# ---- design 1 ----
### Signal wires by layer, design 1

The bar under the picture is 20 um long.
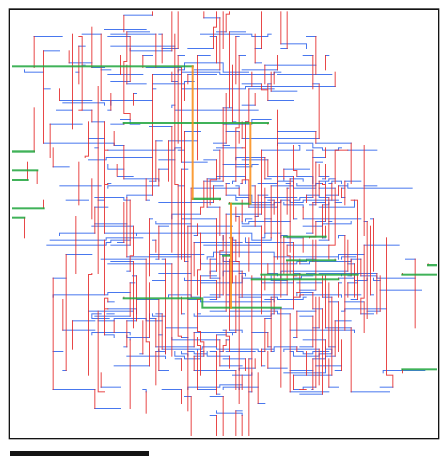

### src/rtl/spi_pkg.sv
// ============================================================================
//  Module   : spi_pkg
//  Brief    : Shared frame widths, register map and controller state encoding
//  Revision : 1.0
// ============================================================================
`default_nettype none

package spi_pkg;

    localparam int SPI_FRAME_W = 16;
    localparam int SPI_ADDR_W  = 7;
    localparam int SPI_DATA_W  = 8;

    localparam logic SPI_CMD_WRITE = 1'b1;

    localparam logic [SPI_ADDR_W-1:0] EN_OUT_7_0  = 7'h00;
    localparam logic [SPI_ADDR_W-1:0] EN_OUT_15_8 = 7'h01;
    localparam logic [SPI_ADDR_W-1:0] EN_PWM_7_0  = 7'h02;
    localparam logic [SPI_ADDR_W-1:0] EN_PWM_15_8 = 7'h03;
    localparam logic [SPI_ADDR_W-1:0] PWM_DUTY    = 7'h04;

    typedef enum logic [2:0] {
        ST_IDLE  = 3'd0,
        ST_SETUP = 3'd1,
        ST_SHIFT = 3'd2,
        ST_HOLD  = 3'd3,
        ST_GAP   = 3'd4
    } spi_state_e;

    function automatic logic [SPI_FRAME_W-1:0] spi_make_frame(
        input logic                  wr,
        input logic [SPI_ADDR_W-1:0] addr,
        input logic [SPI_DATA_W-1:0] data
    );
        return {wr, addr, data};
    endfunction

endpackage

`default_nettype wire

### src/rtl/spi_tick_gen.sv
// ============================================================================
//  Module   : spi_tick_gen
//  Brief    : Phase counter emitting a one-cycle tick every CLK_DIV cycles
//  Revision : 1.0
// ============================================================================
`default_nettype none

module spi_tick_gen #(
    parameter int CLK_DIV = 8
) (
    input  logic clk,
    input  logic rst_n,
    input  logic i_en,
    input  logic i_clr,
    output logic o_tick
);

    localparam int                 c_cnt_w = (CLK_DIV > 1) ? $clog2(CLK_DIV) : 1;
    localparam logic [c_cnt_w-1:0] c_last  = c_cnt_w'(CLK_DIV - 1);

    logic [c_cnt_w-1:0] r_cnt;

    always_ff @(posedge clk or negedge rst_n) begin
        if (!rst_n) begin
            r_cnt <= '0;
        end else if (i_clr) begin
            r_cnt <= '0;
        end else if (i_en) begin
            r_cnt <= (r_cnt == c_last) ? '0 : r_cnt + 1'b1;
        end
    end

    assign o_tick = i_en && !i_clr && (r_cnt == c_last);

endmodule

`default_nettype wire

### src/rtl/spi_controller.sv
// ============================================================================
//  Module   : spi_controller
//  Brief    : SPI mode-0 initiator sending one 16-bit command frame per request
//  Revision : 1.0
// ============================================================================
`default_nettype none

module spi_controller
    import spi_pkg::*;
#(
    parameter int CLK_DIV     = 8,
    parameter int IDLE_CYCLES = 8
) (
    input  logic                  clk,
    input  logic                  rst_n,
    input  logic                  req_valid,
    output logic                  req_ready,
    input  logic                  req_write,
    input  logic [SPI_ADDR_W-1:0] req_addr,
    input  logic [SPI_DATA_W-1:0] req_data,
    output logic                  busy,
    output logic                  done,
    output logic                  SCLK,
    output logic                  COPI,
    output logic                  nCS
);

    generate
        if (CLK_DIV < 4) begin : g_bad_clk_div
            $error("spi_controller: CLK_DIV must be at least 4");
        end
        if (IDLE_CYCLES < 4) begin : g_bad_idle_cycles
            $error("spi_controller: IDLE_CYCLES must be at least 4");
        end
    endgenerate

    localparam int                 c_gap_w    = $clog2(IDLE_CYCLES);
    localparam logic [c_gap_w-1:0] c_gap_last = c_gap_w'(IDLE_CYCLES - 1);

    spi_state_e              r_state, w_state_nxt;
    logic [SPI_FRAME_W-1:0]  r_shreg, w_shreg_nxt;
    logic [3:0]              r_bit_cnt, w_bit_cnt_nxt;
    logic [c_gap_w-1:0]      r_gap_cnt, w_gap_cnt_nxt;
    logic                    r_sclk, w_sclk_nxt;
    logic                    r_copi, w_copi_nxt;
    logic                    r_ncs, w_ncs_nxt;
    logic                    r_done, w_done_nxt;
    logic                    r_busy, w_busy_nxt;
    logic                    r_ready, w_ready_nxt;

    logic                    w_accept;
    logic                    w_tick;
    logic                    w_tick_en;
    logic [SPI_FRAME_W-1:0]  w_frame;

    assign w_accept  = req_valid && r_ready;
    assign w_frame   = spi_make_frame(req_write, req_addr, req_data);
    assign w_tick_en = (r_state == ST_SETUP) || (r_state == ST_SHIFT) || (r_state == ST_HOLD);

    spi_tick_gen #(
        .CLK_DIV (CLK_DIV)
    ) u_tick_gen (
        .clk    (clk),
        .rst_n  (rst_n),
        .i_en   (w_tick_en),
        .i_clr  (w_accept),
        .o_tick (w_tick)
    );

    always_ff @(posedge clk or negedge rst_n) begin
        if (!rst_n) begin
            r_state   <= ST_IDLE;
            r_shreg   <= '0;
            r_bit_cnt <= '0;
            r_gap_cnt <= '0;
            r_sclk    <= 1'b0;
            r_copi    <= 1'b0;
            r_ncs     <= 1'b1;
            r_done    <= 1'b0;
            r_busy    <= 1'b0;
            r_ready   <= 1'b1;
        end else begin
            r_state   <= w_state_nxt;
            r_shreg   <= w_shreg_nxt;
            r_bit_cnt <= w_bit_cnt_nxt;
            r_gap_cnt <= w_gap_cnt_nxt;
            r_sclk    <= w_sclk_nxt;
            r_copi    <= w_copi_nxt;
            r_ncs     <= w_ncs_nxt;
            r_done    <= w_done_nxt;
            r_busy    <= w_busy_nxt;
            r_ready   <= w_ready_nxt;
        end
    end

    // Next values for every output register, so each pin comes straight off a flop.
    always_comb begin
        w_state_nxt   = r_state;
        w_shreg_nxt   = r_shreg;
        w_bit_cnt_nxt = r_bit_cnt;
        w_gap_cnt_nxt = r_gap_cnt;
        w_sclk_nxt    = r_sclk;
        w_copi_nxt    = r_copi;
        w_ncs_nxt     = r_ncs;
        w_done_nxt    = 1'b0;
        w_busy_nxt    = r_busy;
        w_ready_nxt   = r_ready;

        unique case (r_state)
            ST_IDLE: begin
                if (w_accept) begin
                    w_shreg_nxt   = w_frame;
                    w_copi_nxt    = w_frame[SPI_FRAME_W-1];
                    w_bit_cnt_nxt = 4'd15;
                    w_sclk_nxt    = 1'b0;
                    w_ncs_nxt     = 1'b0;
                    w_busy_nxt    = 1'b1;
                    w_ready_nxt   = 1'b0;
                    w_state_nxt   = ST_SETUP;
                end
            end
            ST_SETUP: begin
                if (w_tick) begin
                    w_sclk_nxt  = 1'b1;
                    w_state_nxt = ST_SHIFT;
                end
            end
            ST_SHIFT: begin
                if (w_tick) begin
                    if (!r_sclk) begin
                        w_sclk_nxt = 1'b1;
                    end else begin
                        // Data only moves on the falling edge; the last bit stays put into HOLD.
                        w_sclk_nxt = 1'b0;
                        if (r_bit_cnt == 4'd0) begin
                            w_state_nxt = ST_HOLD;
                        end else begin
                            w_bit_cnt_nxt = r_bit_cnt - 4'd1;
                            w_shreg_nxt   = {r_shreg[SPI_FRAME_W-2:0], 1'b0};
                            w_copi_nxt    = r_shreg[SPI_FRAME_W-2];
                        end
                    end
                end
            end
            ST_HOLD: begin
                if (w_tick) begin
                    w_ncs_nxt     = 1'b1;
                    w_done_nxt    = 1'b1;
                    w_gap_cnt_nxt = '0;
                    w_state_nxt   = ST_GAP;
                end
            end
            ST_GAP: begin
                if (r_gap_cnt == c_gap_last) begin
                    w_copi_nxt  = 1'b0;
                    w_busy_nxt  = 1'b0;
                    w_ready_nxt = 1'b1;
                    w_state_nxt = ST_IDLE;
                end else begin
                    w_gap_cnt_nxt = r_gap_cnt + 1'b1;
                end
            end
            default: begin
                w_state_nxt = ST_IDLE;
            end
        endcase
    end

    assign req_ready = r_ready;
    assign busy      = r_busy;
    assign done      = r_done;
    assign SCLK      = r_sclk;
    assign COPI      = r_copi;
    assign nCS       = r_ncs;

endmodule

`default_nettype wire

### config.mk
export PLATFORM = sky130hd
export DESIGN_NAME = spi_controller
export DESIGN_NICKNAME = d
export VERILOG_FILES = /design/src/rtl/spi_pkg.sv /design/src/rtl/spi_tick_gen.sv /design/src/rtl/spi_controller.sv
export SDC_FILE = /design/constraint.sdc
export NUM_CORES = 1
export LEC_CHECK = 0
export ABC_CLOCK_PERIOD_IN_PS = 5900
export CORE_MARGIN = 1
export CORE_UTILIZATION = 51
export CTS_CLUSTER_DIAMETER = 50
export DETAILED_ROUTE_END_ITERATION = 10
export GPL_ROUTABILITY_DRIVEN = 0
export PLACE_DENSITY = 0.82
export SLEW_MARGIN = 20
export SYNTH_ARGS = -nofsm -noshare
export SYNTH_HDL_FRONTEND = slang
export SYNTH_HIERARCHICAL = 1
export SYNTH_SLANG_ARGS = --single-unit
### constraint.sdc
create_clock -name clk -period 5.9 [get_ports clk]
set_clock_uncertainty 0.05 [all_clocks]
set_input_delay 1.475 -clock clk [delete_from_list [all_inputs] [get_ports clk]]
set_output_delay 1.475 -clock clk [all_outputs]
set_load 0.01 [all_outputs]
# ---- design 2 ----
## src/rtl/vga_params.sv

```systemverilog
// Shared VGA timing and FSM parameters used by the controller, renderer and sprite mover.
package vga_params;
  localparam int SCREEN_W_DEF = 800;
  localparam int SCREEN_H_DEF = 600;
  localparam int COORD_W      = 16;

  // Sprite mover FSM encodings
  localparam logic [1:0] ST_IDLE   = 2'd0;
  localparam logic [1:0] ST_CALC_X = 2'd1;
  localparam logic [1:0] ST_CALC_Y = 2'd2;
  localparam logic [1:0] ST_COMMIT = 2'd3;

  // Result of one per-axis step
  typedef struct packed {
    logic [COORD_W-1:0] pos;
    logic               dir_neg;
    logic               bounce;
  } step_t;
endpackage

```

## src/rtl/axis_stepper.sv

```systemverilog
// One axis of sprite motion: advance by speed, clamp at 0 / LIMIT and flip direction.
module axis_stepper
  import vga_params::*;
#(
  parameter int LIMIT = 784
) (
  input  logic [COORD_W-1:0] pos,
  input  logic               dir_neg,
  input  logic [3:0]         speed,
  output step_t              res
);
  logic [COORD_W:0] sum;

  assign sum = {1'b0, pos} + {13'd0, speed};

  // Clamp-and-flip step; speed 0 is a pure hold so it can never bounce.
  always_comb begin
    res.pos     = pos;
    res.dir_neg = dir_neg;
    res.bounce  = 1'b0;
    if (speed != 4'd0) begin
      if (!dir_neg) begin
        if (sum >= (COORD_W+1)'(LIMIT)) begin
          res.pos     = COORD_W'(LIMIT);
          res.dir_neg = 1'b1;
          res.bounce  = 1'b1;
        end else begin
          res.pos = sum[COORD_W-1:0];
        end
      end else begin
        if (pos <= {12'd0, speed}) begin
          res.pos     = '0;
          res.dir_neg = 1'b0;
          res.bounce  = 1'b1;
        end else begin
          res.pos = pos - {12'd0, speed};
        end
      end
    end
  end
endmodule

```

## src/rtl/sprite_mover.sv

```systemverilog
// Bouncing sprite position generator, stepped once per vertical sync.
module sprite_mover
  import vga_params::*;
#(
  parameter int SCREEN_W = SCREEN_W_DEF,
  parameter int SCREEN_H = SCREEN_H_DEF,
  parameter int SPR_W    = 16,
  parameter int SPR_H    = 16
) (
  input  logic                i_pix_clk,
  input  logic                i_reset,
  input  logic                i_vert_sync,
  input  logic                i_enable,
  input  logic [3:0]          i_speed,
  output logic [COORD_W-1:0]  o_x_coord,
  output logic [COORD_W-1:0]  o_y_coord,
  output logic                o_frame_tick,
  output logic                o_bounce_x,
  output logic                o_bounce_y
);
  localparam int NUM_AXES = 2;

  logic                              vs_q;
  logic                              vs_rise;
  logic [1:0]                        state;
  logic [3:0]                        spd_q;
  logic [NUM_AXES-1:0][COORD_W-1:0]  shd_pos;
  logic [NUM_AXES-1:0]               dir_neg;
  logic [NUM_AXES-1:0]               bnc_pend;
  step_t [NUM_AXES-1:0]              step_res;

  assign vs_rise = i_vert_sync & ~vs_q;

  // Axis 0 is X, axis 1 is Y; only the travel limit differs.
  for (genvar a = 0; a < NUM_AXES; a++) begin : g_axis
    axis_stepper #(
      .LIMIT((a == 0) ? (SCREEN_W - SPR_W) : (SCREEN_H - SPR_H))
    ) u_step (
      .pos     (shd_pos[a]),
      .dir_neg (dir_neg[a]),
      .speed   (spd_q),
      .res     (step_res[a])
    );
  end

  // Register vsync so its rising edge is seen as a data event, never a clock.
  always_ff @(posedge i_pix_clk or posedge i_reset) begin
    if (i_reset) vs_q <= 1'b0;
    else         vs_q <= i_vert_sync;
  end

  // Update sequencer; edges arriving outside IDLE are dropped, not queued.
  always_ff @(posedge i_pix_clk or posedge i_reset) begin
    if (i_reset) begin
      state <= ST_IDLE;
      spd_q <= '0;
    end else begin
      case (state)
        ST_IDLE: if (vs_rise && i_enable) begin
          state <= ST_CALC_X;
          spd_q <= i_speed;
        end
        ST_CALC_X: state <= ST_CALC_Y;
        ST_CALC_Y: state <= ST_COMMIT;
        default:   state <= ST_IDLE;
      endcase
    end
  end

  // Shadow position/direction work: X in CALC_X, Y in CALC_Y.
  always_ff @(posedge i_pix_clk or posedge i_reset) begin
    if (i_reset) begin
      shd_pos  <= '0;
      dir_neg  <= '0;
      bnc_pend <= '0;
    end else if (state == ST_CALC_X) begin
      shd_pos[0]  <= step_res[0].pos;
      dir_neg[0]  <= step_res[0].dir_neg;
      bnc_pend[0] <= step_res[0].bounce;
    end else if (state == ST_CALC_Y) begin
      shd_pos[1]  <= step_res[1].pos;
      dir_neg[1]  <= step_res[1].dir_neg;
      bnc_pend[1] <= step_res[1].bounce;
    end
  end

  // Commit both coordinates on one edge, with single-cycle tick and bounce pulses.
  always_ff @(posedge i_pix_clk or posedge i_reset) begin
    if (i_reset) begin
      o_x_coord    <= '0;
      o_y_coord    <= '0;
      o_frame_tick <= 1'b0;
      o_bounce_x   <= 1'b0;
      o_bounce_y   <= 1'b0;
    end else if (state == ST_COMMIT) begin
      o_x_coord    <= shd_pos[0];
      o_y_coord    <= shd_pos[1];
      o_frame_tick <= 1'b1;
      o_bounce_x   <= bnc_pend[0];
      o_bounce_y   <= bnc_pend[1];
    end else begin
      o_frame_tick <= 1'b0;
      o_bounce_x   <= 1'b0;
      o_bounce_y   <= 1'b0;
    end
  end
endmodule
```

## config.mk

```make
export PLATFORM = sky130hd
export DESIGN_NAME = sprite_mover
export DESIGN_NICKNAME = d
export VERILOG_FILES = /design/src/rtl/vga_params.sv /design/src/rtl/axis_stepper.sv /design/src/rtl/sprite_mover.sv
export SDC_FILE = /design/constraint.sdc
export NUM_CORES = 1
export LEC_CHECK = 0
export ABC_AREA = 1
export CAP_MARGIN = 20
export CORE_MARGIN = 2
export CORE_UTILIZATION = 35
export CTS_BUF_LIST = sky130_fd_sc_hd__clkbuf_8
export DETAILED_ROUTE_END_ITERATION = 16
export PLACE_DENSITY = 0.56
export SYNTH_ARGS = -nofsm -noshare
export SYNTH_HDL_FRONTEND = slang
export SYNTH_SLANG_ARGS = --single-unit
```

## constraint.sdc

```tcl
create_clock -name i_pix_clk -period 4 [get_ports i_pix_clk]
set_input_delay 0.8 -clock i_pix_clk [delete_from_list [all_inputs] [get_ports i_pix_clk]]
set_output_delay 0.8 -clock i_pix_clk [all_outputs]
set_load 0.01 [all_outputs]
```

### Selected gate families, design 1

The bar under the picture is 20 um long.
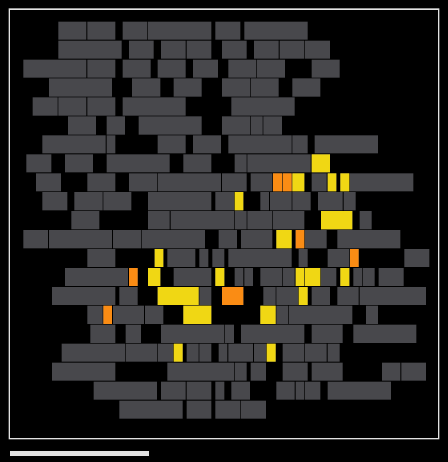
Yellow is nor cells, cells 19. Orange is inv cells, cells 7.
Comb/total area: 41.2%
Top cell excl fill/tap: dfrtp_1
non-filler cells, final: 228

About 'Signal wires by layer' of design 1:
Orange is metal 4, wire length 45.6 um. Green is metal 3, wire length 143 um. Blue is metal 1, wire length 1420 um. Red is metal 2, wire length 1700 um.
Detailed Route WL: 3300 um
GRT Util Overall: 20.1%
vias: 1268
DR WL/cell: 14.5 um

==> results.sh, design 1 <==
# source this file to load flow results
export IMPL_antenna_cells=0
export IMPL_setup_viol=0
export IMPL_cts_sinks=34
export IMPL_hold_path_class="register to register"
export IMPL_ys_sh_aoi_pct=10.3
export IMPL_viasPerCell=5.56
export IMPL_critPathLaunchType="input port"
export IMPL_warnings=26
export IMPL_end_kind="register"
export IMPL_worst_setup_path_type="input port to register"
export IMPL_grtUsageMet1_pct=24.6
export IMPL_dr_max_layer_used="met4"
export IMPL_syn_cell_area_sq_um=1800
export IMPL_drt_iter0_drc=32
export IMPL_clk_pin_slew_worst_paths_ns=0.10
export IMPL_outcome="complete, no violations"
export IMPL_ys_area_sq_um=1800
export IMPL_fill_cells=283
export IMPL_final_period_utilization_pct=58.6
export IMPL_grt_pass1_vias=1184
export IMPL_seqPwrFrac_pct=61.8
export IMPL_hold_slack_ns=0.452
export IMPL_cellInternalPower_mw=0.293
export IMPL_fp_row_count=21
export IMPL_area_leaders="dfrtp_1 (44%), mux2_2 (18%), ha_1 (3.5%), dfstp_2 (2.9%), a21oi_1 (2.5%)"
export IMPL_p_clk_mw=0.122
export IMPL_fin_ws_ns=2.44
export IMPL_ys_cells=154
export IMPL_hold_viol_final=0
==> design 1: area by class of cell <==
type                            instances  share of cell area (%)
Clock buffer                            6                    1.96
Clock inverter                          2                   0.474
Inverter                                7                    1.48
Multi-Input combinational cell        108                    41.2
Sequential cell                        34                    40.5
Tap cell                               46                    2.73
Timing Repair Buffer                   25                    11.7
==> design 1: worst max-delay path, cell delays in order <==
cell and delay [ns]:
clkdlybuf4s50_1 0.49, and2_1 0.27, nor2_1 0.15, nand2_1 0.11, nor2_2 0.08, o21ai_2 0.63
mux2_2 0.42
### Cell outlines without signal wires, design 2

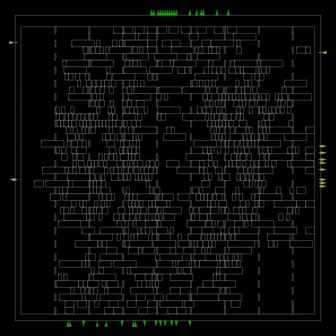
flop share of the area: 33.4%
num tapcells: 180
Fillers: 1479

==> results.sh, design 2 <==
# source this file to load flow results
export IMPL_final_common_cell="nand2_1"
export IMPL_hold_viol_final=0
export IMPL_port_buffers=42
export IMPL_worst_setup_path_type="register to register"
export IMPL_power_mw=5.21
export IMPL_p_leak_nw=2.73
export IMPL_gp_congestion=0.945
export IMPL_viasPerCell=5.18
export IMPL_drcViolationCount=0
export IMPL_grt_antenna_before_repair=0
export IMPL_synth_seq_cells=78
export IMPL_rsz0062_at_grt="no"
export IMPL_postSynthSeqShare_pct=38.5
export IMPL_outcome="complete, no violations"
export IMPL_peakVddDrop_mv=0.245
export IMPL_wirelength_um=13400
export IMPL_hold_path_class="register to register"
export IMPL_crit_path_max_incr_delay_ns=0.49
export IMPL_antenna_cells=0
export IMPL_top_cell="nand2_1"
export IMPL_hold_slack_ns=0.478
export IMPL_hold_buffers=0
export IMPL_cp_slowest_cell="dfrtp_1"
export IMPL_hp_start="bnc_pend[1]"
export IMPL_warnings=37
export IMPL_clkCellAreaFrac_pct=3.63
export IMPL_clock_buffer_count=9
export IMPL_grt_pass1_vias=4596
export IMPL_max_slew_margin_pct=53.6
export IMPL_fin_crit_ns=2.84
export IMPL_synth_simple_gate_area_share_pct=30.7
export IMPL_tightest_slew_ns=0.694
export IMPL_crit_path_max_fanout=9
export IMPL_regArea_sq_um=1950
export IMPL_p_clk_share_pct=12.6
export IMPL_syn_cell_area_sq_um=5070
export IMPL_post_cts_repair_setup_buffers=0
export IMPL_cp_arrival_ns=3.11
==> design 2: state kept, by name, indices dropped and copies added, names as in the netlist <==
| name | flops |
|---|---|
| o_frame_tick | 1 |
| o_x_coord | 16 |
| o_bounce_y | 1 |
| bnc_pend | 2 |
| o_bounce_x | 1 |
| dir_neg | 2 |
| state | 2 |
| shd_pos | 32 |
| spd_q | 4 |
| o_y_coord | 16 |
| vs_q | 1 |
==> design 2: through the flow <==
step / setup WS, ns / instances
after floorplan: 1.20 / 707
after global placement: 1.23 / 908
after detailed placement: 1.19 / 908
after CTS: 1.17 / 924
after global routing: 0.914 / 924
final: 1.16 / 924

# ---- design 3 ----
### Signal wires by layer, design 3

The bar under the picture is 50 um long.
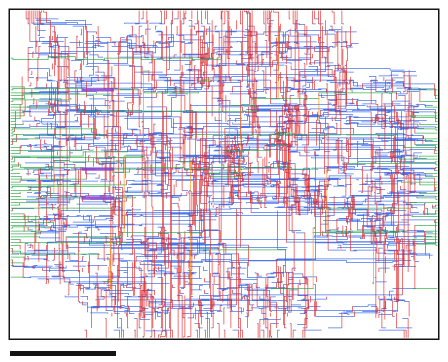

<file path="config.mk">
export PLATFORM = sky130hd
export DESIGN_NAME = framed_packet_serializer_flat
export DESIGN_NICKNAME = d
export VERILOG_FILES = /design/src/rtl/framed_packet_serializer_pkg.sv /design/src/rtl/framed_packet_serializer_if.sv /design/src/rtl/framed_packet_serializer_bit_counter.sv /design/src/rtl/framed_packet_serializer.sv /design/src/flat_wrapper.sv
export SDC_FILE = /design/constraint.sdc
export NUM_CORES = 1
export LEC_CHECK = 0
export CAP_MARGIN = 20
export CORE_AREA = 2 2 200 153
export DETAILED_ROUTE_END_ITERATION = 8
export DIE_AREA = 0 0 202 155
export GPL_ROUTABILITY_DRIVEN = 1
export GPL_TIMING_DRIVEN = 0
export PLACE_DENSITY = 0.56
export RECOVER_POWER = 25
export SLEW_MARGIN = 15
export SYNTH_ARGS = -nofsm -noshare
export SYNTH_HDL_FRONTEND = slang
export SYNTH_SLANG_ARGS = --single-unit
export TNS_END_PERCENT = 50
</file>
<file path="constraint.sdc">
create_clock -name clock -period 3.2 [get_ports clock]
set_input_delay 0.64 -clock clock [delete_from_list [all_inputs] [get_ports clock]]
set_output_delay 0.64 -clock clock [all_outputs]
set_load 0.02 [all_outputs]
</file>
<file path="src/rtl/framed_packet_serializer_pkg.sv">
// Shared types and helpers for the framed packet serializer.
//   serializer_state_t : frame phase
//   bit_index_width()  : counter width needed to index n positions (min 1)
package framed_packet_serializer_pkg;

  localparam int       DEF_PACKET_SIZE    = 192;
  localparam int       DEF_PREAMBLE_WIDTH = 8;
  localparam bit [7:0] DEF_PREAMBLE       = 8'hAA;

  typedef enum logic [1:0] {
    ST_IDLE,
    ST_PREAMBLE,
    ST_PAYLOAD,
    ST_GAP
  } serializer_state_t;

  function automatic int bit_index_width(input int n);
    return (n < 2) ? 1 : $clog2(n);
  endfunction

endpackage

</file>
<file path="src/rtl/framed_packet_serializer_if.sv">
// Load handshake bundle for the framed packet serializer.
//   load_packet/load_repeat/load_valid : master -> slave
//   load_ready                         : slave  -> master
interface framed_packet_serializer_if #(
  parameter int PACKET_SIZE  = 192,
  parameter int REPEAT_WIDTH = 8
);
  logic [PACKET_SIZE-1:0]  load_packet;
  logic [REPEAT_WIDTH-1:0] load_repeat;
  logic                    load_valid;
  logic                    load_ready;

  modport master (output load_packet, load_repeat, load_valid, input load_ready);
  modport slave  (input load_packet, load_repeat, load_valid, output load_ready);
endinterface

</file>
<file path="src/rtl/framed_packet_serializer_bit_counter.sv">
// Loadable down-counter with terminal-count flag. Load wins over decrement;
// decrement at zero holds (no wrap).
//   clock, reset_n : clock / async active-low reset
//   load, load_val : load a new start value
//   dec            : step down by one
//   count, tc      : current value, count==0
module framed_packet_serializer_bit_counter #(
  parameter int W = 4
) (
  input  logic         clock,
  input  logic         reset_n,
  input  logic         load,
  input  logic [W-1:0] load_val,
  input  logic         dec,
  output logic [W-1:0] count,
  output logic         tc
);

  assign tc = (count == '0);

  always_ff @(posedge clock or negedge reset_n) begin
    if (!reset_n)       count <= '0;
    else if (load)      count <= load_val;
    else if (dec && !tc) count <= count - W'(1);
  end

endmodule

</file>
<file path="src/rtl/framed_packet_serializer.sv">
// Framed packet serializer: preamble (MSB-first), payload (MSB- or LSB-first),
// optional repeats separated by idle zero gap bits. One bit per `next` strobe.
//   clock, reset_n       : clock / async active-low reset
//   ld                   : load handshake (packet, repeat count, valid/ready)
//   abort                : synchronous return to IDLE, highest priority
//   next                 : modulator consumed the current bit
//   bit_out, bit_valid   : current serial bit and its qualifier
//   frame_start          : pulse when the first preamble bit is presented
//   frame_done           : pulse after the last payload bit of a frame is consumed
//   busy                 : not IDLE
module framed_packet_serializer
  import framed_packet_serializer_pkg::*;
#(
  parameter int                      PACKET_SIZE    = DEF_PACKET_SIZE,
  parameter int                      PREAMBLE_WIDTH = DEF_PREAMBLE_WIDTH,
  parameter logic [PREAMBLE_WIDTH-1:0] PREAMBLE     = DEF_PREAMBLE,
  parameter int                      GAP_BITS       = 4,
  parameter int                      LSB_FIRST      = 0,
  parameter int                      REPEAT_WIDTH   = 8
) (
  input  logic                        clock,
  input  logic                        reset_n,
  framed_packet_serializer_if.slave   ld,
  input  logic                        abort,
  input  logic                        next,
  output logic                        bit_out,
  output logic                        bit_valid,
  output logic                        frame_start,
  output logic                        frame_done,
  output logic                        busy
);

  // One shared index counter covers preamble, payload and gap phases.
  localparam int IDX_MAX = (PACKET_SIZE > PREAMBLE_WIDTH)
                           ? ((PACKET_SIZE > GAP_BITS) ? PACKET_SIZE : GAP_BITS)
                           : ((PREAMBLE_WIDTH > GAP_BITS) ? PREAMBLE_WIDTH : GAP_BITS);
  localparam int CNT_W = bit_index_width(IDX_MAX);
  localparam int PIX_W = bit_index_width(PACKET_SIZE);
  localparam int RIX_W = bit_index_width(PREAMBLE_WIDTH);

  localparam logic [CNT_W-1:0] PRE_LD = CNT_W'(PREAMBLE_WIDTH - 1);
  localparam logic [CNT_W-1:0] PAY_LD = CNT_W'(PACKET_SIZE - 1);
  localparam logic [CNT_W-1:0] GAP_LD = (GAP_BITS > 0) ? CNT_W'(GAP_BITS - 1) : '0;

  serializer_state_t       state, state_nxt;
  logic [PACKET_SIZE-1:0]  pkt_q;
  logic [REPEAT_WIDTH-1:0] rep_q;
  logic [CNT_W-1:0]        cnt, cnt_ld_val;
  logic                    cnt_tc, cnt_ld, cnt_dec;
  logic                    take, rep_dec, fs_nxt, fd_nxt;
  logic [PIX_W-1:0]        pay_idx;

  framed_packet_serializer_bit_counter #(.W(CNT_W)) u_idx (
    .clock    (clock),
    .reset_n  (reset_n),
    .load     (cnt_ld),
    .load_val (cnt_ld_val),
    .dec      (cnt_dec),
    .count    (cnt),
    .tc       (cnt_tc)
  );

  assign ld.load_ready = (state == ST_IDLE) && !abort;
  assign busy          = (state != ST_IDLE);
  assign bit_valid     = busy;

  // Counter runs down from the last index; MSB-first payload indexes by the
  // count directly, LSB-first mirrors it.
  assign pay_idx = (LSB_FIRST != 0) ? (PIX_W'(PACKET_SIZE - 1) - cnt[PIX_W-1:0])
                                    : cnt[PIX_W-1:0];

  always_comb begin
    bit_out = 1'b0;
    case (state)
      ST_PREAMBLE: bit_out = PREAMBLE[cnt[RIX_W-1:0]];
      ST_PAYLOAD:  bit_out = pkt_q[pay_idx];
      default:     bit_out = 1'b0;
    endcase
  end

  always_comb begin
    state_nxt  = state;
    cnt_ld     = 1'b0;
    cnt_ld_val = '0;
    cnt_dec    = 1'b0;
    take       = 1'b0;
    rep_dec    = 1'b0;
    fs_nxt     = 1'b0;
    fd_nxt     = 1'b0;
    if (abort) begin
      state_nxt = ST_IDLE;
    end else begin
      case (state)
        ST_IDLE: if (ld.load_valid) begin
          take       = 1'b1;
          state_nxt  = ST_PREAMBLE;
          cnt_ld     = 1'b1;
          cnt_ld_val = PRE_LD;
          fs_nxt     = 1'b1;
        end
        ST_PREAMBLE: if (next) begin
          if (cnt_tc) begin
            state_nxt  = ST_PAYLOAD;
            cnt_ld     = 1'b1;
            cnt_ld_val = PAY_LD;
          end else cnt_dec = 1'b1;
        end
        ST_PAYLOAD: if (next) begin
          if (cnt_tc) begin
            fd_nxt = 1'b1;
            if (rep_q == '0) begin
              state_nxt = ST_IDLE;
            end else begin
              rep_dec = 1'b1;
              cnt_ld  = 1'b1;
              if (GAP_BITS > 0) begin
                state_nxt  = ST_GAP;
                cnt_ld_val = GAP_LD;
              end else begin
                state_nxt  = ST_PREAMBLE;
                cnt_ld_val = PRE_LD;
                fs_nxt     = 1'b1;
              end
            end
          end else cnt_dec = 1'b1;
        end
        ST_GAP: if (next) begin
          if (cnt_tc) begin
            state_nxt  = ST_PREAMBLE;
            cnt_ld     = 1'b1;
            cnt_ld_val = PRE_LD;
            fs_nxt     = 1'b1;
          end else cnt_dec = 1'b1;
        end
        default: state_nxt = ST_IDLE;
      endcase
    end
  end

  always_ff @(posedge clock or negedge reset_n) begin
    if (!reset_n) begin
      state       <= ST_IDLE;
      pkt_q       <= '0;
      rep_q       <= '0;
      frame_start <= 1'b0;
      frame_done  <= 1'b0;
    end else begin
      state       <= state_nxt;
      frame_start <= fs_nxt;
      frame_done  <= fd_nxt;
      if (take) begin
        pkt_q <= ld.load_packet;
        rep_q <= ld.load_repeat;
      end else if (rep_dec) begin
        rep_q <= rep_q - REPEAT_WIDTH'(1);
      end
    end
  end

endmodule

</file>
<file path="src/flat_wrapper.sv">
// flat-port wrapper written by rule: the top's interface ports become plain ports
module framed_packet_serializer_flat import framed_packet_serializer_pkg::*;
#(
  parameter int                      PACKET_SIZE    = DEF_PACKET_SIZE,
  parameter int                      PREAMBLE_WIDTH = DEF_PREAMBLE_WIDTH,
  parameter logic [PREAMBLE_WIDTH-1:0] PREAMBLE     = DEF_PREAMBLE,
  parameter int                      GAP_BITS       = 4,
  parameter int                      LSB_FIRST      = 0,
  parameter int                      REPEAT_WIDTH   = 8
)
  (clock, reset_n, abort, next, bit_out, bit_valid, frame_start, frame_done, busy, ld_load_packet, ld_load_repeat, ld_load_valid, ld_load_ready);
  framed_packet_serializer_if #(.PACKET_SIZE(PACKET_SIZE), .REPEAT_WIDTH(REPEAT_WIDTH)) ld_i ();
  input  logic clock;
  input  logic reset_n;
  input  logic abort;
  input  logic next;
  output logic bit_out;
  output logic bit_valid;
  output logic frame_start;
  output logic frame_done;
  output logic busy;
  input wire logic [$bits(ld_i.load_packet)-1:0] ld_load_packet;
  input wire logic [$bits(ld_i.load_repeat)-1:0] ld_load_repeat;
  input wire logic [$bits(ld_i.load_valid)-1:0] ld_load_valid;
  output wire logic [$bits(ld_i.load_ready)-1:0] ld_load_ready;
  assign ld_i.load_packet = ld_load_packet;
  assign ld_i.load_repeat = ld_load_repeat;
  assign ld_i.load_valid = ld_load_valid;
  assign ld_load_ready = ld_i.load_ready;
  framed_packet_serializer #(.PACKET_SIZE(PACKET_SIZE), .PREAMBLE_WIDTH(PREAMBLE_WIDTH), .PREAMBLE(PREAMBLE), .GAP_BITS(GAP_BITS), .LSB_FIRST(LSB_FIRST), .REPEAT_WIDTH(REPEAT_WIDTH)) u_core (.clock(clock), .reset_n(reset_n), .ld(ld_i), .abort(abort), .next(next), .bit_out(bit_out), .bit_valid(bit_valid), .frame_start(frame_start), .frame_done(frame_done), .busy(busy));
endmodule
</file>
# ---- design 4 ----
File: src/rtl/vga_mem_arbiter.sv
// Memory arbiter for a VGA scanline fetcher: display line fetches take strict
// priority over a host port, with in-order read tagging into a double-buffered line buffer.
module vga_mem_arbiter #(
  parameter int AW         = 18,
  parameter int DW         = 16,
  parameter int LINE_WORDS = 40,
  parameter int H          = 480,
  parameter int OSTD       = 4
) (
  input  logic                            aclk,
  input  logic                            aresetn,
  input  logic                            hblank,
  input  logic                            vblank,
  input  logic [AW-1:0]                   fb_base,
  input  logic                            host_valid,
  input  logic                            host_we,
  input  logic [AW-1:0]                   host_addr,
  input  logic [DW-1:0]                   host_wdata,
  output logic                            host_ready,
  output logic                            host_rvalid,
  output logic [DW-1:0]                   host_rdata,
  output logic                            mem_req,
  output logic                            mem_we,
  output logic [AW-1:0]                   mem_addr,
  output logic [DW-1:0]                   mem_wdata,
  input  logic                            mem_gnt,
  input  logic                            mem_rvalid,
  input  logic [DW-1:0]                   mem_rdata,
  output logic                            lb_we,
  output logic [$clog2(LINE_WORDS):0]     lb_addr,
  output logic [DW-1:0]                   lb_wdata,
  output logic                            fetch_err,
  output logic                            disp_bank
);

  localparam int WW  = $clog2(LINE_WORDS);
  localparam int LBW = 1 + WW;
  localparam int LW  = $clog2(H + 1);
  localparam int CW  = $clog2(OSTD + 1);
  localparam int PW  = (OSTD > 1) ? $clog2(OSTD) : 1;
  localparam int TW  = 1 + LBW;

  typedef enum logic [1:0] {IDLE, FETCH, HOST} state_t;

  state_t          state, state_next;
  logic            hblank_d, vblank_d;
  logic [LW-1:0]   line, line_next;
  logic            trig, trig_pend;
  logic            fill_bank;
  logic [AW-1:0]   fetch_base, fetch_base_next;
  logic [WW:0]     word;
  logic            xfer, fetch_gnt, last_gnt, overrun;

  logic [TW-1:0]   tags [OSTD];
  logic [PW-1:0]   wr_ptr, rd_ptr;
  logic [CW-1:0]   count;
  logic            fifo_full, push, pop;
  logic [TW-1:0]   tag_in, tag_out;

  function automatic logic [PW-1:0] ptr_inc(input logic [PW-1:0] p);
    if (p == PW'(OSTD - 1)) begin
      return '0;
    end else begin
      return p + PW'(1);
    end
  endfunction

  // Blank edge detection and line counting; L saturates at H so no fetch follows the last line.
  always_comb begin
    trig      = 1'b0;
    line_next = line;
    if (vblank && !vblank_d) begin
      line_next = '0;
      trig      = 1'b1;
    end else if (hblank && !hblank_d && !vblank) begin
      if (line < LW'(H)) begin
        line_next = line + LW'(1);
        trig      = (line_next < LW'(H));
      end else begin
        line_next = line;
        trig      = 1'b0;
      end
    end else begin
      trig      = 1'b0;
    end
    fetch_base_next = fb_base + (AW'(line_next) * AW'(LINE_WORDS));
  end

  assign fifo_full = (count == CW'(OSTD));
  assign xfer      = mem_req && mem_gnt;
  assign fetch_gnt = (state == FETCH) && xfer;
  assign last_gnt  = fetch_gnt && (word == (WW+1)'(LINE_WORDS - 1));
  assign overrun   = (state == FETCH) && trig && !last_gnt;

  always_comb begin
    mem_req    = 1'b0;
    mem_we     = 1'b0;
    mem_addr   = '0;
    mem_wdata  = '0;
    host_ready = 1'b0;
    case (state)
      FETCH: begin
        mem_req  = !fifo_full;
        mem_addr = fetch_base + AW'(word);
      end
      HOST: begin
        mem_req    = host_valid && (host_we || !fifo_full);
        mem_we     = host_we;
        mem_addr   = host_addr;
        mem_wdata  = host_wdata;
        host_ready = host_valid && (host_we || !fifo_full) && mem_gnt;
      end
      default: begin
        mem_req = 1'b0;
      end
    endcase
  end

  always_comb begin
    state_next = state;
    case (state)
      IDLE: begin
        if (trig) begin
          state_next = FETCH;
        end else if (host_valid) begin
          state_next = HOST;
        end else begin
          state_next = IDLE;
        end
      end
      FETCH: begin
        if (trig) begin
          state_next = FETCH;
        end else if (last_gnt) begin
          state_next = IDLE;
        end else begin
          state_next = FETCH;
        end
      end
      HOST: begin
        if (xfer) begin
          state_next = (trig || trig_pend) ? FETCH : IDLE;
        end else begin
          state_next = HOST;
        end
      end
      default: begin
        state_next = IDLE;
      end
    endcase
  end

  // A trigger loads the new line's bank/address at once, even if the FSM must first finish a host grant.
  always_ff @(posedge aclk or negedge aresetn) begin
    if (!aresetn) begin
      state      <= IDLE;
      hblank_d   <= 1'b0;
      vblank_d   <= 1'b0;
      line       <= '0;
      trig_pend  <= 1'b0;
      fill_bank  <= 1'b0;
      disp_bank  <= 1'b0;
      fetch_base <= '0;
      word       <= '0;
      fetch_err  <= 1'b0;
    end else begin
      state    <= state_next;
      hblank_d <= hblank;
      vblank_d <= vblank;
      line     <= line_next;
      if (state == HOST) begin
        if (xfer) begin
          trig_pend <= 1'b0;
        end else if (trig) begin
          trig_pend <= 1'b1;
        end else begin
          trig_pend <= trig_pend;
        end
      end else begin
        trig_pend <= 1'b0;
      end
      if (trig) begin
        fill_bank  <= ~fill_bank;
        disp_bank  <= fill_bank;
        fetch_base <= fetch_base_next;
        word       <= '0;
      end else if (fetch_gnt) begin
        word <= word + (WW+1)'(1);
      end else begin
        word <= word;
      end
      if (overrun) begin
        fetch_err <= 1'b1;
      end else begin
        fetch_err <= fetch_err;
      end
    end
  end

  // Tags are captured at grant time, so words granted before an overrun keep their old bank.
  assign push   = xfer && !mem_we;
  assign pop    = mem_rvalid && (count != '0);
  assign tag_in = (state == HOST) ? {1'b1, {LBW{1'b0}}} : {1'b0, fill_bank, word[WW-1:0]};

  always_ff @(posedge aclk) begin
    if (push) begin
      tags[wr_ptr] <= tag_in;
    end
  end

  always_ff @(posedge aclk or negedge aresetn) begin
    if (!aresetn) begin
      wr_ptr <= '0;
      rd_ptr <= '0;
      count  <= '0;
    end else begin
      if (push) begin
        wr_ptr <= ptr_inc(wr_ptr);
      end
      if (pop) begin
        rd_ptr <= ptr_inc(rd_ptr);
      end
      case ({push, pop})
        2'b10:   count <= count + CW'(1);
        2'b01:   count <= count - CW'(1);
        default: count <= count;
      endcase
    end
  end

  // An empty FIFO (e.g. just after reset) silently drops any stray return.
  assign tag_out     = tags[rd_ptr];
  assign lb_we       = pop && !tag_out[TW-1];
  assign lb_addr     = tag_out[LBW-1:0];
  assign lb_wdata    = mem_rdata;
  assign host_rvalid = pop && tag_out[TW-1];
  assign host_rdata  = mem_rdata;

endmodule

File: config.mk
export PLATFORM = sky130hd
export DESIGN_NAME = vga_mem_arbiter
export DESIGN_NICKNAME = d
export VERILOG_FILES = /design/src/rtl/vga_mem_arbiter.sv
export SDC_FILE = /design/constraint.sdc
export NUM_CORES = 1
export LEC_CHECK = 0
export CAP_MARGIN = 10
export CORE_ASPECT_RATIO = 0.75
export CORE_MARGIN = 8
export CORE_UTILIZATION = 44
export DETAILED_ROUTE_END_ITERATION = 6
export PLACE_DENSITY = 0.85
export RECOVER_POWER = 100
export SYNTH_ARGS = -nofsm -noshare
export SYNTH_HDL_FRONTEND = slang
export SYNTH_SLANG_ARGS = --single-unit
export TNS_END_PERCENT = 10
File: constraint.sdc
create_clock -name aclk -period 4.1 [get_ports aclk]
set_clock_uncertainty 0.15 [all_clocks]
set_input_delay 0.82 -clock aclk [delete_from_list [all_inputs] [get_ports aclk]]
set_output_delay 0.82 -clock aclk [all_outputs]
set_load 0.03 [all_outputs]
# ---- design 5 ----
<file path="config.mk">
export PLATFORM = sky130hd
export DESIGN_NAME = ps2_host_tx
export DESIGN_NICKNAME = d
export VERILOG_FILES = /design/src/rtl/ps2_host_tx.sv
export SDC_FILE = /design/constraint.sdc
export NUM_CORES = 1
export LEC_CHECK = 0
export CORE_MARGIN = 2
export CORE_UTILIZATION = 55
export DETAILED_ROUTE_END_ITERATION = 10
export HOLD_SLACK_MARGIN = 0.02
export PLACE_DENSITY_LB_ADDON = 0.05
export SLEW_MARGIN = 15
export SYNTH_ARGS = -nofsm -noshare
export SYNTH_HDL_FRONTEND = slang
export SYNTH_SLANG_ARGS = --single-unit
export TNS_END_PERCENT = 50
</file>
<file path="constraint.sdc">
create_clock -name clk -period 6 [get_ports clk]
set_input_delay 0.9 -clock clk [delete_from_list [all_inputs] [get_ports clk]]
set_output_delay 0.9 -clock clk [all_outputs]
set_load 0.1 [all_outputs]
</file>
<file path="src/rtl/ps2_host_tx.sv">
// rtl/ps2_host_tx.sv - PS/2 host-to-device byte transmitter
//
// Sends one byte from the host to a PS/2 device. The sequence is: inhibit
// the clock, request-to-send with a start bit, 8 data bits LSB first, odd
// parity, stop bit, then check the device ACK. Pads are open collector:
// an oe of 1 drives the line low, and an oe of 0 releases it.
//
// Ports:
//   clk, rst          system clock, asynchronous active-high reset
//   tx_data/tx_valid  byte request, accepted only while tx_ready is high
//   tx_ready          idle, a byte can be accepted
//   ps2_clk_in        raw PS2_CLK pad level
//   ps2_data_in       raw PS2_DATA pad level
//   ps2_clk_oe        registered pull-down enable for PS2_CLK
//   ps2_data_oe       registered pull-down enable for PS2_DATA
//   busy              lines in host-to-device use (gates the receiver)
//   tx_done           one-cycle pulse, byte acknowledged
//   tx_err            one-cycle pulse, NACK or timeout
module ps2_host_tx #(
  parameter int INHIBIT_CYCLES = 10000,
  parameter int TIMEOUT_CYCLES = 2000000
) (
  input  logic       clk,
  input  logic       rst,
  input  logic [7:0] tx_data,
  input  logic       tx_valid,
  output logic       tx_ready,
  input  logic       ps2_clk_in,
  input  logic       ps2_data_in,
  output logic       ps2_clk_oe,
  output logic       ps2_data_oe,
  output logic       busy,
  output logic       tx_done,
  output logic       tx_err
);

  // One counter serves both the inhibit phase and the transfer timeout;
  // the two phases never overlap.
  localparam int CNT_MAX = (INHIBIT_CYCLES > TIMEOUT_CYCLES) ? INHIBIT_CYCLES : TIMEOUT_CYCLES;
  localparam int CW = $clog2(CNT_MAX + 1);
  localparam logic [CW-1:0] INH_LAST = CW'(INHIBIT_CYCLES - 1);
  localparam logic [CW-1:0] TMO_LAST = CW'(TIMEOUT_CYCLES - 1);

  typedef enum logic [2:0] {
    S_IDLE,
    S_INHIBIT,
    S_RTS,
    S_SEND,
    S_ACK,
    S_WAIT_IDLE
  } state_t;

  state_t          state_q, state_d;
  logic [1:0]      clk_sync_q, data_sync_q;
  logic            clk_last_q;
  logic [7:0]      data_q, data_d;
  logic            parity_q, parity_d;
  logic [CW-1:0]   cnt_q, cnt_d;
  logic [3:0]      bit_idx_q, bit_idx_d;
  logic            clk_oe_q, clk_oe_d;
  logic            data_oe_q, data_oe_d;
  logic            done_q, done_d;
  logic            err_q, err_d;

  logic            clk_s;
  logic            data_s;
  logic            fall;
  logic            timed_out;

  assign clk_s     = clk_sync_q[1];
  assign data_s    = data_sync_q[1];
  assign fall      = clk_last_q & ~clk_s;
  assign timed_out = (cnt_q == TMO_LAST);

  assign tx_ready    = (state_q == S_IDLE);
  assign busy        = (state_q != S_IDLE);
  assign ps2_clk_oe  = clk_oe_q;
  assign ps2_data_oe = data_oe_q;
  assign tx_done     = done_q;
  assign tx_err      = err_q;

  // Synchronizers reset to 1 (idle bus level) so reset release cannot
  // fabricate a falling edge.
  always_ff @(posedge clk or posedge rst) begin
    if (rst) begin
      clk_sync_q  <= 2'b11;
      data_sync_q <= 2'b11;
      clk_last_q  <= 1'b1;
    end else begin
      clk_sync_q  <= {clk_sync_q[0], ps2_clk_in};
      data_sync_q <= {data_sync_q[0], ps2_data_in};
      clk_last_q  <= clk_s;
    end
  end

  always_ff @(posedge clk or posedge rst) begin
    if (rst) begin
      state_q   <= S_IDLE;
      data_q    <= 8'h00;
      parity_q  <= 1'b0;
      cnt_q     <= '0;
      bit_idx_q <= 4'd0;
      clk_oe_q  <= 1'b0;
      data_oe_q <= 1'b0;
      done_q    <= 1'b0;
      err_q     <= 1'b0;
    end else begin
      state_q   <= state_d;
      data_q    <= data_d;
      parity_q  <= parity_d;
      cnt_q     <= cnt_d;
      bit_idx_q <= bit_idx_d;
      clk_oe_q  <= clk_oe_d;
      data_oe_q <= data_oe_d;
      done_q    <= done_d;
      err_q     <= err_d;
    end
  end

  // The oe values computed here are those for the state being entered, so
  // the registered pad enables line up with the state register.
  always_comb begin
    state_d   = state_q;
    data_d    = data_q;
    parity_d  = parity_q;
    cnt_d     = cnt_q;
    bit_idx_d = bit_idx_q;
    clk_oe_d  = clk_oe_q;
    data_oe_d = data_oe_q;
    done_d    = 1'b0;
    err_d     = 1'b0;

    case (state_q)
      S_IDLE: begin
        clk_oe_d  = 1'b0;
        data_oe_d = 1'b0;
        if (tx_valid) begin
          data_d    = tx_data;
          parity_d  = ~^tx_data;
          cnt_d     = '0;
          bit_idx_d = 4'd0;
          clk_oe_d  = 1'b1;
          state_d   = S_INHIBIT;
        end
      end

      S_INHIBIT: begin
        clk_oe_d  = 1'b1;
        data_oe_d = 1'b0;
        if (cnt_q == INH_LAST) begin
          cnt_d     = '0;
          data_oe_d = 1'b1;
          state_d   = S_RTS;
        end else begin
          cnt_d = cnt_q + CW'(1);
        end
      end

      S_RTS: begin
        // Release the clock while still holding the start bit.
        cnt_d     = '0;
        bit_idx_d = 4'd0;
        clk_oe_d  = 1'b0;
        data_oe_d = 1'b1;
        state_d   = S_SEND;
      end

      S_SEND: begin
        cnt_d    = cnt_q + CW'(1);
        clk_oe_d = 1'b0;
        if (timed_out) begin
          err_d     = 1'b1;
          data_oe_d = 1'b0;
          cnt_d     = '0;
          state_d   = S_IDLE;
        end else if (fall) begin
          bit_idx_d = bit_idx_q + 4'd1;
          if (bit_idx_q < 4'd8) begin
            data_oe_d = ~data_q[bit_idx_q[2:0]];
          end else if (bit_idx_q == 4'd8) begin
            data_oe_d = ~parity_q;
          end else begin
            data_oe_d = 1'b0;
            state_d   = S_ACK;
          end
        end
      end

      S_ACK: begin
        cnt_d     = cnt_q + CW'(1);
        clk_oe_d  = 1'b0;
        data_oe_d = 1'b0;
        if (timed_out) begin
          err_d   = 1'b1;
          cnt_d   = '0;
          state_d = S_IDLE;
        end else if (fall) begin
          if (data_s) begin
            err_d   = 1'b1;
            cnt_d   = '0;
            state_d = S_IDLE;
          end else begin
            state_d = S_WAIT_IDLE;
          end
        end
      end

      S_WAIT_IDLE: begin
        cnt_d     = cnt_q + CW'(1);
        clk_oe_d  = 1'b0;
        data_oe_d = 1'b0;
        if (timed_out) begin
          err_d   = 1'b1;
          cnt_d   = '0;
          state_d = S_IDLE;
        end else if (clk_s && data_s) begin
          done_d  = 1'b1;
          cnt_d   = '0;
          state_d = S_IDLE;
        end
      end

      default: begin
        clk_oe_d  = 1'b0;
        data_oe_d = 1'b0;
        state_d   = S_IDLE;
      end
    endcase
  end

endmodule

</file>
### Selected gate families, design 3

The bar under the picture is 50 um long.
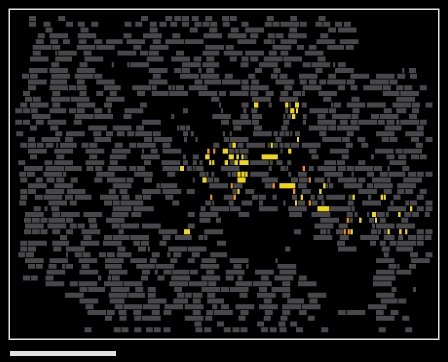
Yellow is nor cells, cells 47. Orange is inv cells, cells 13.
Top cell excl fill/tap: dfrtp_1
Comb/total area: 33.1%

### Cell outlines without signal wires, design 3

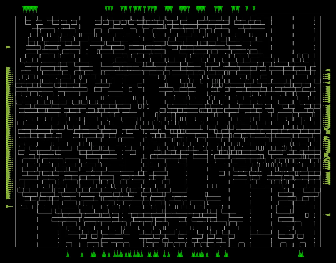
Core Rows: 55
core area: 29500 sq um
num tapcells: 399
non-filler cells, final: 1363
final design utilization: 46.8%

Notes on 'Signal wires by layer' of design 3 above:
Orange is metal 4, wire length 433 um. Purple is metal 5, wire length 41.4 um. Green is metal 3, wire length 2350 um. Blue is metal 1, wire length 13400 um. Red is metal 2, wire length 11900 um.
vias: 6706
DR WL/cell: 20.6 um
Detailed Route WL: 28100 um
GRT Util Overall: 18.3%

==> results.sh, design 3 <==
# source this file to load flow results
export IMPL_outcome="finished, violations left"
export IMPL_violations="capacitance limit, slew limit, setup timing"
export IMPL_cp_slowest_cell="mux4_2"
export IMPL_setup_viol=1
export IMPL_crit_chain="buf_8 > buf_12 > buf_4 > mux4_2 > mux2_4 > nand2_1 > o2111ai_1 > a32oi_1 > o31ai_1 > buf_4"
export IMPL_cp_startpoint="u_core.u_idx.count[0]"
export IMPL_drv_slew=62
export IMPL_post_cts_repair_setup_buffers=8
export IMPL_fin_ws_ns=-0.291
export IMPL_crit_path_max_incr_delay_ns=0.49
export IMPL_p_comb_share_pct=37.5
export IMPL_async_flop_share_pct=100
export IMPL_synth_cell_types=57
export IMPL_hold_buffers=0
export IMPL_cap_violations=1
export IMPL_synth_simple_gate_area_share_pct=5.61
## design 3: area by class of cell
cell class	count	share of cell area, %
inverters	13	0.353
diodes	5	0.0906
flip-flops and latches	212	38.4
multi-input cells	423	33.1
plain buffers	46	2.33
clock inverters	9	0.952
clock buffers	33	4.88
repair buffers	223	16.3
well taps	399	3.62
## design 3: state kept, by name (all words and copies together), names as in the netlist
register and count:
u_core.u_idx.count 8, u_core.rep_q 8, u_core.frame_done 1, u_core.frame_start 1, u_core.state 2, u_core.pkt_q 192
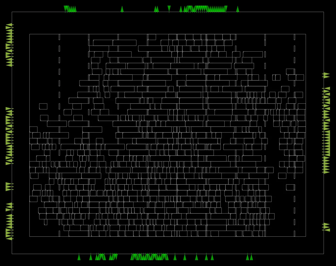
*Cell outlines without signal wires, design 4*
Fillers: 971
sequential cell count: 81

### Selected gate families, design 4

The bar under the picture is 50 um long.
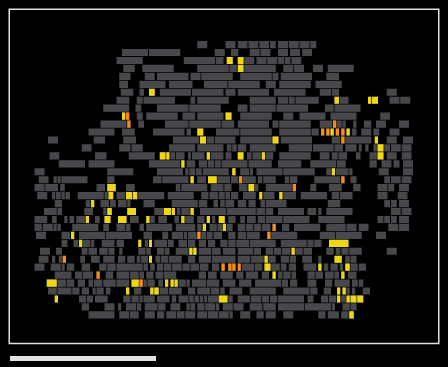
Yellow is nor cells, cells 82. Orange is inv cells, cells 21.
non-filler cells, final: 876
Top cell excl fill/tap: clkdlybuf4s50_1

==> results.sh, design 4 <==
# source this file to load flow results
export IMPL_outcome="finished, violations left"
export IMPL_violations="capacitance limit, slew limit, setup timing"
export IMPL_cp_num_buf_inv=4
export IMPL_grt_pass1_wl_um=25400
export IMPL_crit_path_max_fanout=4
export IMPL_cap_violations=1
export IMPL_coreArea_sq_um=12300
export IMPL_cts_root_buffer="clkbuf_16"
export IMPL_syn_cell_area_sq_um=5610
export IMPL_final_period_utilization_pct=115
export IMPL_setup_viol=7
export IMPL_ys_area_sq_um=5610
export IMPL_drv_slew=39
export IMPL_endpoint="fetch_base[16]"
export IMPL_fmax_mhz=211
export IMPL_fin_ws_ns=-0.629
-- design 4: repair_timing --
item | CTS | global route
gates cloned | 0 | 0
hold buffers | 0 | 0
gates resized | 31 | 19
pin swaps | 16 | 22
setup endpoints to repair | 16 | 17
buffers inserted | 2 | 3
-- design 4: cell type report --
class | instances | area, sq um | share of cell area (%)
Tap cell | 166 | 208 | 2.73
Clock inverter | 6 | 65.1 | 0.856
Sequential cell | 81 | 2190 | 28.8
Inverter | 21 | 78.8 | 1.04
Multi-Input combinational cell | 411 | 3200 | 42.1
Timing Repair Buffer | 181 | 1610 | 21.2
Clock buffer | 10 | 250 | 3.29
### Cell outlines without signal wires, design 5

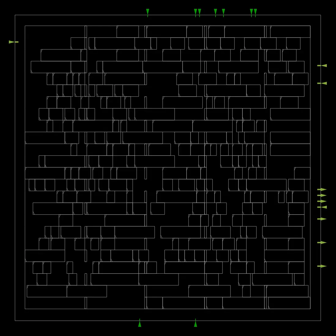
flop share of the area: 42.1%
final design utilization: 64.0%
Core Rows: 24

### Sequential cells colored by netlist name, design 5

The bar under the picture is 20 um long. Other sequential cells in the stronger gray, the rest of the logic in the fainter gray.
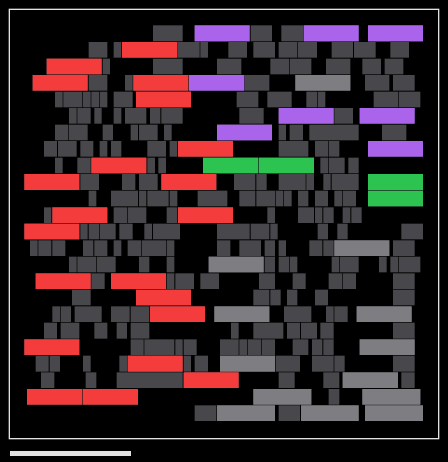
Purple is `data_q`, placed flops 8. Red is `cnt_q`, placed flops 21. Green is `bit_idx_q`, placed flops 4.
Another 13 sequential cells are not colored.
Seq. cell area: 1160 sq um
sequential cell power: 0.466 mW

==> results.sh, design 5 <==
# source this file to load flow results
export IMPL_vias=1804
export IMPL_top_cell="dfrtp_1"
export IMPL_hold_buffers=0
export IMPL_crit_path_max_fanout=16
export IMPL_fin_ws_ns=2.61
export IMPL_switchingPower_mw=0.489
export IMPL_ys_cells=244
export IMPL_tightest_slew_ns=0.960
export IMPL_gp_congestion=0.836
export IMPL_cp_num_buf_inv=2
export IMPL_grt_pass1_wl_um=8090
export IMPL_cp_top_family="buffers and inverters"
export IMPL_ys_area_sq_um=2430
export IMPL_r2r_end="cnt_q[12]"
export IMPL_clock_path_buffers=2
export IMPL_gr_total_overflow=0
export IMPL_drt_iter0_drc=139
export IMPL_reg_top3="cnt_q x21, data_q x8, bit_idx_q x4"
export IMPL_fin_area_sq_um=2750
export IMPL_outcome="complete, no violations"
export IMPL_ys_flop_type="dfrtp_1"
export IMPL_route_met2_wl_um=2140
export IMPL_min_to="data_sync_q[1]"
export IMPL_drv_slew=0
export IMPL_seqPwrFrac_pct=39.3
export IMPL_postSynthSeqShare_pct=47.6
export IMPL_inv_count=11
export IMPL_hold_viol_final=0
export IMPL_ys_sh_adder_pct=1.54
export IMPL_track_usage_pct=20.4
export IMPL_wl_met3_um=146
design 5: worst max-delay path by stage:
stage | startpoint | endpoint | slack, ns | cells past startpoint
6_report | state_q[0] | tx_ready | 2.61 | 3
5_1_grt | state_q[0] | tx_ready | 2.52 | 3
4_1_cts | state_q[0] | tx_ready | 2.62 | 3
3_5_place_dp | tx_valid | cnt_q[18] | 2.88 | 7
3_3_place_gp | tx_valid | cnt_q[18] | 2.91 | 7
2_1_floorplan | state_q[1] | data_q[0] | 2.88 | 6

==> gallery <==
Cells colored by class.
Plate I
The bar under the picture is 20 um long. Fill, decap, tap and diode cells in gray.
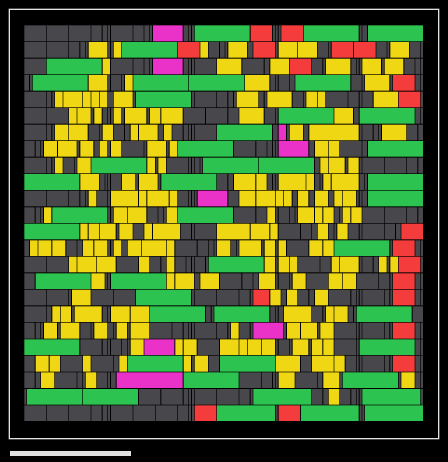
Plate II
The bar under the picture is 50 um long. Fill, decap, tap and diode cells in gray.
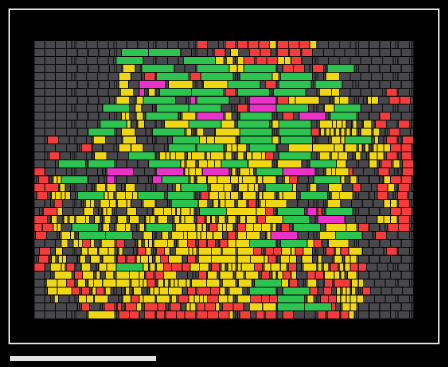
Plate III
The bar under the picture is 50 um long. Fill, decap, tap and diode cells in gray.
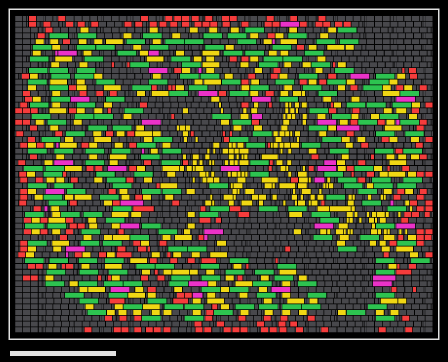
The one with the fewest cells is Plate I.
For design 4, see Plate II.
For design 3, see Plate III.
For design 5, see Plate I.

Key to Plate I:
Red is remaining buffers and delay cells, cells 19, share of their area 7.0%. Yellow is combinational and other logic, cells 186, share of their area 46%. Green is sequential cells, cells 46, share of their area 43%. Magenta is clock drivers and dummy loads, cells 8, share of their area 4.3%.


# ---- design 6 ----
<file path="config.mk">
export PLATFORM = sky130hd
export DESIGN_NAME = mul_div_unit_flat
export DESIGN_NICKNAME = d
export VERILOG_FILES = /design/src/rtl/mul_div_unit_if.sv /design/src/rtl/mul_div_unit.sv /design/src/flat_wrapper.sv
export SDC_FILE = /design/constraint.sdc
export NUM_CORES = 1
export LEC_CHECK = 0
export CORE_MARGIN = 2
export CORE_UTILIZATION = 50
export DETAILED_ROUTE_END_ITERATION = 16
export GPL_ROUTABILITY_DRIVEN = 0
export GPL_TIMING_DRIVEN = 0
export PLACE_DENSITY = 0.7
export REMOVE_ABC_BUFFERS = 1
export SETUP_SLACK_MARGIN = 0.02
export SLEW_MARGIN = 20
export SYNTH_ARGS = -nofsm -noshare
export SYNTH_HDL_FRONTEND = slang
export SYNTH_SLANG_ARGS = --single-unit
export TNS_END_PERCENT = 1
</file>
<file path="constraint.sdc">
create_clock -name clock -period 3.8 [get_ports clock]
set_input_delay 0.57 -clock clock [delete_from_list [all_inputs] [get_ports clock]]
set_output_delay 0.57 -clock clock [all_outputs]
set_load 0.05 [all_outputs]
</file>
<file path="src/rtl/mul_div_unit_if.sv">
// rtl/mul_div_unit_if.sv - request/result bundle for the iterative multiply/divide unit
interface mul_div_unit_if #(parameter int WIDTH = 32);
  logic             start;
  logic [2:0]       op;
  logic [WIDTH-1:0] A;
  logic [WIDTH-1:0] B;
  logic             busy;
  logic             done;
  logic             div_by_zero;
  logic [WIDTH-1:0] hi;
  logic [WIDTH-1:0] lo;

  modport master (output start, op, A, B, input busy, done, div_by_zero, hi, lo);
  modport slave  (input start, op, A, B, output busy, done, div_by_zero, hi, lo);
endinterface

</file>
<file path="src/rtl/mul_div_unit.sv">
// rtl/mul_div_unit.sv - iterative MULT/MULTU/DIV/DIVU unit with HI/LO and MTHI/MTLO
module mul_div_unit #(
  parameter int WIDTH = 32
) (
  input logic           clock,
  input logic           reset,
  mul_div_unit_if.slave bus
);
  typedef enum logic [1:0] {S_IDLE, S_MUL, S_DIV, S_FIN} state_t;

  localparam int            CW   = $clog2(WIDTH);
  localparam logic [CW-1:0] LAST = CW'(WIDTH - 1);

  state_t             state, state_nx;
  logic [CW-1:0]      cnt;
  logic [2*WIDTH-1:0] acc;
  logic [WIDTH-1:0]   opnd, a_raw, hi_q, lo_q;
  logic               is_div, neg_lo, neg_hi, dbz, done_q, dz_q;

  logic               op_mul, op_div, is_signed, ge;
  logic [WIDTH-1:0]   a_abs, b_abs, rem_nx, quo, rem;
  logic [WIDTH:0]     psum, shifted;
  logic [2*WIDTH-1:0] prod_fix;

  assign op_mul    = (bus.op[2:1] == 2'b00);
  assign op_div    = (bus.op[2:1] == 2'b01);
  assign is_signed = ~bus.op[0];
  assign a_abs     = (is_signed && bus.A[WIDTH-1]) ? -bus.A : bus.A;
  assign b_abs     = (is_signed && bus.B[WIDTH-1]) ? -bus.B : bus.B;

  // acc holds {partial product, remaining multiplier bits} or {remainder, dividend/quotient bits}
  assign psum     = {1'b0, acc[2*WIDTH-1:WIDTH]} + (acc[0] ? {1'b0, opnd} : '0);
  assign shifted  = {acc[2*WIDTH-1:WIDTH], acc[WIDTH-1]};
  assign ge       = (shifted >= {1'b0, opnd});
  assign rem_nx   = ge ? (shifted[WIDTH-1:0] - opnd) : shifted[WIDTH-1:0];
  assign quo      = acc[WIDTH-1:0];
  assign rem      = acc[2*WIDTH-1:WIDTH];
  assign prod_fix = neg_lo ? -acc : acc;

  always_ff @(posedge clock) begin
    if (reset) state <= S_IDLE;
    else       state <= state_nx;
  end

  always_comb begin
    state_nx = state;
    case (state)
      S_IDLE: begin
        if (bus.start && op_mul)      state_nx = S_MUL;
        else if (bus.start && op_div) state_nx = S_DIV;
      end
      S_MUL, S_DIV: if (cnt == LAST) state_nx = S_FIN;
      S_FIN:        state_nx = S_IDLE;
      default:      state_nx = S_IDLE;
    endcase
  end

  always_ff @(posedge clock) begin
    if (reset) begin
      cnt    <= '0;
      acc    <= '0;
      opnd   <= '0;
      a_raw  <= '0;
      hi_q   <= '0;
      lo_q   <= '0;
      is_div <= 1'b0;
      neg_lo <= 1'b0;
      neg_hi <= 1'b0;
      dbz    <= 1'b0;
      done_q <= 1'b0;
      dz_q   <= 1'b0;
    end else begin
      done_q <= 1'b0;
      dz_q   <= 1'b0;
      case (state)
        S_IDLE: begin
          if (bus.start) begin
            if (op_mul || op_div) begin
              acc    <= {{WIDTH{1'b0}}, (op_div ? a_abs : b_abs)};
              opnd   <= op_div ? b_abs : a_abs;
              a_raw  <= bus.A;
              is_div <= op_div;
              neg_lo <= is_signed & (bus.A[WIDTH-1] ^ bus.B[WIDTH-1]);
              neg_hi <= is_signed & bus.A[WIDTH-1];
              dbz    <= op_div && (bus.B == '0);
              cnt    <= '0;
            end else if (bus.op == 3'b100) begin
              hi_q <= bus.A;
            end else if (bus.op == 3'b101) begin
              lo_q <= bus.A;
            end
          end
        end
        S_MUL: begin
          acc <= {psum, acc[WIDTH-1:1]};
          if (cnt != LAST) cnt <= cnt + CW'(1);
        end
        S_DIV: begin
          acc <= {rem_nx, acc[WIDTH-2:0], ge};
          if (cnt != LAST) cnt <= cnt + CW'(1);
        end
        S_FIN: begin
          done_q <= 1'b1;
          dz_q   <= dbz;
          if (is_div) begin
            lo_q <= dbz ? '1 : (neg_lo ? -quo : quo);
            hi_q <= dbz ? a_raw : (neg_hi ? -rem : rem);
          end else begin
            {hi_q, lo_q} <= prod_fix;
          end
        end
        default: ;
      endcase
    end
  end

  // busy drops in FIN so the pipeline can release while the result is written back
  assign bus.busy        = (state == S_MUL) || (state == S_DIV);
  assign bus.done        = done_q;
  assign bus.div_by_zero = dz_q;
  assign bus.hi          = hi_q;
  assign bus.lo          = lo_q;
endmodule

</file>
<file path="src/flat_wrapper.sv">
// flat-port wrapper written by rule: the top's interface ports become plain ports
module mul_div_unit_flat 
#(
  parameter int WIDTH = 32
)
  (clock, reset, bus_start, bus_op, bus_A, bus_B, bus_busy, bus_done, bus_div_by_zero, bus_hi, bus_lo);
  mul_div_unit_if #(.WIDTH(WIDTH)) bus_i ();
  input logic clock;
  input logic reset;
  input wire logic [$bits(bus_i.start)-1:0] bus_start;
  input wire logic [$bits(bus_i.op)-1:0] bus_op;
  input wire logic [$bits(bus_i.A)-1:0] bus_A;
  input wire logic [$bits(bus_i.B)-1:0] bus_B;
  output wire logic [$bits(bus_i.busy)-1:0] bus_busy;
  output wire logic [$bits(bus_i.done)-1:0] bus_done;
  output wire logic [$bits(bus_i.div_by_zero)-1:0] bus_div_by_zero;
  output wire logic [$bits(bus_i.hi)-1:0] bus_hi;
  output wire logic [$bits(bus_i.lo)-1:0] bus_lo;
  assign bus_i.start = bus_start;
  assign bus_i.op = bus_op;
  assign bus_i.A = bus_A;
  assign bus_i.B = bus_B;
  assign bus_busy = bus_i.busy;
  assign bus_done = bus_i.done;
  assign bus_div_by_zero = bus_i.div_by_zero;
  assign bus_hi = bus_i.hi;
  assign bus_lo = bus_i.lo;
  mul_div_unit #(.WIDTH(WIDTH)) u_core (.clock(clock), .reset(reset), .bus(bus_i));
endmodule
</file>
# ---- design 7 ----
==> config.mk <==
export PLATFORM = sky130hd
export DESIGN_NAME = serial_adder
export DESIGN_NICKNAME = d
export VERILOG_FILES = /design/src/rtl/sa_pkg.sv /design/src/rtl/serial_adder_slice.sv /design/src/rtl/serial_adder.sv
export SDC_FILE = /design/constraint.sdc
export NUM_CORES = 1
export LEC_CHECK = 0
export CORE_MARGIN = 2
export CORE_UTILIZATION = 55
export CTS_CLUSTER_DIAMETER = 80
export CTS_CLUSTER_SIZE = 20
export DETAILED_ROUTE_END_ITERATION = 6
export PLACE_DENSITY = 0.83
export SYNTH_ARGS = -nofsm -noshare
export SYNTH_HDL_FRONTEND = slang
export SYNTH_SLANG_ARGS = --single-unit
==> constraint.sdc <==
create_clock -name clk -period 2.5 [get_ports clk]
set_input_delay 0.75 -clock clk [delete_from_list [all_inputs] [get_ports clk]]
set_output_delay 0.75 -clock clk [all_outputs]
set_load 0.05 [all_outputs]
==> src/rtl/sa_pkg.sv <==
// Shared definitions for the serial adder: FSM state type and a constant
// ceil(log2) helper used to size the step counter.
package sa_pkg;

    typedef enum logic {
        ST_IDLE = 1'b0,
        ST_RUN  = 1'b1
    } sa_state_t;

    // Smallest r with 2**r >= value; returns 0 for value <= 1.
    function automatic int unsigned clog2(input int unsigned value);
        int unsigned r;
        r = 0;
        while ((64'd1 << r) < 64'(value)) begin
            r = r + 1;
        end
        return r;
    endfunction

endpackage

==> src/rtl/serial_adder_slice.sv <==
// DIGIT-bit combinational ripple of 1-bit full adders. Also exposes the
// carry into the top bit so the caller can derive signed overflow.
module serial_adder_slice #(
    parameter int unsigned DIGIT = 1
) (
    input  logic [DIGIT-1:0] x,
    input  logic [DIGIT-1:0] y,
    input  logic             ci,
    output logic [DIGIT-1:0] s,
    output logic             co,
    output logic             c_msb
);

    logic [DIGIT:0] carry;

    // Ripple the carry through DIGIT full-adder cells, LSB first.
    always_comb begin
        carry    = '0;
        s        = '0;
        carry[0] = ci;
        for (int unsigned i = 0; i < DIGIT; i++) begin
            s[i]       = x[i] ^ y[i] ^ carry[i];
            carry[i+1] = (x[i] & y[i]) | (carry[i] & (x[i] ^ y[i]));
        end
        co    = carry[DIGIT];
        c_msb = carry[DIGIT-1];
    end

endmodule

==> src/rtl/serial_adder.sv <==
// Multi-cycle adder/subtractor: latches operands on start, then processes
// DIGIT bits per clock LSB first through a registered carry. Results are
// registered and flagged with a one-cycle done pulse.
module serial_adder
    import sa_pkg::*;
#(
    parameter int unsigned WIDTH = 8,
    parameter int unsigned DIGIT = 1
) (
    input  logic             clk,
    input  logic             reset,
    input  logic             start,
    input  logic             sub,
    input  logic             c_in,
    input  logic [WIDTH-1:0] a,
    input  logic [WIDTH-1:0] b,
    output logic             busy,
    output logic             done,
    output logic [WIDTH-1:0] s,
    output logic             c_out,
    output logic             overflow
);

    localparam int unsigned STEPS = WIDTH / DIGIT;
    localparam int unsigned CNT_W = (clog2(STEPS) > 0) ? clog2(STEPS) : 1;
    localparam int unsigned LAST  = STEPS - 1;

    sa_state_t          state_q;
    sa_state_t          state_d;
    logic [CNT_W-1:0]   count_q;
    logic [WIDTH-1:0]   a_q;
    logic [WIDTH-1:0]   b_q;
    logic [WIDTH-1:0]   sum_q;
    logic [WIDTH-1:0]   sum_next;
    logic               carry_q;
    logic [DIGIT-1:0]   slice_s;
    logic               slice_co;
    logic               slice_msb;
    logic               last_step;

    assign last_step = (count_q == CNT_W'(LAST));
    assign busy      = (state_q == ST_RUN);

    serial_adder_slice #(
        .DIGIT(DIGIT)
    ) u_slice (
        .x     (a_q[DIGIT-1:0]),
        .y     (b_q[DIGIT-1:0]),
        .ci    (carry_q),
        .s     (slice_s),
        .co    (slice_co),
        .c_msb (slice_msb)
    );

    // New result digits enter from the MSB end; a single-step build has no
    // older digits to keep, so that case is split out to avoid an empty slice.
    generate
        if (DIGIT == WIDTH) begin : g_one_step
            assign sum_next = slice_s;
        end else begin : g_multi_step
            assign sum_next = {slice_s, sum_q[WIDTH-1:DIGIT]};
        end
    endgenerate

    // FSM state register.
    always_ff @(posedge clk) begin
        if (reset) begin
            state_q <= ST_IDLE;
        end else begin
            state_q <= state_d;
        end
    end

    // Next state: IDLE -> RUN on start, RUN -> IDLE after the final step.
    always_comb begin
        state_d = state_q;
        case (state_q)
            ST_IDLE: if (start)     state_d = ST_RUN;
            ST_RUN:  if (last_step) state_d = ST_IDLE;
            default:                state_d = ST_IDLE;
        endcase
    end

    // Operand latch, per-step shift/accumulate and result registers.
    always_ff @(posedge clk) begin
        if (reset) begin
            count_q  <= '0;
            a_q      <= '0;
            b_q      <= '0;
            sum_q    <= '0;
            carry_q  <= 1'b0;
            done     <= 1'b0;
            s        <= '0;
            c_out    <= 1'b0;
            overflow <= 1'b0;
        end else begin
            done <= 1'b0;
            case (state_q)
                ST_IDLE: begin
                    if (start) begin
                        a_q     <= a;
                        b_q     <= sub ? ~b : b;
                        carry_q <= sub ? 1'b1 : c_in;
                        count_q <= '0;
                    end
                end
                ST_RUN: begin
                    a_q     <= a_q >> DIGIT;
                    b_q     <= b_q >> DIGIT;
                    carry_q <= slice_co;
                    sum_q   <= sum_next;
                    count_q <= count_q + 1'b1;
                    if (last_step) begin
                        s        <= sum_next;
                        c_out    <= slice_co;
                        overflow <= slice_co ^ slice_msb;
                        done     <= 1'b1;
                    end
                end
                default: ;
            endcase
        end
    end

endmodule

# ---- design 8 ----
$ cat src/rtl/led7seg_pkg.sv
// Shared definitions for the 74HC595 LED-7-segment serial link:
// word layout, segment bit order, digit patterns and the receive-side decode.
package led7seg_pkg;

    localparam int WORD_W     = 16;
    localparam int NUM_DIGITS = 8;
    localparam int SEG_W      = 8;
    localparam int SEL_W      = 8;

    // Segment byte bit order, active-high; transmitter builds bytes with the same struct.
    typedef struct packed {
        logic dp;
        logic g;
        logic f;
        logic e;
        logic d;
        logic c;
        logic b;
        logic a;
    } seg_byte_t;

    // One serial word as shifted on the wire, MSB first.
    typedef struct packed {
        seg_byte_t          seg;
        logic [SEL_W-1:0]   sel;
    } link_word_t;

    localparam logic [7:0] SEG_0 = 8'h3F;
    localparam logic [7:0] SEG_1 = 8'h06;
    localparam logic [7:0] SEG_2 = 8'h5B;
    localparam logic [7:0] SEG_3 = 8'h4F;
    localparam logic [7:0] SEG_4 = 8'h66;
    localparam logic [7:0] SEG_5 = 8'h6D;
    localparam logic [7:0] SEG_6 = 8'h7D;
    localparam logic [7:0] SEG_7 = 8'h07;
    localparam logic [7:0] SEG_8 = 8'h7F;
    localparam logic [7:0] SEG_9 = 8'h6F;

    localparam logic [3:0] BCD_BLANK = 4'hE;
    localparam logic [3:0] BCD_BAD   = 4'hF;

    // Segment byte back to a digit value; the decimal point never affects the result.
    function automatic logic [3:0] seg_decode(input logic [7:0] seg);
        logic [7:0] s;
        s = seg & 8'h7F;
        case (s)
            SEG_0:   seg_decode = 4'd0;
            SEG_1:   seg_decode = 4'd1;
            SEG_2:   seg_decode = 4'd2;
            SEG_3:   seg_decode = 4'd3;
            SEG_4:   seg_decode = 4'd4;
            SEG_5:   seg_decode = 4'd5;
            SEG_6:   seg_decode = 4'd6;
            SEG_7:   seg_decode = 4'd7;
            SEG_8:   seg_decode = 4'd8;
            SEG_9:   seg_decode = 4'd9;
            8'h00:   seg_decode = BCD_BLANK;
            default: seg_decode = BCD_BAD;
        endcase
    endfunction

endpackage

$ cat src/rtl/line_sync_edge.sv
// Brings one asynchronous link line into the clk domain and flags its rising edge.
module line_sync_edge #(
    parameter int SYNC_STAGES = 2
) (
    input  logic clk,
    input  logic rst,
    input  logic d,
    output logic sync,
    output logic rise
);

    logic [SYNC_STAGES-1:0] sync_q, sync_d;
    logic                   hist_q, hist_d;

    // Shift the pin through the synchronizer; the history flop holds the previous synced value.
    always_comb begin
        sync_d = {sync_q[SYNC_STAGES-2:0], d};
        hist_d = sync_q[SYNC_STAGES-1];
    end

    // Synchronizer and history registers.
    always_ff @(posedge clk or negedge rst) begin
        if (!rst) begin
            sync_q <= '0;
            hist_q <= 1'b0;
        end else begin
            sync_q <= sync_d;
            hist_q <= hist_d;
        end
    end

    assign sync = sync_q[SYNC_STAGES-1];
    assign rise = sync & ~hist_q;

endmodule

$ cat src/rtl/led7seg_74hc595_receiver.sv
// Receiving end of the 3-wire 74HC595 display link: shifts in {seg,sel} words,
// latches them on rclk, and mirrors the display into a segment/BCD frame buffer.
module led7seg_74hc595_receiver
    import led7seg_pkg::*;
#(
    parameter int SYNC_STAGES = 2
) (
    input  logic                       clk,
    input  logic                       rst,
    input  logic                       sclk,
    input  logic                       rclk,
    input  logic                       dio,
    input  logic                       clr,
    output logic [WORD_W-1:0]          word,
    output logic                       word_vld,
    output logic [NUM_DIGITS*8-1:0]    seg_frame,
    output logic [NUM_DIGITS*4-1:0]    bcd_frame,
    output logic [NUM_DIGITS-1:0]      digit_mask,
    output logic                       err_len,
    output logic                       err_sel
);

    localparam int CNT_W = 5;

    logic sclk_rise, rclk_rise, dio_sync;

    line_sync_edge #(.SYNC_STAGES(SYNC_STAGES)) u_sync_sclk (
        .clk(clk), .rst(rst), .d(sclk), .sync(), .rise(sclk_rise)
    );
    line_sync_edge #(.SYNC_STAGES(SYNC_STAGES)) u_sync_rclk (
        .clk(clk), .rst(rst), .d(rclk), .sync(), .rise(rclk_rise)
    );
    // dio only needs its level, sampled in the same cycle the sclk edge is seen.
    line_sync_edge #(.SYNC_STAGES(SYNC_STAGES)) u_sync_dio (
        .clk(clk), .rst(rst), .d(dio), .sync(dio_sync), .rise()
    );

    logic [WORD_W-1:0]                 shreg_q, shreg_d;
    logic [CNT_W-1:0]                  bit_cnt_q, bit_cnt_d;
    logic [WORD_W-1:0]                 word_q, word_d;
    logic                              word_vld_q, word_vld_d;
    logic [NUM_DIGITS-1:0][7:0]        seg_q, seg_d;
    logic [NUM_DIGITS-1:0][3:0]        bcd_q, bcd_d;
    logic [NUM_DIGITS-1:0]             mask_q, mask_d;
    logic                              err_len_q, err_len_d;
    logic                              err_sel_q, err_sel_d;

    link_word_t                        lw;
    logic                              sel_onehot;

    // Shift path and bit count: a same-cycle rclk sees the post-shift state.
    always_comb begin
        shreg_d   = shreg_q;
        bit_cnt_d = bit_cnt_q;
        if (sclk_rise) begin
            shreg_d = {shreg_q[WORD_W-2:0], dio_sync};
            if (bit_cnt_q != {CNT_W{1'b1}})
                bit_cnt_d = bit_cnt_q + 1'b1;
        end
        if (rclk_rise)
            bit_cnt_d = '0;
    end

    assign lw         = link_word_t'(shreg_d);
    assign sel_onehot = (lw.sel != '0) && ((lw.sel & (lw.sel - 1'b1)) == '0);

    // Latch, frame update and sticky errors; an error event overrides clr in the same cycle.
    always_comb begin
        word_d     = word_q;
        word_vld_d = 1'b0;
        seg_d      = seg_q;
        bcd_d      = bcd_q;
        mask_d     = mask_q;
        err_len_d  = err_len_q;
        err_sel_d  = err_sel_q;
        if (clr) begin
            mask_d    = '0;
            err_len_d = 1'b0;
            err_sel_d = 1'b0;
        end
        if (rclk_rise) begin
            word_d     = shreg_d;
            word_vld_d = 1'b1;
            // bit_cnt_d is cleared by the latch, so recompute the pre-clear count here.
            if ((sclk_rise ? ((bit_cnt_q == {CNT_W{1'b1}}) ? bit_cnt_q : bit_cnt_q + 1'b1)
                           : bit_cnt_q) != CNT_W'(WORD_W))
                err_len_d = 1'b1;
            if (sel_onehot) begin
                for (int k = 0; k < NUM_DIGITS; k++) begin
                    if (lw.sel[k]) begin
                        seg_d[k]  = lw.seg;
                        bcd_d[k]  = seg_decode(lw.seg);
                        mask_d[k] = 1'b1;
                    end
                end
            end else begin
                err_sel_d = 1'b1;
            end
        end
    end

    // State registers.
    always_ff @(posedge clk or negedge rst) begin
        if (!rst) begin
            shreg_q    <= '0;
            bit_cnt_q  <= '0;
            word_q     <= '0;
            word_vld_q <= 1'b0;
            seg_q      <= '0;
            bcd_q      <= '0;
            mask_q     <= '0;
            err_len_q  <= 1'b0;
            err_sel_q  <= 1'b0;
        end else begin
            shreg_q    <= shreg_d;
            bit_cnt_q  <= bit_cnt_d;
            word_q     <= word_d;
            word_vld_q <= word_vld_d;
            seg_q      <= seg_d;
            bcd_q      <= bcd_d;
            mask_q     <= mask_d;
            err_len_q  <= err_len_d;
            err_sel_q  <= err_sel_d;
        end
    end

    assign word       = word_q;
    assign word_vld   = word_vld_q;
    assign seg_frame  = seg_q;
    assign bcd_frame  = bcd_q;
    assign digit_mask = mask_q;
    assign err_len    = err_len_q;
    assign err_sel    = err_sel_q;

endmodule

$ cat config.mk
export PLATFORM = sky130hd
export DESIGN_NAME = led7seg_74hc595_receiver
export DESIGN_NICKNAME = d
export VERILOG_FILES = /design/src/rtl/led7seg_pkg.sv /design/src/rtl/line_sync_edge.sv /design/src/rtl/led7seg_74hc595_receiver.sv
export SDC_FILE = /design/constraint.sdc
export NUM_CORES = 1
export LEC_CHECK = 0
export ABC_AREA = 1
export CAP_MARGIN = 10
export CORE_MARGIN = 5
export CORE_UTILIZATION = 43
export CTS_BUF_LIST = sky130_fd_sc_hd__clkbuf_8 sky130_fd_sc_hd__clkbuf_16
export DETAILED_ROUTE_END_ITERATION = 10
export HOLD_SLACK_MARGIN = 0.08
export PLACE_DENSITY = 0.84
export SLEW_MARGIN = 40
export SYNTH_ARGS = -nofsm -noshare
export SYNTH_HDL_FRONTEND = slang
export SYNTH_SLANG_ARGS = --single-unit
$ cat constraint.sdc
create_clock -name clk -period 2.3 [get_ports clk]
set_clock_uncertainty 0.15 [all_clocks]
set_input_delay 0.23 -clock clk [delete_from_list [all_inputs] [get_ports clk]]
set_output_delay 0.23 -clock clk [all_outputs]
set_load 0.01 [all_outputs]
### Signal wires by layer, design 8

The bar under the picture is 50 um long.
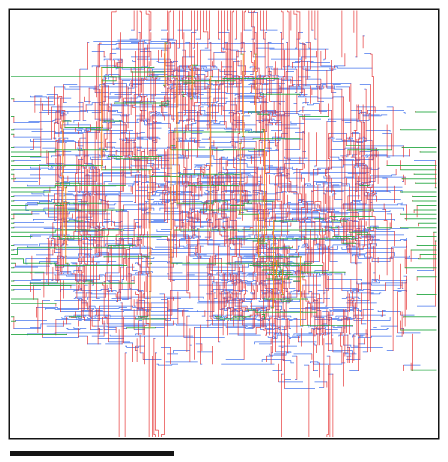
Blue is metal 1, wire length 7780 um. Red is metal 2, wire length 9130 um. Orange is metal 4, wire length 448 um. Green is metal 3, wire length 1540 um.
Detailed Route WL: 18900 um
GRT Util Overall: 21.6%
vias: 5756
DR WL/cell: 16.7 um

### Selected gate families, design 8

The bar under the picture is 50 um long.
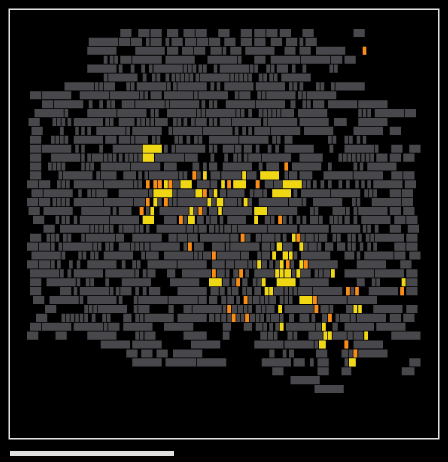
Orange is inv cells, cells 37. Yellow is nor cells, cells 56.
non-filler cells, final: 1130
Comb/total area: 26.6%

==> results.sh, design 8 <==
# source this file to load flow results
export IMPL_syn_cell_area_sq_um=6270
export IMPL_warnings=29
export IMPL_worst_path_most_repeated_cell="nand2_1"
export IMPL_grt_met3_usage_pct=5.65
export IMPL_r2r_end="seg_frame[61]"
export IMPL_ios=129
export IMPL_crit_chain="inv_2 > nand2_4 > clkbuf_16 > nand2_1 > o21ai_0 > nor2_1 > nand3_1 > nand2_1 > nand2_4 > buf_8 > nor3_2 > buf_6 > nand2_1 > nand2_1"
export IMPL_grt_pass1_vias=5400
export IMPL_critPathLaunchType="register"
export IMPL_worstPathRequired_ns=2.51
export IMPL_viasPerCell=5.09
export IMPL_p_clk_share_pct=28.7
export IMPL_fmax_mhz=434
export IMPL_cp_slowest_cell="dfrtp_1"
export IMPL_final_layout_top_logic_cells="nand2_1 (411), dfrtp_1 (151), clkdlybuf4s50_1 (127)"
export IMPL_outcome="finished, violations left"
export IMPL_initial_core_util_pct=43.5
export IMPL_fin_ws_ns=-0.00578
export IMPL_violations="setup timing"
export IMPL_dr_max_layer_used="met4"
export IMPL_die_h_um=131
export IMPL_peakVddDrop_mv=0.623
export IMPL_port_buffers=128
export IMPL_antenna_cells=0
export IMPL_crit_path_max_incr_delay_ns=0.39
export IMPL_clock_path_buffers=2
export IMPL_synth_seq_cells=152
export IMPL_netlist_area_leader_share_pct=60.6
export IMPL_die_area_sq_um=17100
export IMPL_setup_viol=3
export IMPL_gr_max_usage_layer="met2"
export IMPL_worst_setup_path_type="register to register"
export IMPL_fp_row_count=44
export IMPL_topCombFamilyByArea="simple AND/OR/NAND/NOR gates"
export IMPL_drt_antenna_violating_nets=0
export IMPL_drt_iter0_drc=602
export IMPL_route_layer_met1_wl_um=7780
==> design 8: layout make-up <==
class / count / area, sq um / share of cell area (%)
multi-input cells: 538 / 2390 / 26.6
inverters: 37 / 139 / 1.55
clock buffers: 20 / 467 / 5.20
flip-flops and latches: 152 / 3800 / 42.4
well taps: 184 / 230 / 2.56
clock inverters: 12 / 77.6 / 0.864
repair buffers: 187 / 1870 / 20.8
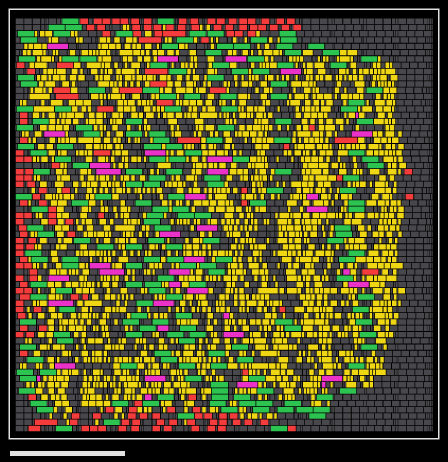
*Cells colored by class, design 6*
The bar under the picture is 50 um long. Fill, decap, tap and diode cells in gray.
Green is sequential cells, cells 205, share of their area 22%. Magenta is clock drivers and dummy loads, cells 38, share of their area 4.4%. Red is remaining buffers and delay cells, cells 161, share of their area 9.7%. Yellow is combinational and other logic, cells 1963, share of their area 64%.
Final Cell Area: 19300 sq um
final design utilization: 59.4%
Core Rows: 66

### Cell outlines without signal wires, design 6

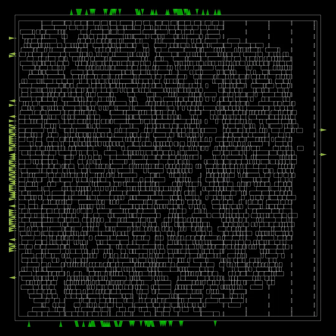
Fillers: 3062
num tapcells: 442

==> results.sh, design 6 <==
# source this file to load flow results
export IMPL_outcome="complete, no violations"
export IMPL_crit_chain="clkinvlp_4 > ha_1 > nand2b_1 > or3_1 > or3_4 > nor4_4 > nor2_1 > o211a_1 > a21oi_1 > o211ai_1 > a211oi_1"
export IMPL_hold_path_class="input port to register"
export IMPL_vias=18102
export IMPL_die_h_um=186
export IMPL_grtUsageMet1_pct=46.1
export IMPL_cp_slowest_cell="or3_4"
export IMPL_p_seq_mw=2.84
export IMPL_skew_ns=0.0125
export IMPL_gr_total_overflow=0
export IMPL_cp_num_buf_inv=1
export IMPL_post_cts_repair_setup_buffers=6
export IMPL_end_kind="register"
export IMPL_place_inst=2760
export IMPL_inv_count=78
export IMPL_non_clock_buffer_area_share_pct=9.39
export IMPL_grt_met3_usage_pct=5.17
export IMPL_r2r_end="u_core.bus.hi[22]"
export IMPL_grt_pass1_wl_um=92700
export IMPL_cts_made_buffers=24
export IMPL_synth_warnings=0
export IMPL_grt_max_degree=124
export IMPL_dr_max_layer_used="met4"
export IMPL_peakVddDrop_mv=0.577
export IMPL_drv_slew=0
export IMPL_regArea_sq_um=4110
export IMPL_p_leak_nw=7.31
export IMPL_comb_area_share_pct=60.7
export IMPL_use_met2_pct=52.4
export IMPL_final_common_cell="nand2_1"
export IMPL_ys_sh_aoi_pct=30.5
export IMPL_critPathLaunchType="register"
export IMPL_ys_cells=2344
export IMPL_place_ws_ns=-1.37
export IMPL_min_to="u_core.acc[17]"
export IMPL_cts_resized=19
export IMPL_syn_inst=2344
export IMPL_wire_per_inst_um=21.0
export IMPL_drt_antenna_violating_nets=0
export IMPL_hold_viol_final=0
export IMPL_seq_cells=205
export IMPL_switchingPower_mw=3.91
==> design 6: state kept, by name, indices dropped and copies added, names as in the netlist <==
signal and count:
u_core.a_raw 32, u_core.acc 64, u_core.bus.div_by_zero 1, u_core.bus.done 1, u_core.bus.hi 32, u_core.bus.lo 32, u_core.cnt 5, u_core.dbz 1
u_core.is_div 1, u_core.neg_hi 1, u_core.neg_lo 1, u_core.opnd 32, u_core.state 2
### Selected gate families, design 7

The bar under the picture is 20 um long.
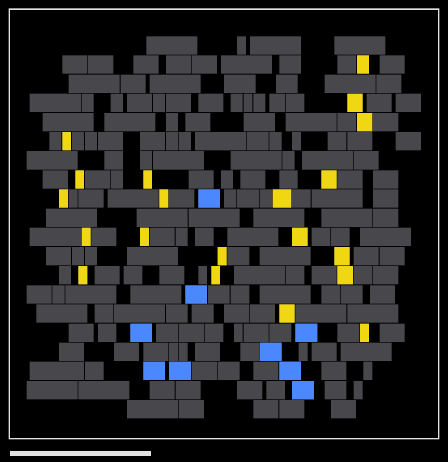
Yellow is nor cells, cells 20. Blue is xor and xnor cells, cells 9, where bottom middle.
Top cell excl fill/tap: dfxtp_1
non-filler cells, final: 248
Comb/total area: 40.9%

==> results.sh, design 7 <==
# source this file to load flow results
export IMPL_warnings=26
export IMPL_cp_slowest_cell="clkdlybuf4s50_1"
export IMPL_max_slew_margin_pct=50.2
export IMPL_skew_ns=0.0140
export IMPL_track_usage_pct=21.3
export IMPL_grt_max_degree=64
export IMPL_p_clk_mw=0.321
export IMPL_p_comb_share_pct=14.0
export IMPL_inv_count=1
export IMPL_ios=33
export IMPL_fin_crit_ns=2.27
export IMPL_vias=1341
export IMPL_setup_tns_ns=0
export IMPL_regArea_sq_um=782
export IMPL_fin_area_sq_um=2140
export IMPL_cp_depth=1
export IMPL_switchingPower_mw=0.308
export IMPL_ys_sh_aoi_pct=17.1
export IMPL_wirelength_um=3490
export IMPL_outcome="complete, no violations"
export IMPL_cp_startpoint="overflow"
export IMPL_wl_met3_um=143
export IMPL_synth_simple_gate_area_share_pct=16.9
[design 7: cell usage after synthesis, types with 8 or more instances]
| library cell | count | share of area (%) |
|---|---|---|
| mux2i_1 | 15 | 8.5 |
| nand2_1 | 10 | 2.1 |
| nor2_1 | 11 | 2.3 |
| a21bo_2 | 9 | 5.1 |
| a211oi_1 | 8 | 3.4 |
| nand3_1 | 9 | 2.5 |
| a21oi_1 | 13 | 3.7 |
| xnor2_1 | 9 | 4.4 |
| dfxtp_1 | 39 | 44 |
[design 7: registers in the layout, indices dropped and copies added, names as in the netlist, 3 cells and up]
name	count
a_q	8
b_q	8
s	8
sum_q	7
count_q	3

# ---- design 9 ----
### Sequential cells colored by netlist name, design 9

The bar under the picture is 20 um long. Other sequential cells in the stronger gray, the rest of the logic in the fainter gray.
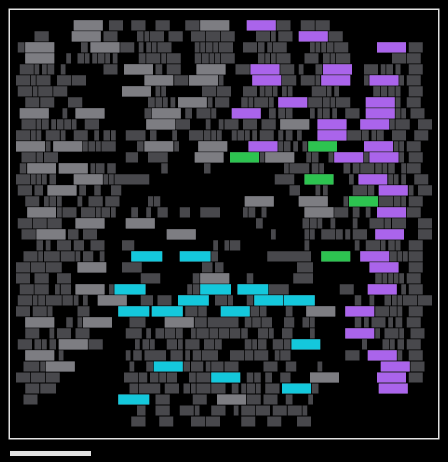

File: config.mk
export PLATFORM = sky130hd
export DESIGN_NAME = shift_issue_unit
export DESIGN_NICKNAME = d
export VERILOG_FILES = /design/src/rtl/shift_issue_unit.sv
export SDC_FILE = /design/constraint.sdc
export NUM_CORES = 1
export LEC_CHECK = 0
export CORE_UTILIZATION = 35
export DETAILED_ROUTE_END_ITERATION = 10
export GPL_TIMING_DRIVEN = 0
export PLACE_DENSITY = 0.83
export SYNTH_ARGS = -nofsm -noshare
export SYNTH_HDL_FRONTEND = slang
export SYNTH_SLANG_ARGS = --single-unit
File: constraint.sdc
create_clock -name clk -period 1.9 [get_ports clk]
set_clock_uncertainty 0.05 [all_clocks]
set_input_delay 0.285 -clock clk [delete_from_list [all_inputs] [get_ports clk]]
set_output_delay 0.285 -clock clk [all_outputs]
set_load 0.005 [all_outputs]
File: src/rtl/shift_issue_unit.sv
// ---------------------------------------------------------------------------
// shift_issue_unit
//
// Two-stage issue wrapper around an external combinational barrel shifter.
// S1 holds a decoded shift request and drives the shifter. S2 captures the
// shifter result and presents it to the consumer.
//
// Handshake: a transfer happens on a rising edge where valid && ready on
// the same side. The producer may not withdraw or alter a request while
// valid is high and ready is low. in_ready never looks at in_valid.
//
// Ports
//   clk, rst              : clock, synchronous active-high reset
//   in_valid/in_ready     : request handshake
//   in_funct              : shift opcode (funct field)
//   in_rs                 : variable shift amount source (low SW bits)
//   in_rt                 : data to shift
//   in_sa                 : immediate shift amount
//   in_rd                 : destination tag, carried unchanged
//   sh_din/sh_shamt       : operand and amount to the external shifter
//   sh_al/sh_lr           : 1=arithmetic/0=logical, 1=left/0=right
//   sh_dout               : shifter result, same cycle as sh_* drive
//   out_valid/out_ready   : result handshake
//   out_data/out_rd       : result and its tag
//   out_err               : request carried an unsupported funct
//   done_cnt              : saturating count of results handed off
// ---------------------------------------------------------------------------
module shift_issue_unit #(
   parameter int DW = 32,
   parameter int SW = 5
) (
   input  logic          clk,
   input  logic          rst,
   input  logic          in_valid,
   output logic          in_ready,
   input  logic [5:0]    in_funct,
   input  logic [DW-1:0] in_rs,
   input  logic [DW-1:0] in_rt,
   input  logic [SW-1:0] in_sa,
   input  logic [4:0]    in_rd,
   output logic [DW-1:0] sh_din,
   output logic [SW-1:0] sh_shamt,
   output logic          sh_al,
   output logic          sh_lr,
   input  logic [DW-1:0] sh_dout,
   output logic          out_valid,
   input  logic          out_ready,
   output logic [DW-1:0] out_data,
   output logic [4:0]    out_rd,
   output logic          out_err,
   output logic [15:0]   done_cnt
);

   // S1: decoded request
   logic          s1_valid_q, s1_valid_d;
   logic [DW-1:0] s1_din_q,   s1_din_d;
   logic [SW-1:0] s1_amt_q,   s1_amt_d;
   logic          s1_al_q,    s1_al_d;
   logic          s1_lr_q,    s1_lr_d;
   logic [4:0]    s1_rd_q,    s1_rd_d;
   logic          s1_err_q,   s1_err_d;

   // S2: result
   logic          s2_valid_q, s2_valid_d;
   logic [DW-1:0] s2_data_q,  s2_data_d;
   logic [4:0]    s2_rd_q,    s2_rd_d;
   logic          s2_err_q,   s2_err_d;

   logic [15:0]   done_cnt_q, done_cnt_d;

   logic          s1_adv;
   logic          accept;
   logic          out_xfer;

   // Decoded fields of the incoming request
   logic          dec_lr;
   logic          dec_al;
   logic [SW-1:0] dec_amt;
   logic          dec_err;

   // S1 moves forward whenever S2 is empty or S2 drains this same edge.
   assign s1_adv   = s1_valid_q && (!s2_valid_q || out_ready);
   assign in_ready = !s1_valid_q || s1_adv;
   assign accept   = in_valid && in_ready;
   assign out_xfer = s2_valid_q && out_ready;

   // Unsupported functs become a logical right shift by zero, so the
   // result passes in_rt through untouched with the error flag set.
   always_comb begin
      dec_lr  = 1'b0;
      dec_al  = 1'b0;
      dec_amt = '0;
      dec_err = 1'b0;
      unique case (in_funct)
         6'b000000: begin dec_lr = 1'b1; dec_amt = in_sa;          end // SLL
         6'b000010: begin                dec_amt = in_sa;          end // SRL
         6'b000011: begin dec_al = 1'b1; dec_amt = in_sa;          end // SRA
         6'b000100: begin dec_lr = 1'b1; dec_amt = in_rs[SW-1:0];  end // SLLV
         6'b000110: begin                dec_amt = in_rs[SW-1:0];  end // SRLV
         6'b000111: begin dec_al = 1'b1; dec_amt = in_rs[SW-1:0];  end // SRAV
         default:   begin dec_err = 1'b1;                          end
      endcase
   end

   always_comb begin
      s1_valid_d = s1_valid_q;
      s1_din_d   = s1_din_q;
      s1_amt_d   = s1_amt_q;
      s1_al_d    = s1_al_q;
      s1_lr_d    = s1_lr_q;
      s1_rd_d    = s1_rd_q;
      s1_err_d   = s1_err_q;
      s2_valid_d = s2_valid_q;
      s2_data_d  = s2_data_q;
      s2_rd_d    = s2_rd_q;
      s2_err_d   = s2_err_q;
      done_cnt_d = done_cnt_q;

      // A new request may replace the one advancing out of S1 on the same
      // edge, which keeps throughput at one per cycle.
      if (accept) begin
         s1_valid_d = 1'b1;
         s1_din_d   = in_rt;
         s1_amt_d   = dec_amt;
         s1_al_d    = dec_al;
         s1_lr_d    = dec_lr;
         s1_rd_d    = in_rd;
         s1_err_d   = dec_err;
      end else if (s1_adv) begin
         s1_valid_d = 1'b0;
      end

      // S2 only loads when it is empty or draining, so its contents are
      // stable while the consumer stalls.
      if (s1_adv) begin
         s2_valid_d = 1'b1;
         s2_data_d  = sh_dout;
         s2_rd_d    = s1_rd_q;
         s2_err_d   = s1_err_q;
      end else if (out_xfer) begin
         s2_valid_d = 1'b0;
      end

      if (out_xfer && (done_cnt_q != 16'hFFFF)) begin
         done_cnt_d = done_cnt_q + 16'd1;
      end
   end

   always_ff @(posedge clk) begin
      if (rst) begin
         s1_valid_q <= 1'b0;
         s1_din_q   <= '0;
         s1_amt_q   <= '0;
         s1_al_q    <= 1'b0;
         s1_lr_q    <= 1'b0;
         s1_rd_q    <= '0;
         s1_err_q   <= 1'b0;
         s2_valid_q <= 1'b0;
         s2_data_q  <= '0;
         s2_rd_q    <= '0;
         s2_err_q   <= 1'b0;
         done_cnt_q <= '0;
      end else begin
         s1_valid_q <= s1_valid_d;
         s1_din_q   <= s1_din_d;
         s1_amt_q   <= s1_amt_d;
         s1_al_q    <= s1_al_d;
         s1_lr_q    <= s1_lr_d;
         s1_rd_q    <= s1_rd_d;
         s1_err_q   <= s1_err_d;
         s2_valid_q <= s2_valid_d;
         s2_data_q  <= s2_data_d;
         s2_rd_q    <= s2_rd_d;
         s2_err_q   <= s2_err_d;
         done_cnt_q <= done_cnt_d;
      end
   end

   assign sh_din    = s1_din_q;
   assign sh_shamt  = s1_amt_q;
   assign sh_al     = s1_al_q;
   assign sh_lr     = s1_lr_q;

   assign out_valid = s2_valid_q;
   assign out_data  = s2_data_q;
   assign out_rd    = s2_rd_q;
   assign out_err   = s2_err_q;
   assign done_cnt  = done_cnt_q;

endmodule

# ---- design 10 ----
[src/rtl/tap_pkg.sv]
`default_nettype none
// ============================================================================
// Module  : tap_pkg
// Brief   : Shared TAP encodings, opcodes and DR-select enum.
// Rev     : 1.0
// ============================================================================
package tap_pkg;

  typedef enum logic [3:0] {
    TS_TEST_LOGIC_RESET = 4'h0,
    TS_RUN_TEST_IDLE    = 4'h1,
    TS_SELECT_DR        = 4'h2,
    TS_CAPTURE_DR       = 4'h3,
    TS_SHIFT_DR         = 4'h4,
    TS_EXIT1_DR         = 4'h5,
    TS_PAUSE_DR         = 4'h6,
    TS_EXIT2_DR         = 4'h7,
    TS_UPDATE_DR        = 4'h8,
    TS_SELECT_IR        = 4'h9,
    TS_CAPTURE_IR       = 4'hA,
    TS_SHIFT_IR         = 4'hB,
    TS_EXIT1_IR         = 4'hC,
    TS_PAUSE_IR         = 4'hD,
    TS_EXIT2_IR         = 4'hE,
    TS_UPDATE_IR        = 4'hF
  } tap_state_e;

  // Opcodes are sized to 32 bits and cast down to IR_WIDTH at the use site.
  localparam logic [31:0] OP_BYPASS = '1;
  localparam logic [31:0] OP_IDCODE = 32'd1;
  localparam logic [31:0] OP_USER   = 32'd2;

  localparam logic [1:0] IR_CAPTURE_PATTERN = 2'b01;

  typedef enum logic [1:0] {
    DR_BYPASS = 2'd0,
    DR_IDCODE = 2'd1,
    DR_USER   = 2'd2
  } dr_sel_e;

endpackage
`default_nettype wire

[src/rtl/tap_shift_reg.sv]
`default_nettype none
// ============================================================================
// Module  : tap_shift_reg
// Brief   : Generic capture/shift register, shifts right with tdi into MSB.
// Rev     : 1.0
// ============================================================================
module tap_shift_reg #(
  parameter int unsigned WIDTH = 8
) (
  input  logic             tclk,
  input  logic             trst,
  input  logic             capture,
  input  logic             shift,
  input  logic [WIDTH-1:0] capture_val,
  input  logic             tdi,
  output logic [WIDTH-1:0] q
);

  logic [WIDTH-1:0] shift_d;

  generate
    if (WIDTH == 1) begin : g_single
      assign shift_d = tdi;
    end else begin : g_multi
      assign shift_d = {tdi, q[WIDTH-1:1]};
    end
  endgenerate

  always_ff @(posedge tclk or posedge trst) begin
    if (trst) begin
      q <= '0;
    end else if (capture) begin
      q <= capture_val;
    end else if (shift) begin
      q <= shift_d;
    end
  end

endmodule
`default_nettype wire

[src/rtl/tap_scan_regs.sv]
`default_nettype none
// ============================================================================
// Module  : tap_scan_regs
// Brief   : JTAG IR plus BYPASS/IDCODE/USER DRs; USER DR built with TAP_USER_REG_EN.
// Rev     : 1.0
// ============================================================================
module tap_scan_regs
  import tap_pkg::*;
#(
  parameter int unsigned IR_WIDTH     = 4,
  parameter logic [31:0] IDCODE_VALUE = 32'h1234_5093,
  parameter int unsigned USER_WIDTH   = 8
) (
  input  logic                  tclk,
  input  logic                  trst,
  input  logic                  tdi,
  input  logic                  test_logic_reset,
  input  logic                  capture_dr,
  input  logic                  shift_dr,
  input  logic                  update_dr,
  input  logic                  capture_ir,
  input  logic                  shift_ir,
  input  logic                  update_ir,
  input  logic [USER_WIDTH-1:0] user_in,
  output logic                  tdo,
  output logic                  tdo_en,
  output logic [IR_WIDTH-1:0]   ir_out,
  output logic [USER_WIDTH-1:0] user_out,
  output logic                  user_update
);

  // Decodes are one-hot by contract; the masks enforce the documented priority.
  logic upd_ir_en, upd_dr_en, cap_ir_en, cap_dr_en, sh_ir_en, sh_dr_en;
  assign upd_ir_en = update_ir  & ~test_logic_reset;
  assign upd_dr_en = update_dr  & ~test_logic_reset & ~update_ir;
  assign cap_ir_en = capture_ir & ~test_logic_reset & ~update_ir & ~update_dr;
  assign cap_dr_en = capture_dr & ~test_logic_reset & ~update_ir & ~update_dr & ~capture_ir;
  assign sh_ir_en  = shift_ir   & ~test_logic_reset & ~update_ir & ~update_dr & ~capture_ir
                                & ~capture_dr;
  assign sh_dr_en  = shift_dr   & ~test_logic_reset & ~update_ir & ~update_dr & ~capture_ir
                                & ~capture_dr & ~shift_ir;

  logic [IR_WIDTH-1:0] ir_shift_q, ir_out_q, ir_out_d;
  logic [31:0]         id_shift_q;
  logic                bypass_q, bypass_d;
  logic                user_lsb;
  logic                unused_bits;
  dr_sel_e             dr_sel;

  always_comb begin
    dr_sel = DR_BYPASS;
    if (ir_out_q == IR_WIDTH'(OP_IDCODE)) dr_sel = DR_IDCODE;
`ifdef TAP_USER_REG_EN
    if (ir_out_q == IR_WIDTH'(OP_USER)) dr_sel = DR_USER;
`endif
  end

  tap_shift_reg #(.WIDTH(IR_WIDTH)) u_ir_shift (
    .tclk        (tclk),
    .trst        (trst),
    .capture     (cap_ir_en),
    .shift       (sh_ir_en),
    .capture_val (IR_WIDTH'(IR_CAPTURE_PATTERN)),
    .tdi         (tdi),
    .q           (ir_shift_q)
  );

  tap_shift_reg #(.WIDTH(32)) u_id_shift (
    .tclk        (tclk),
    .trst        (trst),
    .capture     (cap_dr_en & (dr_sel == DR_IDCODE)),
    .shift       (sh_dr_en & (dr_sel == DR_IDCODE)),
    .capture_val (IDCODE_VALUE),
    .tdi         (tdi),
    .q           (id_shift_q)
  );

  always_comb begin
    ir_out_d = ir_out_q;
    if (test_logic_reset) ir_out_d = IR_WIDTH'(OP_IDCODE);
    else if (upd_ir_en)   ir_out_d = ir_shift_q;

    bypass_d = bypass_q;
    if (cap_dr_en && dr_sel == DR_BYPASS)     bypass_d = 1'b0;
    else if (sh_dr_en && dr_sel == DR_BYPASS) bypass_d = tdi;
  end

  always_ff @(posedge tclk or posedge trst) begin
    if (trst) begin
      ir_out_q <= IR_WIDTH'(OP_IDCODE);
      bypass_q <= 1'b0;
    end else begin
      ir_out_q <= ir_out_d;
      bypass_q <= bypass_d;
    end
  end

`ifdef TAP_USER_REG_EN
  logic [USER_WIDTH-1:0] user_shift_q, user_out_q, user_out_d;
  logic                  user_update_q, user_update_d;

  tap_shift_reg #(.WIDTH(USER_WIDTH)) u_user_shift (
    .tclk        (tclk),
    .trst        (trst),
    .capture     (cap_dr_en & (dr_sel == DR_USER)),
    .shift       (sh_dr_en & (dr_sel == DR_USER)),
    .capture_val (user_in),
    .tdi         (tdi),
    .q           (user_shift_q)
  );

  always_comb begin
    user_out_d    = user_out_q;
    user_update_d = 1'b0;
    if (upd_dr_en && dr_sel == DR_USER) begin
      user_out_d    = user_shift_q;
      user_update_d = 1'b1;
    end
  end

  always_ff @(posedge tclk or posedge trst) begin
    if (trst) begin
      user_out_q    <= '0;
      user_update_q <= 1'b0;
    end else begin
      user_out_q    <= user_out_d;
      user_update_q <= user_update_d;
    end
  end

  assign user_out    = user_out_q;
  assign user_update = user_update_q;
  assign user_lsb    = user_shift_q[0];
  assign unused_bits = ^id_shift_q[31:1];
`else
  assign user_out    = '0;
  assign user_update = 1'b0;
  assign user_lsb    = 1'b0;
  assign unused_bits = ^{id_shift_q[31:1], user_in, upd_dr_en};
`endif

  always_comb begin
    tdo = 1'b0;
    if (shift_ir) begin
      tdo = ir_shift_q[0];
    end else if (shift_dr) begin
      case (dr_sel)
        DR_IDCODE: tdo = id_shift_q[0];
        DR_USER:   tdo = user_lsb;
        default:   tdo = bypass_q;
      endcase
    end
  end

  assign tdo_en = shift_ir | shift_dr;
  assign ir_out = ir_out_q;

endmodule
`default_nettype wire

[config.mk]
export PLATFORM = sky130hd
export DESIGN_NAME = tap_scan_regs
export DESIGN_NICKNAME = d
export VERILOG_FILES = /design/src/rtl/tap_pkg.sv /design/src/rtl/tap_shift_reg.sv /design/src/rtl/tap_scan_regs.sv
export SDC_FILE = /design/constraint.sdc
export NUM_CORES = 1
export LEC_CHECK = 0
export ABC_CLOCK_PERIOD_IN_PS = 2700
export CAP_MARGIN = 20
export CORE_UTILIZATION = 25
export CTS_CLUSTER_SIZE = 10
export DETAILED_ROUTE_END_ITERATION = 10
export GPL_TIMING_DRIVEN = 1
export PLACE_DENSITY = 0.46
export SLEW_MARGIN = 20
export SYNTH_ARGS = -nofsm -noshare
export SYNTH_HDL_FRONTEND = slang
export SYNTH_HIERARCHICAL = 1
export SYNTH_SLANG_ARGS = --single-unit
[constraint.sdc]
create_clock -name tclk -period 2.7 [get_ports tclk]
set_clock_uncertainty 0.2 [all_clocks]
set_input_delay 0.405 -clock tclk [delete_from_list [all_inputs] [get_ports tclk]]
set_output_delay 0.405 -clock tclk [all_outputs]
set_load 0.02 [all_outputs]
# ---- design 11 ----
===== config.mk =====
export PLATFORM = sky130hd
export DESIGN_NAME = oam_dma_arbiter
export DESIGN_NICKNAME = d
export VERILOG_FILES = /design/src/rtl/oam_dma_arbiter.sv
export SDC_FILE = /design/constraint.sdc
export NUM_CORES = 1
export LEC_CHECK = 0
export CORE_ASPECT_RATIO = 1.25
export CORE_MARGIN = 1.5
export CORE_UTILIZATION = 45
export CTS_CLUSTER_DIAMETER = 200
export DETAILED_ROUTE_END_ITERATION = 16
export GPL_TIMING_DRIVEN = 1
export PLACE_DENSITY = 0.81
export SLEW_MARGIN = 30
export SYNTH_ARGS = -nofsm -noshare
export SYNTH_HDL_FRONTEND = slang
export SYNTH_SLANG_ARGS = --single-unit
export TNS_END_PERCENT = 10

===== constraint.sdc =====
create_clock -name clock -period 2.64 [get_ports clock]
set_input_delay 0.528 -clock clock [delete_from_list [all_inputs] [get_ports clock]]
set_output_delay 0.528 -clock clock [all_outputs]
set_load 0.01 [all_outputs]

===== src/rtl/oam_dma_arbiter.sv =====
// oam_dma_arbiter
// Owns the single memory-map port. Arbitrates CPU accesses against the OAM
// DMA copy engine, applies PPU-mode blocking to VRAM/OAM, and implements
// the 0xFF46 DMA source register.
module oam_dma_arbiter #(
    parameter int          DMA_LEN  = 160,
    parameter logic [15:0] OAM_BASE = 16'hFE00
) (
    input  logic        clock,
    input  logic        reset,
    input  logic [15:0] cpu_addr,
    input  logic        cpu_wren,
    input  logic [7:0]  cpu_wdata,
    output logic [7:0]  cpu_rdata,
    input  logic [1:0]  ppu_mode,
    input  logic        lcd_on,
    output logic [15:0] mem_addr,
    output logic        mem_wren,
    output logic [7:0]  mem_wdata,
    input  logic [7:0]  mem_rdata,
    output logic        dma_active
);

    typedef enum logic [1:0] {
        ST_IDLE  = 2'd0,
        ST_START = 2'd1,
        ST_RD    = 2'd2,
        ST_WR    = 2'd3
    } state_t;

    localparam logic [7:0]  LAST_IDX = 8'(DMA_LEN - 1);
    localparam logic [15:0] DMA_REG  = 16'hFF46;

    // Inclusive address-window test used by every decoder below
    function automatic logic in_range(input logic [15:0] a,
                                      input logic [15:0] lo,
                                      input logic [15:0] hi);
        return (a >= lo) && (a <= hi);
    endfunction

    state_t     state_q, state_d;
    logic [7:0] idx_q, idx_d;
    logic [7:0] dma_src_q, dma_src_d;
    logic [7:0] dma_data_q, dma_data_d;
    logic       wr_first_q, wr_first_d;
    logic       blk_q, blk_d;
    logic       src_rd_q, src_rd_d;

    logic hram_s, trig_s, ppu_blk_s, dma_bus_s, cpu_owns_s, served_s;

    // Classify the CPU request: HRAM, DMA trigger, PPU blocking and port ownership
    always_comb begin
        hram_s     = in_range(cpu_addr, 16'hFF80, 16'hFFFE);
        trig_s     = cpu_wren && (cpu_addr == DMA_REG);
        ppu_blk_s  = lcd_on &&
                     ((in_range(cpu_addr, 16'h8000, 16'h9FFF) && (ppu_mode == 2'd3)) ||
                      (in_range(cpu_addr, 16'hFE00, 16'hFE9F) && ppu_mode[1]));
        // START leaves the port free; only RD/WR actually use it
        dma_bus_s  = (state_q == ST_RD) || (state_q == ST_WR);
        cpu_owns_s = !dma_bus_s || hram_s || trig_s;
        served_s   = cpu_owns_s && !ppu_blk_s;
    end

    // Drive the memory port from the CPU or the DMA engine, and the CPU read mux
    always_comb begin
        mem_addr  = cpu_addr;
        mem_wren  = cpu_wren & ~ppu_blk_s;
        mem_wdata = cpu_wdata;
        if (!cpu_owns_s) begin
            if (state_q == ST_RD) begin
                mem_addr = {dma_src_q, 8'h00} + {8'h00, idx_q};
                mem_wren = 1'b0;
            end else begin
                mem_addr = OAM_BASE + {8'h00, idx_q};
                mem_wren = 1'b1;
                // Read data arrives during the first WR cycle; a later WR cycle
                // (after an HRAM stall) uses the copy captured then
                if (wr_first_q) begin
                    mem_wdata = mem_rdata;
                end else begin
                    mem_wdata = dma_data_q;
                end
            end
        end else begin
            mem_addr = cpu_addr;
        end

        // The DMA register is local, so its read never depends on port ownership
        if (src_rd_q) begin
            cpu_rdata = dma_src_q;
        end else if (blk_q) begin
            cpu_rdata = 8'hFF;
        end else begin
            cpu_rdata = mem_rdata;
        end

        dma_active = (state_q != ST_IDLE);
    end

    // Next-state logic for the copy sequencer and the read-return flags
    always_comb begin
        state_d    = state_q;
        idx_d      = idx_q;
        dma_src_d  = dma_src_q;
        dma_data_d = dma_data_q;
        wr_first_d = 1'b0;
        blk_d      = ~cpu_wren & ~served_s;
        src_rd_d   = ~cpu_wren & (cpu_addr == DMA_REG);

        if ((state_q == ST_WR) && wr_first_q) begin
            dma_data_d = mem_rdata;
        end else begin
            dma_data_d = dma_data_q;
        end

        if (trig_s) begin
            // A write to the DMA register restarts the copy from any state
            state_d   = ST_START;
            idx_d     = 8'd0;
            dma_src_d = cpu_wdata;
        end else begin
            case (state_q)
                ST_IDLE: begin
                    state_d = ST_IDLE;
                end
                ST_START: begin
                    state_d = ST_RD;
                end
                ST_RD: begin
                    if (!cpu_owns_s) begin
                        state_d    = ST_WR;
                        wr_first_d = 1'b1;
                    end else begin
                        state_d = ST_RD;
                    end
                end
                ST_WR: begin
                    if (!cpu_owns_s) begin
                        if (idx_q == LAST_IDX) begin
                            state_d = ST_IDLE;
                        end else begin
                            idx_d   = idx_q + 8'd1;
                            state_d = ST_RD;
                        end
                    end else begin
                        state_d = ST_WR;
                    end
                end
                default: begin
                    state_d = ST_IDLE;
                end
            endcase
        end
    end

    // State and datapath registers
    always_ff @(posedge clock or posedge reset) begin
        if (reset) begin
            state_q    <= ST_IDLE;
            idx_q      <= 8'd0;
            dma_src_q  <= 8'h00;
            dma_data_q <= 8'h00;
            wr_first_q <= 1'b0;
            blk_q      <= 1'b0;
            src_rd_q   <= 1'b0;
        end else begin
            state_q    <= state_d;
            idx_q      <= idx_d;
            dma_src_q  <= dma_src_d;
            dma_data_q <= dma_data_d;
            wr_first_q <= wr_first_d;
            blk_q      <= blk_d;
            src_rd_q   <= src_rd_d;
        end
    end

endmodule


### Cells colored by class, design 10

The bar under the picture is 20 um long. Fill, decap, tap and diode cells in gray.
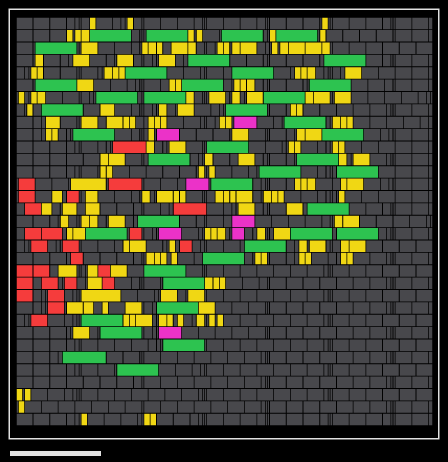
Magenta is clock drivers and dummy loads, cells 7, share of their area 3.7%. Green is sequential cells, cells 41, share of their area 42%. Yellow is combinational and other logic, cells 181, share of their area 44%. Red is remaining buffers and delay cells, cells 25, share of their area 11%.
Core Rows: 33
Final Cell Area: 2590 sq um
core area: 8220 sq um

==> results.sh, design 10 <==
# source this file to load flow results
export IMPL_outcome="complete, no violations"
export IMPL_cts_resized=1
export IMPL_grt_antenna_before_repair=0
export IMPL_grt_pass1_vias=1410
export IMPL_logic_area_sq_um=1060
export IMPL_final_layout_top_logic_cells="conb_1 (45), mux2i_1 (40), dfrtp_1 (40)"
export IMPL_r2r_end="u_id_shift/q[8]"
export IMPL_grt_max_degree=33
export IMPL_dr_pass1_iters=4
export IMPL_p_comb_mw=0.307
export IMPL_nets=272
export IMPL_ys_area_sq_um=2120
export IMPL_wl_met3_um=137
export IMPL_async_flop_share_pct=100
export IMPL_final_period_utilization_pct=86.9
export IMPL_grtUsageMet1_pct=11.9
export IMPL_setup_tns_ns=0
export IMPL_drv_slew=0
export IMPL_gr_total_overflow=0
==> design 10: stage by stage <==
step / setup WS, ns / area (sq um) / util (%) / power (mW) / hold slack [ns]
floorplan: 0.505 / 2280 / - / 1.09 / -0.0289
global placement: 0.0421 / 2490 / 30.3 / 1.18 / 0.336
detailed placement: 0.0468 / 2490 / 30.3 / 1.19 / 0.336
CTS: 0.0413 / 2590 / 31.5 / 1.61 / 0.171
global route: 0.249 / 2590 / 31.5 / 1.70 / 0.215
finish: 0.355 / 2590 / 31.5 / 1.58 / 0.177
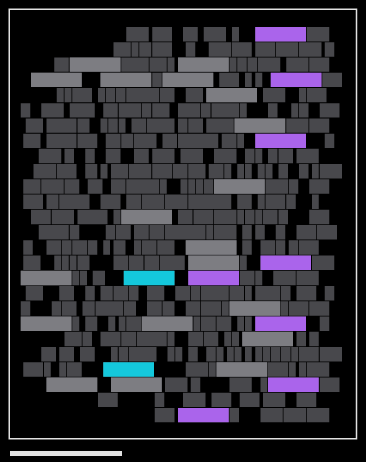
*Sequential cells colored by netlist name, design 11*
The bar under the picture is 20 um long. Other sequential cells in the stronger gray, the rest of the logic in the fainter gray.
Cyan is `state_q`, placed flops 2. Purple is `dma_data_q`, placed flops 8.
Another 19 sequential cells are not colored.
Seq. cell area: 726 sq um
final design utilization: 75.2%

### Signal wires by layer, design 11

The bar under the picture is 20 um long.
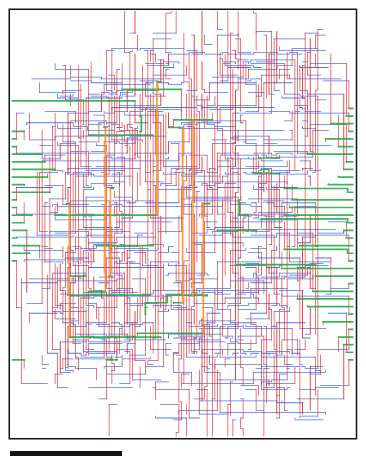
Green is metal 3, wire length 426 um. Red is metal 2, wire length 3430 um. Orange is metal 4, wire length 178 um. Blue is metal 1, wire length 2610 um.
Detailed Route WL: 6650 um
vias: 2181
GRT Util Overall: 27.9%
DR WL/cell: 17.1 um

==> results.sh, design 11 <==
# source this file to load flow results
export IMPL_cts_made_buffers=5
export IMPL_endpoint="mem_addr[2]"
export IMPL_grt_met3_usage_pct=4.75
export IMPL_switchingPower_mw=0.883
export IMPL_synth_warnings=0
export IMPL_grt_max_degree=30
export IMPL_hold_viol_final=0
export IMPL_grtUsageMet1_pct=33.7
export IMPL_coreArea_sq_um=4100
export IMPL_outcome="complete, no violations"
export IMPL_nets=370
export IMPL_power_mw=2.41
export IMPL_crit_chain="dlygate4sd2_1 > nand3_2 > nor3_4 > and3_4 > buf_6 > buf_6 > nor2_4 > mux2_4 > buf_6"
export IMPL_drt_iter0_drc=115
export IMPL_hold_buffers=0
export IMPL_die_area_sq_um=4710
export IMPL_cp_top_family="buffers and inverters"
export IMPL_hold_path_class="register to register"
export IMPL_grt_pass1_wl_um=10000
export IMPL_syn_cell_area_sq_um=1940
export IMPL_drv_slew=0
export IMPL_ys_top_cells_by_count="nand2_1 (45), dfrtp_1 (29), mux2_2 (29), nor2_1 (23), o21ai_0 (21)"
export IMPL_warnings=28
export IMPL_place_ws_ns=-0.727
export IMPL_hpwl_um=4740
export IMPL_gr_max_usage_layer="met2"
export IMPL_seqPwrFrac_pct=29.6
[design 11: cells by family (layout without fill, tap and decap cells)]
kind of cell               count (synthesis)  after routing  synth area share, %
and+or+nand+nor                          105            105                 26.1
AOI/OAI and AO/OA                         44             44                 13.6
muxes                                     31             31                 17.9
DFF                                       29             29                 37.4
buffers and inverters                     13            120                 3.42
xor gates and xnor gates                   2              2                0.903
adders and majority gates                  1              1                0.645
[design 11: worst reg2reg max path, stage by stage (launching register included)]
cell and delay (ns):
dfrtp_1 0.40, and2_0 0.25, buf_4 0.17, nor2b_1 0.21, o21ai_0 0.15, or4_1 0.47
o21ai_0 0.09
### Signal wires by layer, design 9

The bar under the picture is 20 um long.
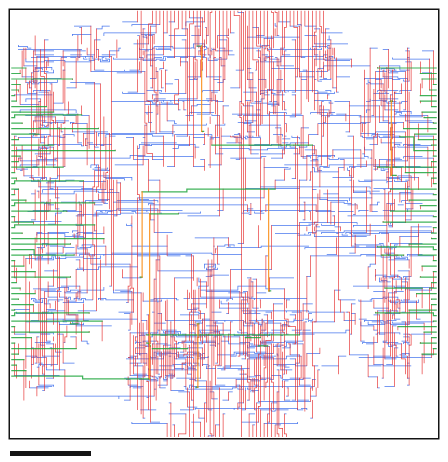
Blue is metal 1, wire length 4430 um. Green is metal 3, wire length 841 um. Red is metal 2, wire length 5900 um. Orange is metal 4, wire length 142 um.
GRT Util Overall: 19.9%
Detailed Route WL: 11300 um
vias: 3939
DR WL/cell: 14.0 um

Notes on 'Sequential cells colored by netlist name' of design 9 above:
Cyan is `done_cnt`, placed flops 16. Green is `out_rd`, placed flops 5, where right middle. Purple is `out_data`, placed flops 32.
Another 48 sequential cells are not colored.
Seq. cell area: 2030 sq um
final design utilization: 58.7%
flop share of the area: 33.4%
sequential cell power: 2.25 mW

==> results.sh, design 9 <==
# source this file to load flow results
export IMPL_outcome="complete, no violations"
export IMPL_cts_sinks=101
export IMPL_h_tree_depth=3
export IMPL_clock_buffer_count=9
export IMPL_route_met2_wl_um=5900
export IMPL_clock_path_buffers=2
export IMPL_crit_path_max_fanout=6
export IMPL_die_width_um=106
export IMPL_die_area_sq_um=11200
export IMPL_synth_nets=584
export IMPL_r2r_end="done_cnt[5]"
export IMPL_ys_sh_adder_pct=0.332
export IMPL_syn_inst=467
export IMPL_use_met2_pct=37.1
export IMPL_viasPerCell=4.89
export IMPL_clk_pin_slew_worst_paths_ns=0.10
export IMPL_final_period_utilization_pct=95.9
export IMPL_reg2reg_slack_ns=0.08
export IMPL_port_buffers=183
export IMPL_dr_max_layer_used="met4"
export IMPL_inv_count=3
export IMPL_comb_cells=335
export IMPL_non_clock_buffer_area_share_pct=32.6
export IMPL_grt_antenna_before_repair=0
export IMPL_critPathLaunchType="register"
export IMPL_dr_pass1_iters=4
export IMPL_synth_seq_cells=101
export IMPL_drive_above_1_share_pct=8.97
export IMPL_gr_total_overflow=0
export IMPL_hpwl_um=8660
export IMPL_ys_area_sq_um=3770
export IMPL_hold_buffers=0
export IMPL_grtUsageMet1_pct=21.7
export IMPL_grt_pass1_vias=3809
export IMPL_fp_row_count=37
export IMPL_seq_cells=101
export IMPL_post_cts_repair_setup_buffers=3
==> design 9: through the flow <==
stage / area (sq um) / hold WS (ns) / total power [mW] / setup WS (ns)
3_5_place_dp: 5770 / 0.396 / 2.91 / -0.764
3_3_place_gp: 5770 / 0.388 / 2.89 / -0.719
2_1_floorplan: 3770 / 0.371 / 2.49 / 0.0629
5_1_grt: 6090 / 0.405 / 4.48 / 0.0175
4_1_cts: 6020 / 0.396 / 4.32 / 0.00942
6_report: 6090 / 0.410 / 4.28 / 0.0780

==> gallery <==
Cell outlines without signal wires.
picture 1
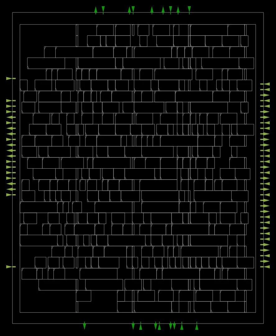
picture 2
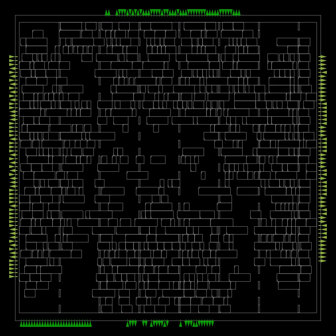
picture 3
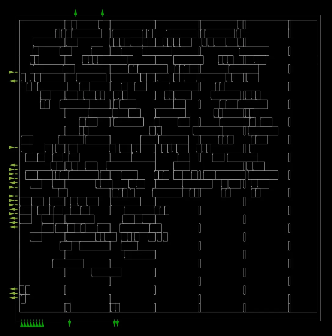
picture 2 -> design 9
picture 3 -> design 10
picture 1 -> design 11



## Gallery

Cells colored by class.
shot_01.png
The bar under the picture is 20 um long. Fill, decap, tap and diode cells in gray.
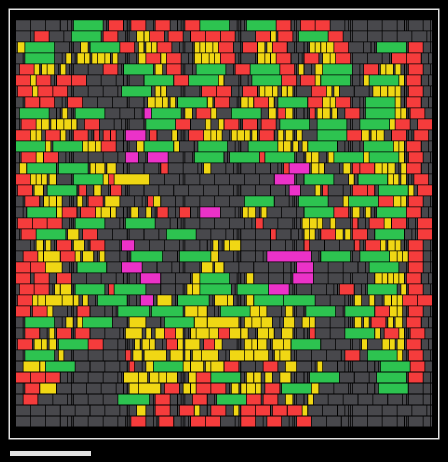
shot_02.png
The bar under the picture is 20 um long. Fill, decap, tap and diode cells in gray.
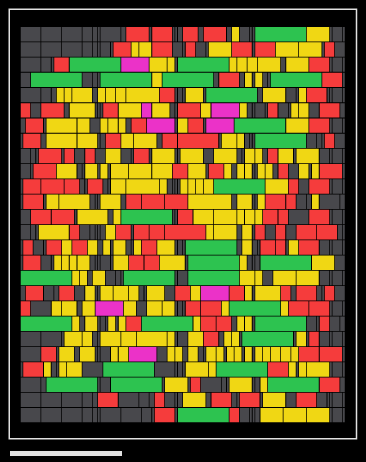
shot_03.png
The bar under the picture is 20 um long. Fill, decap, tap and diode cells in gray.
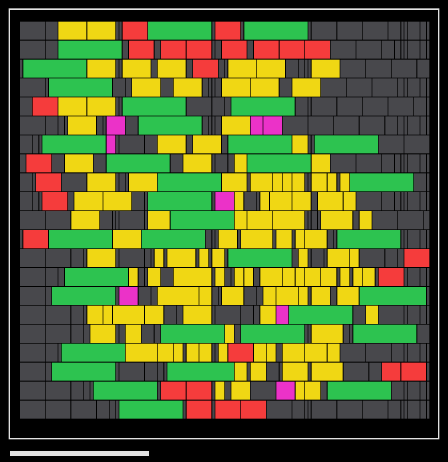
shot_04.png
The bar under the picture is 50 um long. Fill, decap, tap and diode cells in gray.
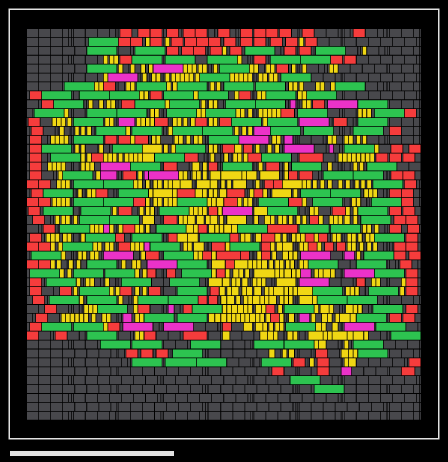
shot_05.png
The bar under the picture is 20 um long. Fill, decap, tap and diode cells in gray.
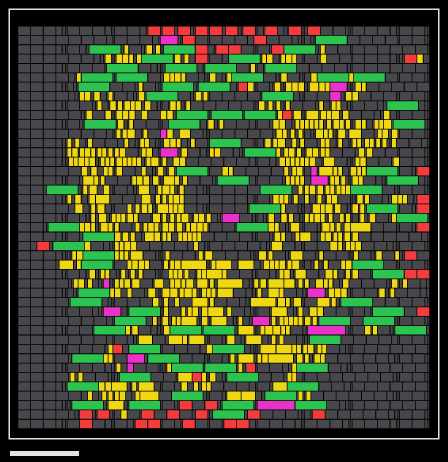
shot_06.png
The bar under the picture is 20 um long. Fill, decap, tap and diode cells in gray.
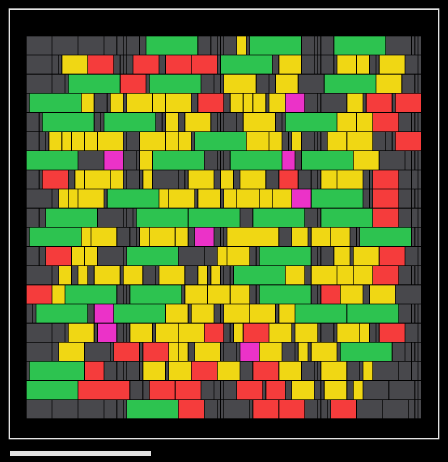
| from | picture |
|---|---|
| design 9 | shot_01.png |
| design 8 | shot_04.png |
| design 11 | shot_02.png |
| design 2 | shot_05.png |
| design 7 | shot_06.png |
| design 1 | shot_03.png |
- most cells: shot_04.png
- lowest utilization: shot_05.png


==> notes/layouts.md <==
Pictures saved along the way, in no particular order.

Signal wires on met4.
(a)
The bar under the picture is 50 um long.
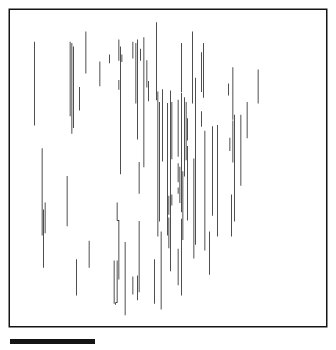
(b)
The bar under the picture is 20 um long.
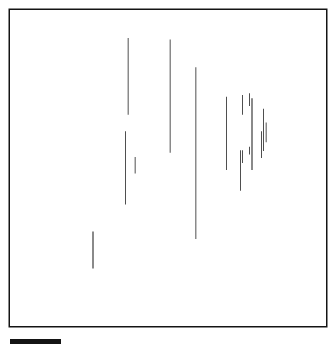
(c)
The bar under the picture is 50 um long.
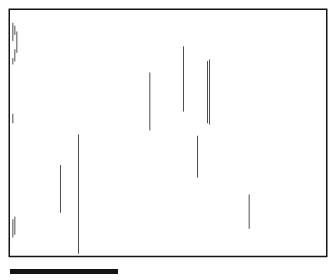
(d)
The bar under the picture is 50 um long.
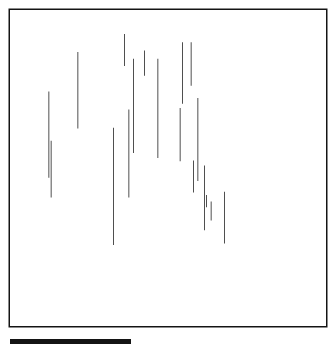
| picture | from |
|---|---|
| (a) | design 6 |
| (c) | design 4 |
| (b) | design 2 |
| (d) | design 8 |
- largest die: (a)

Power is estimated from default activity; no workload was simulated.
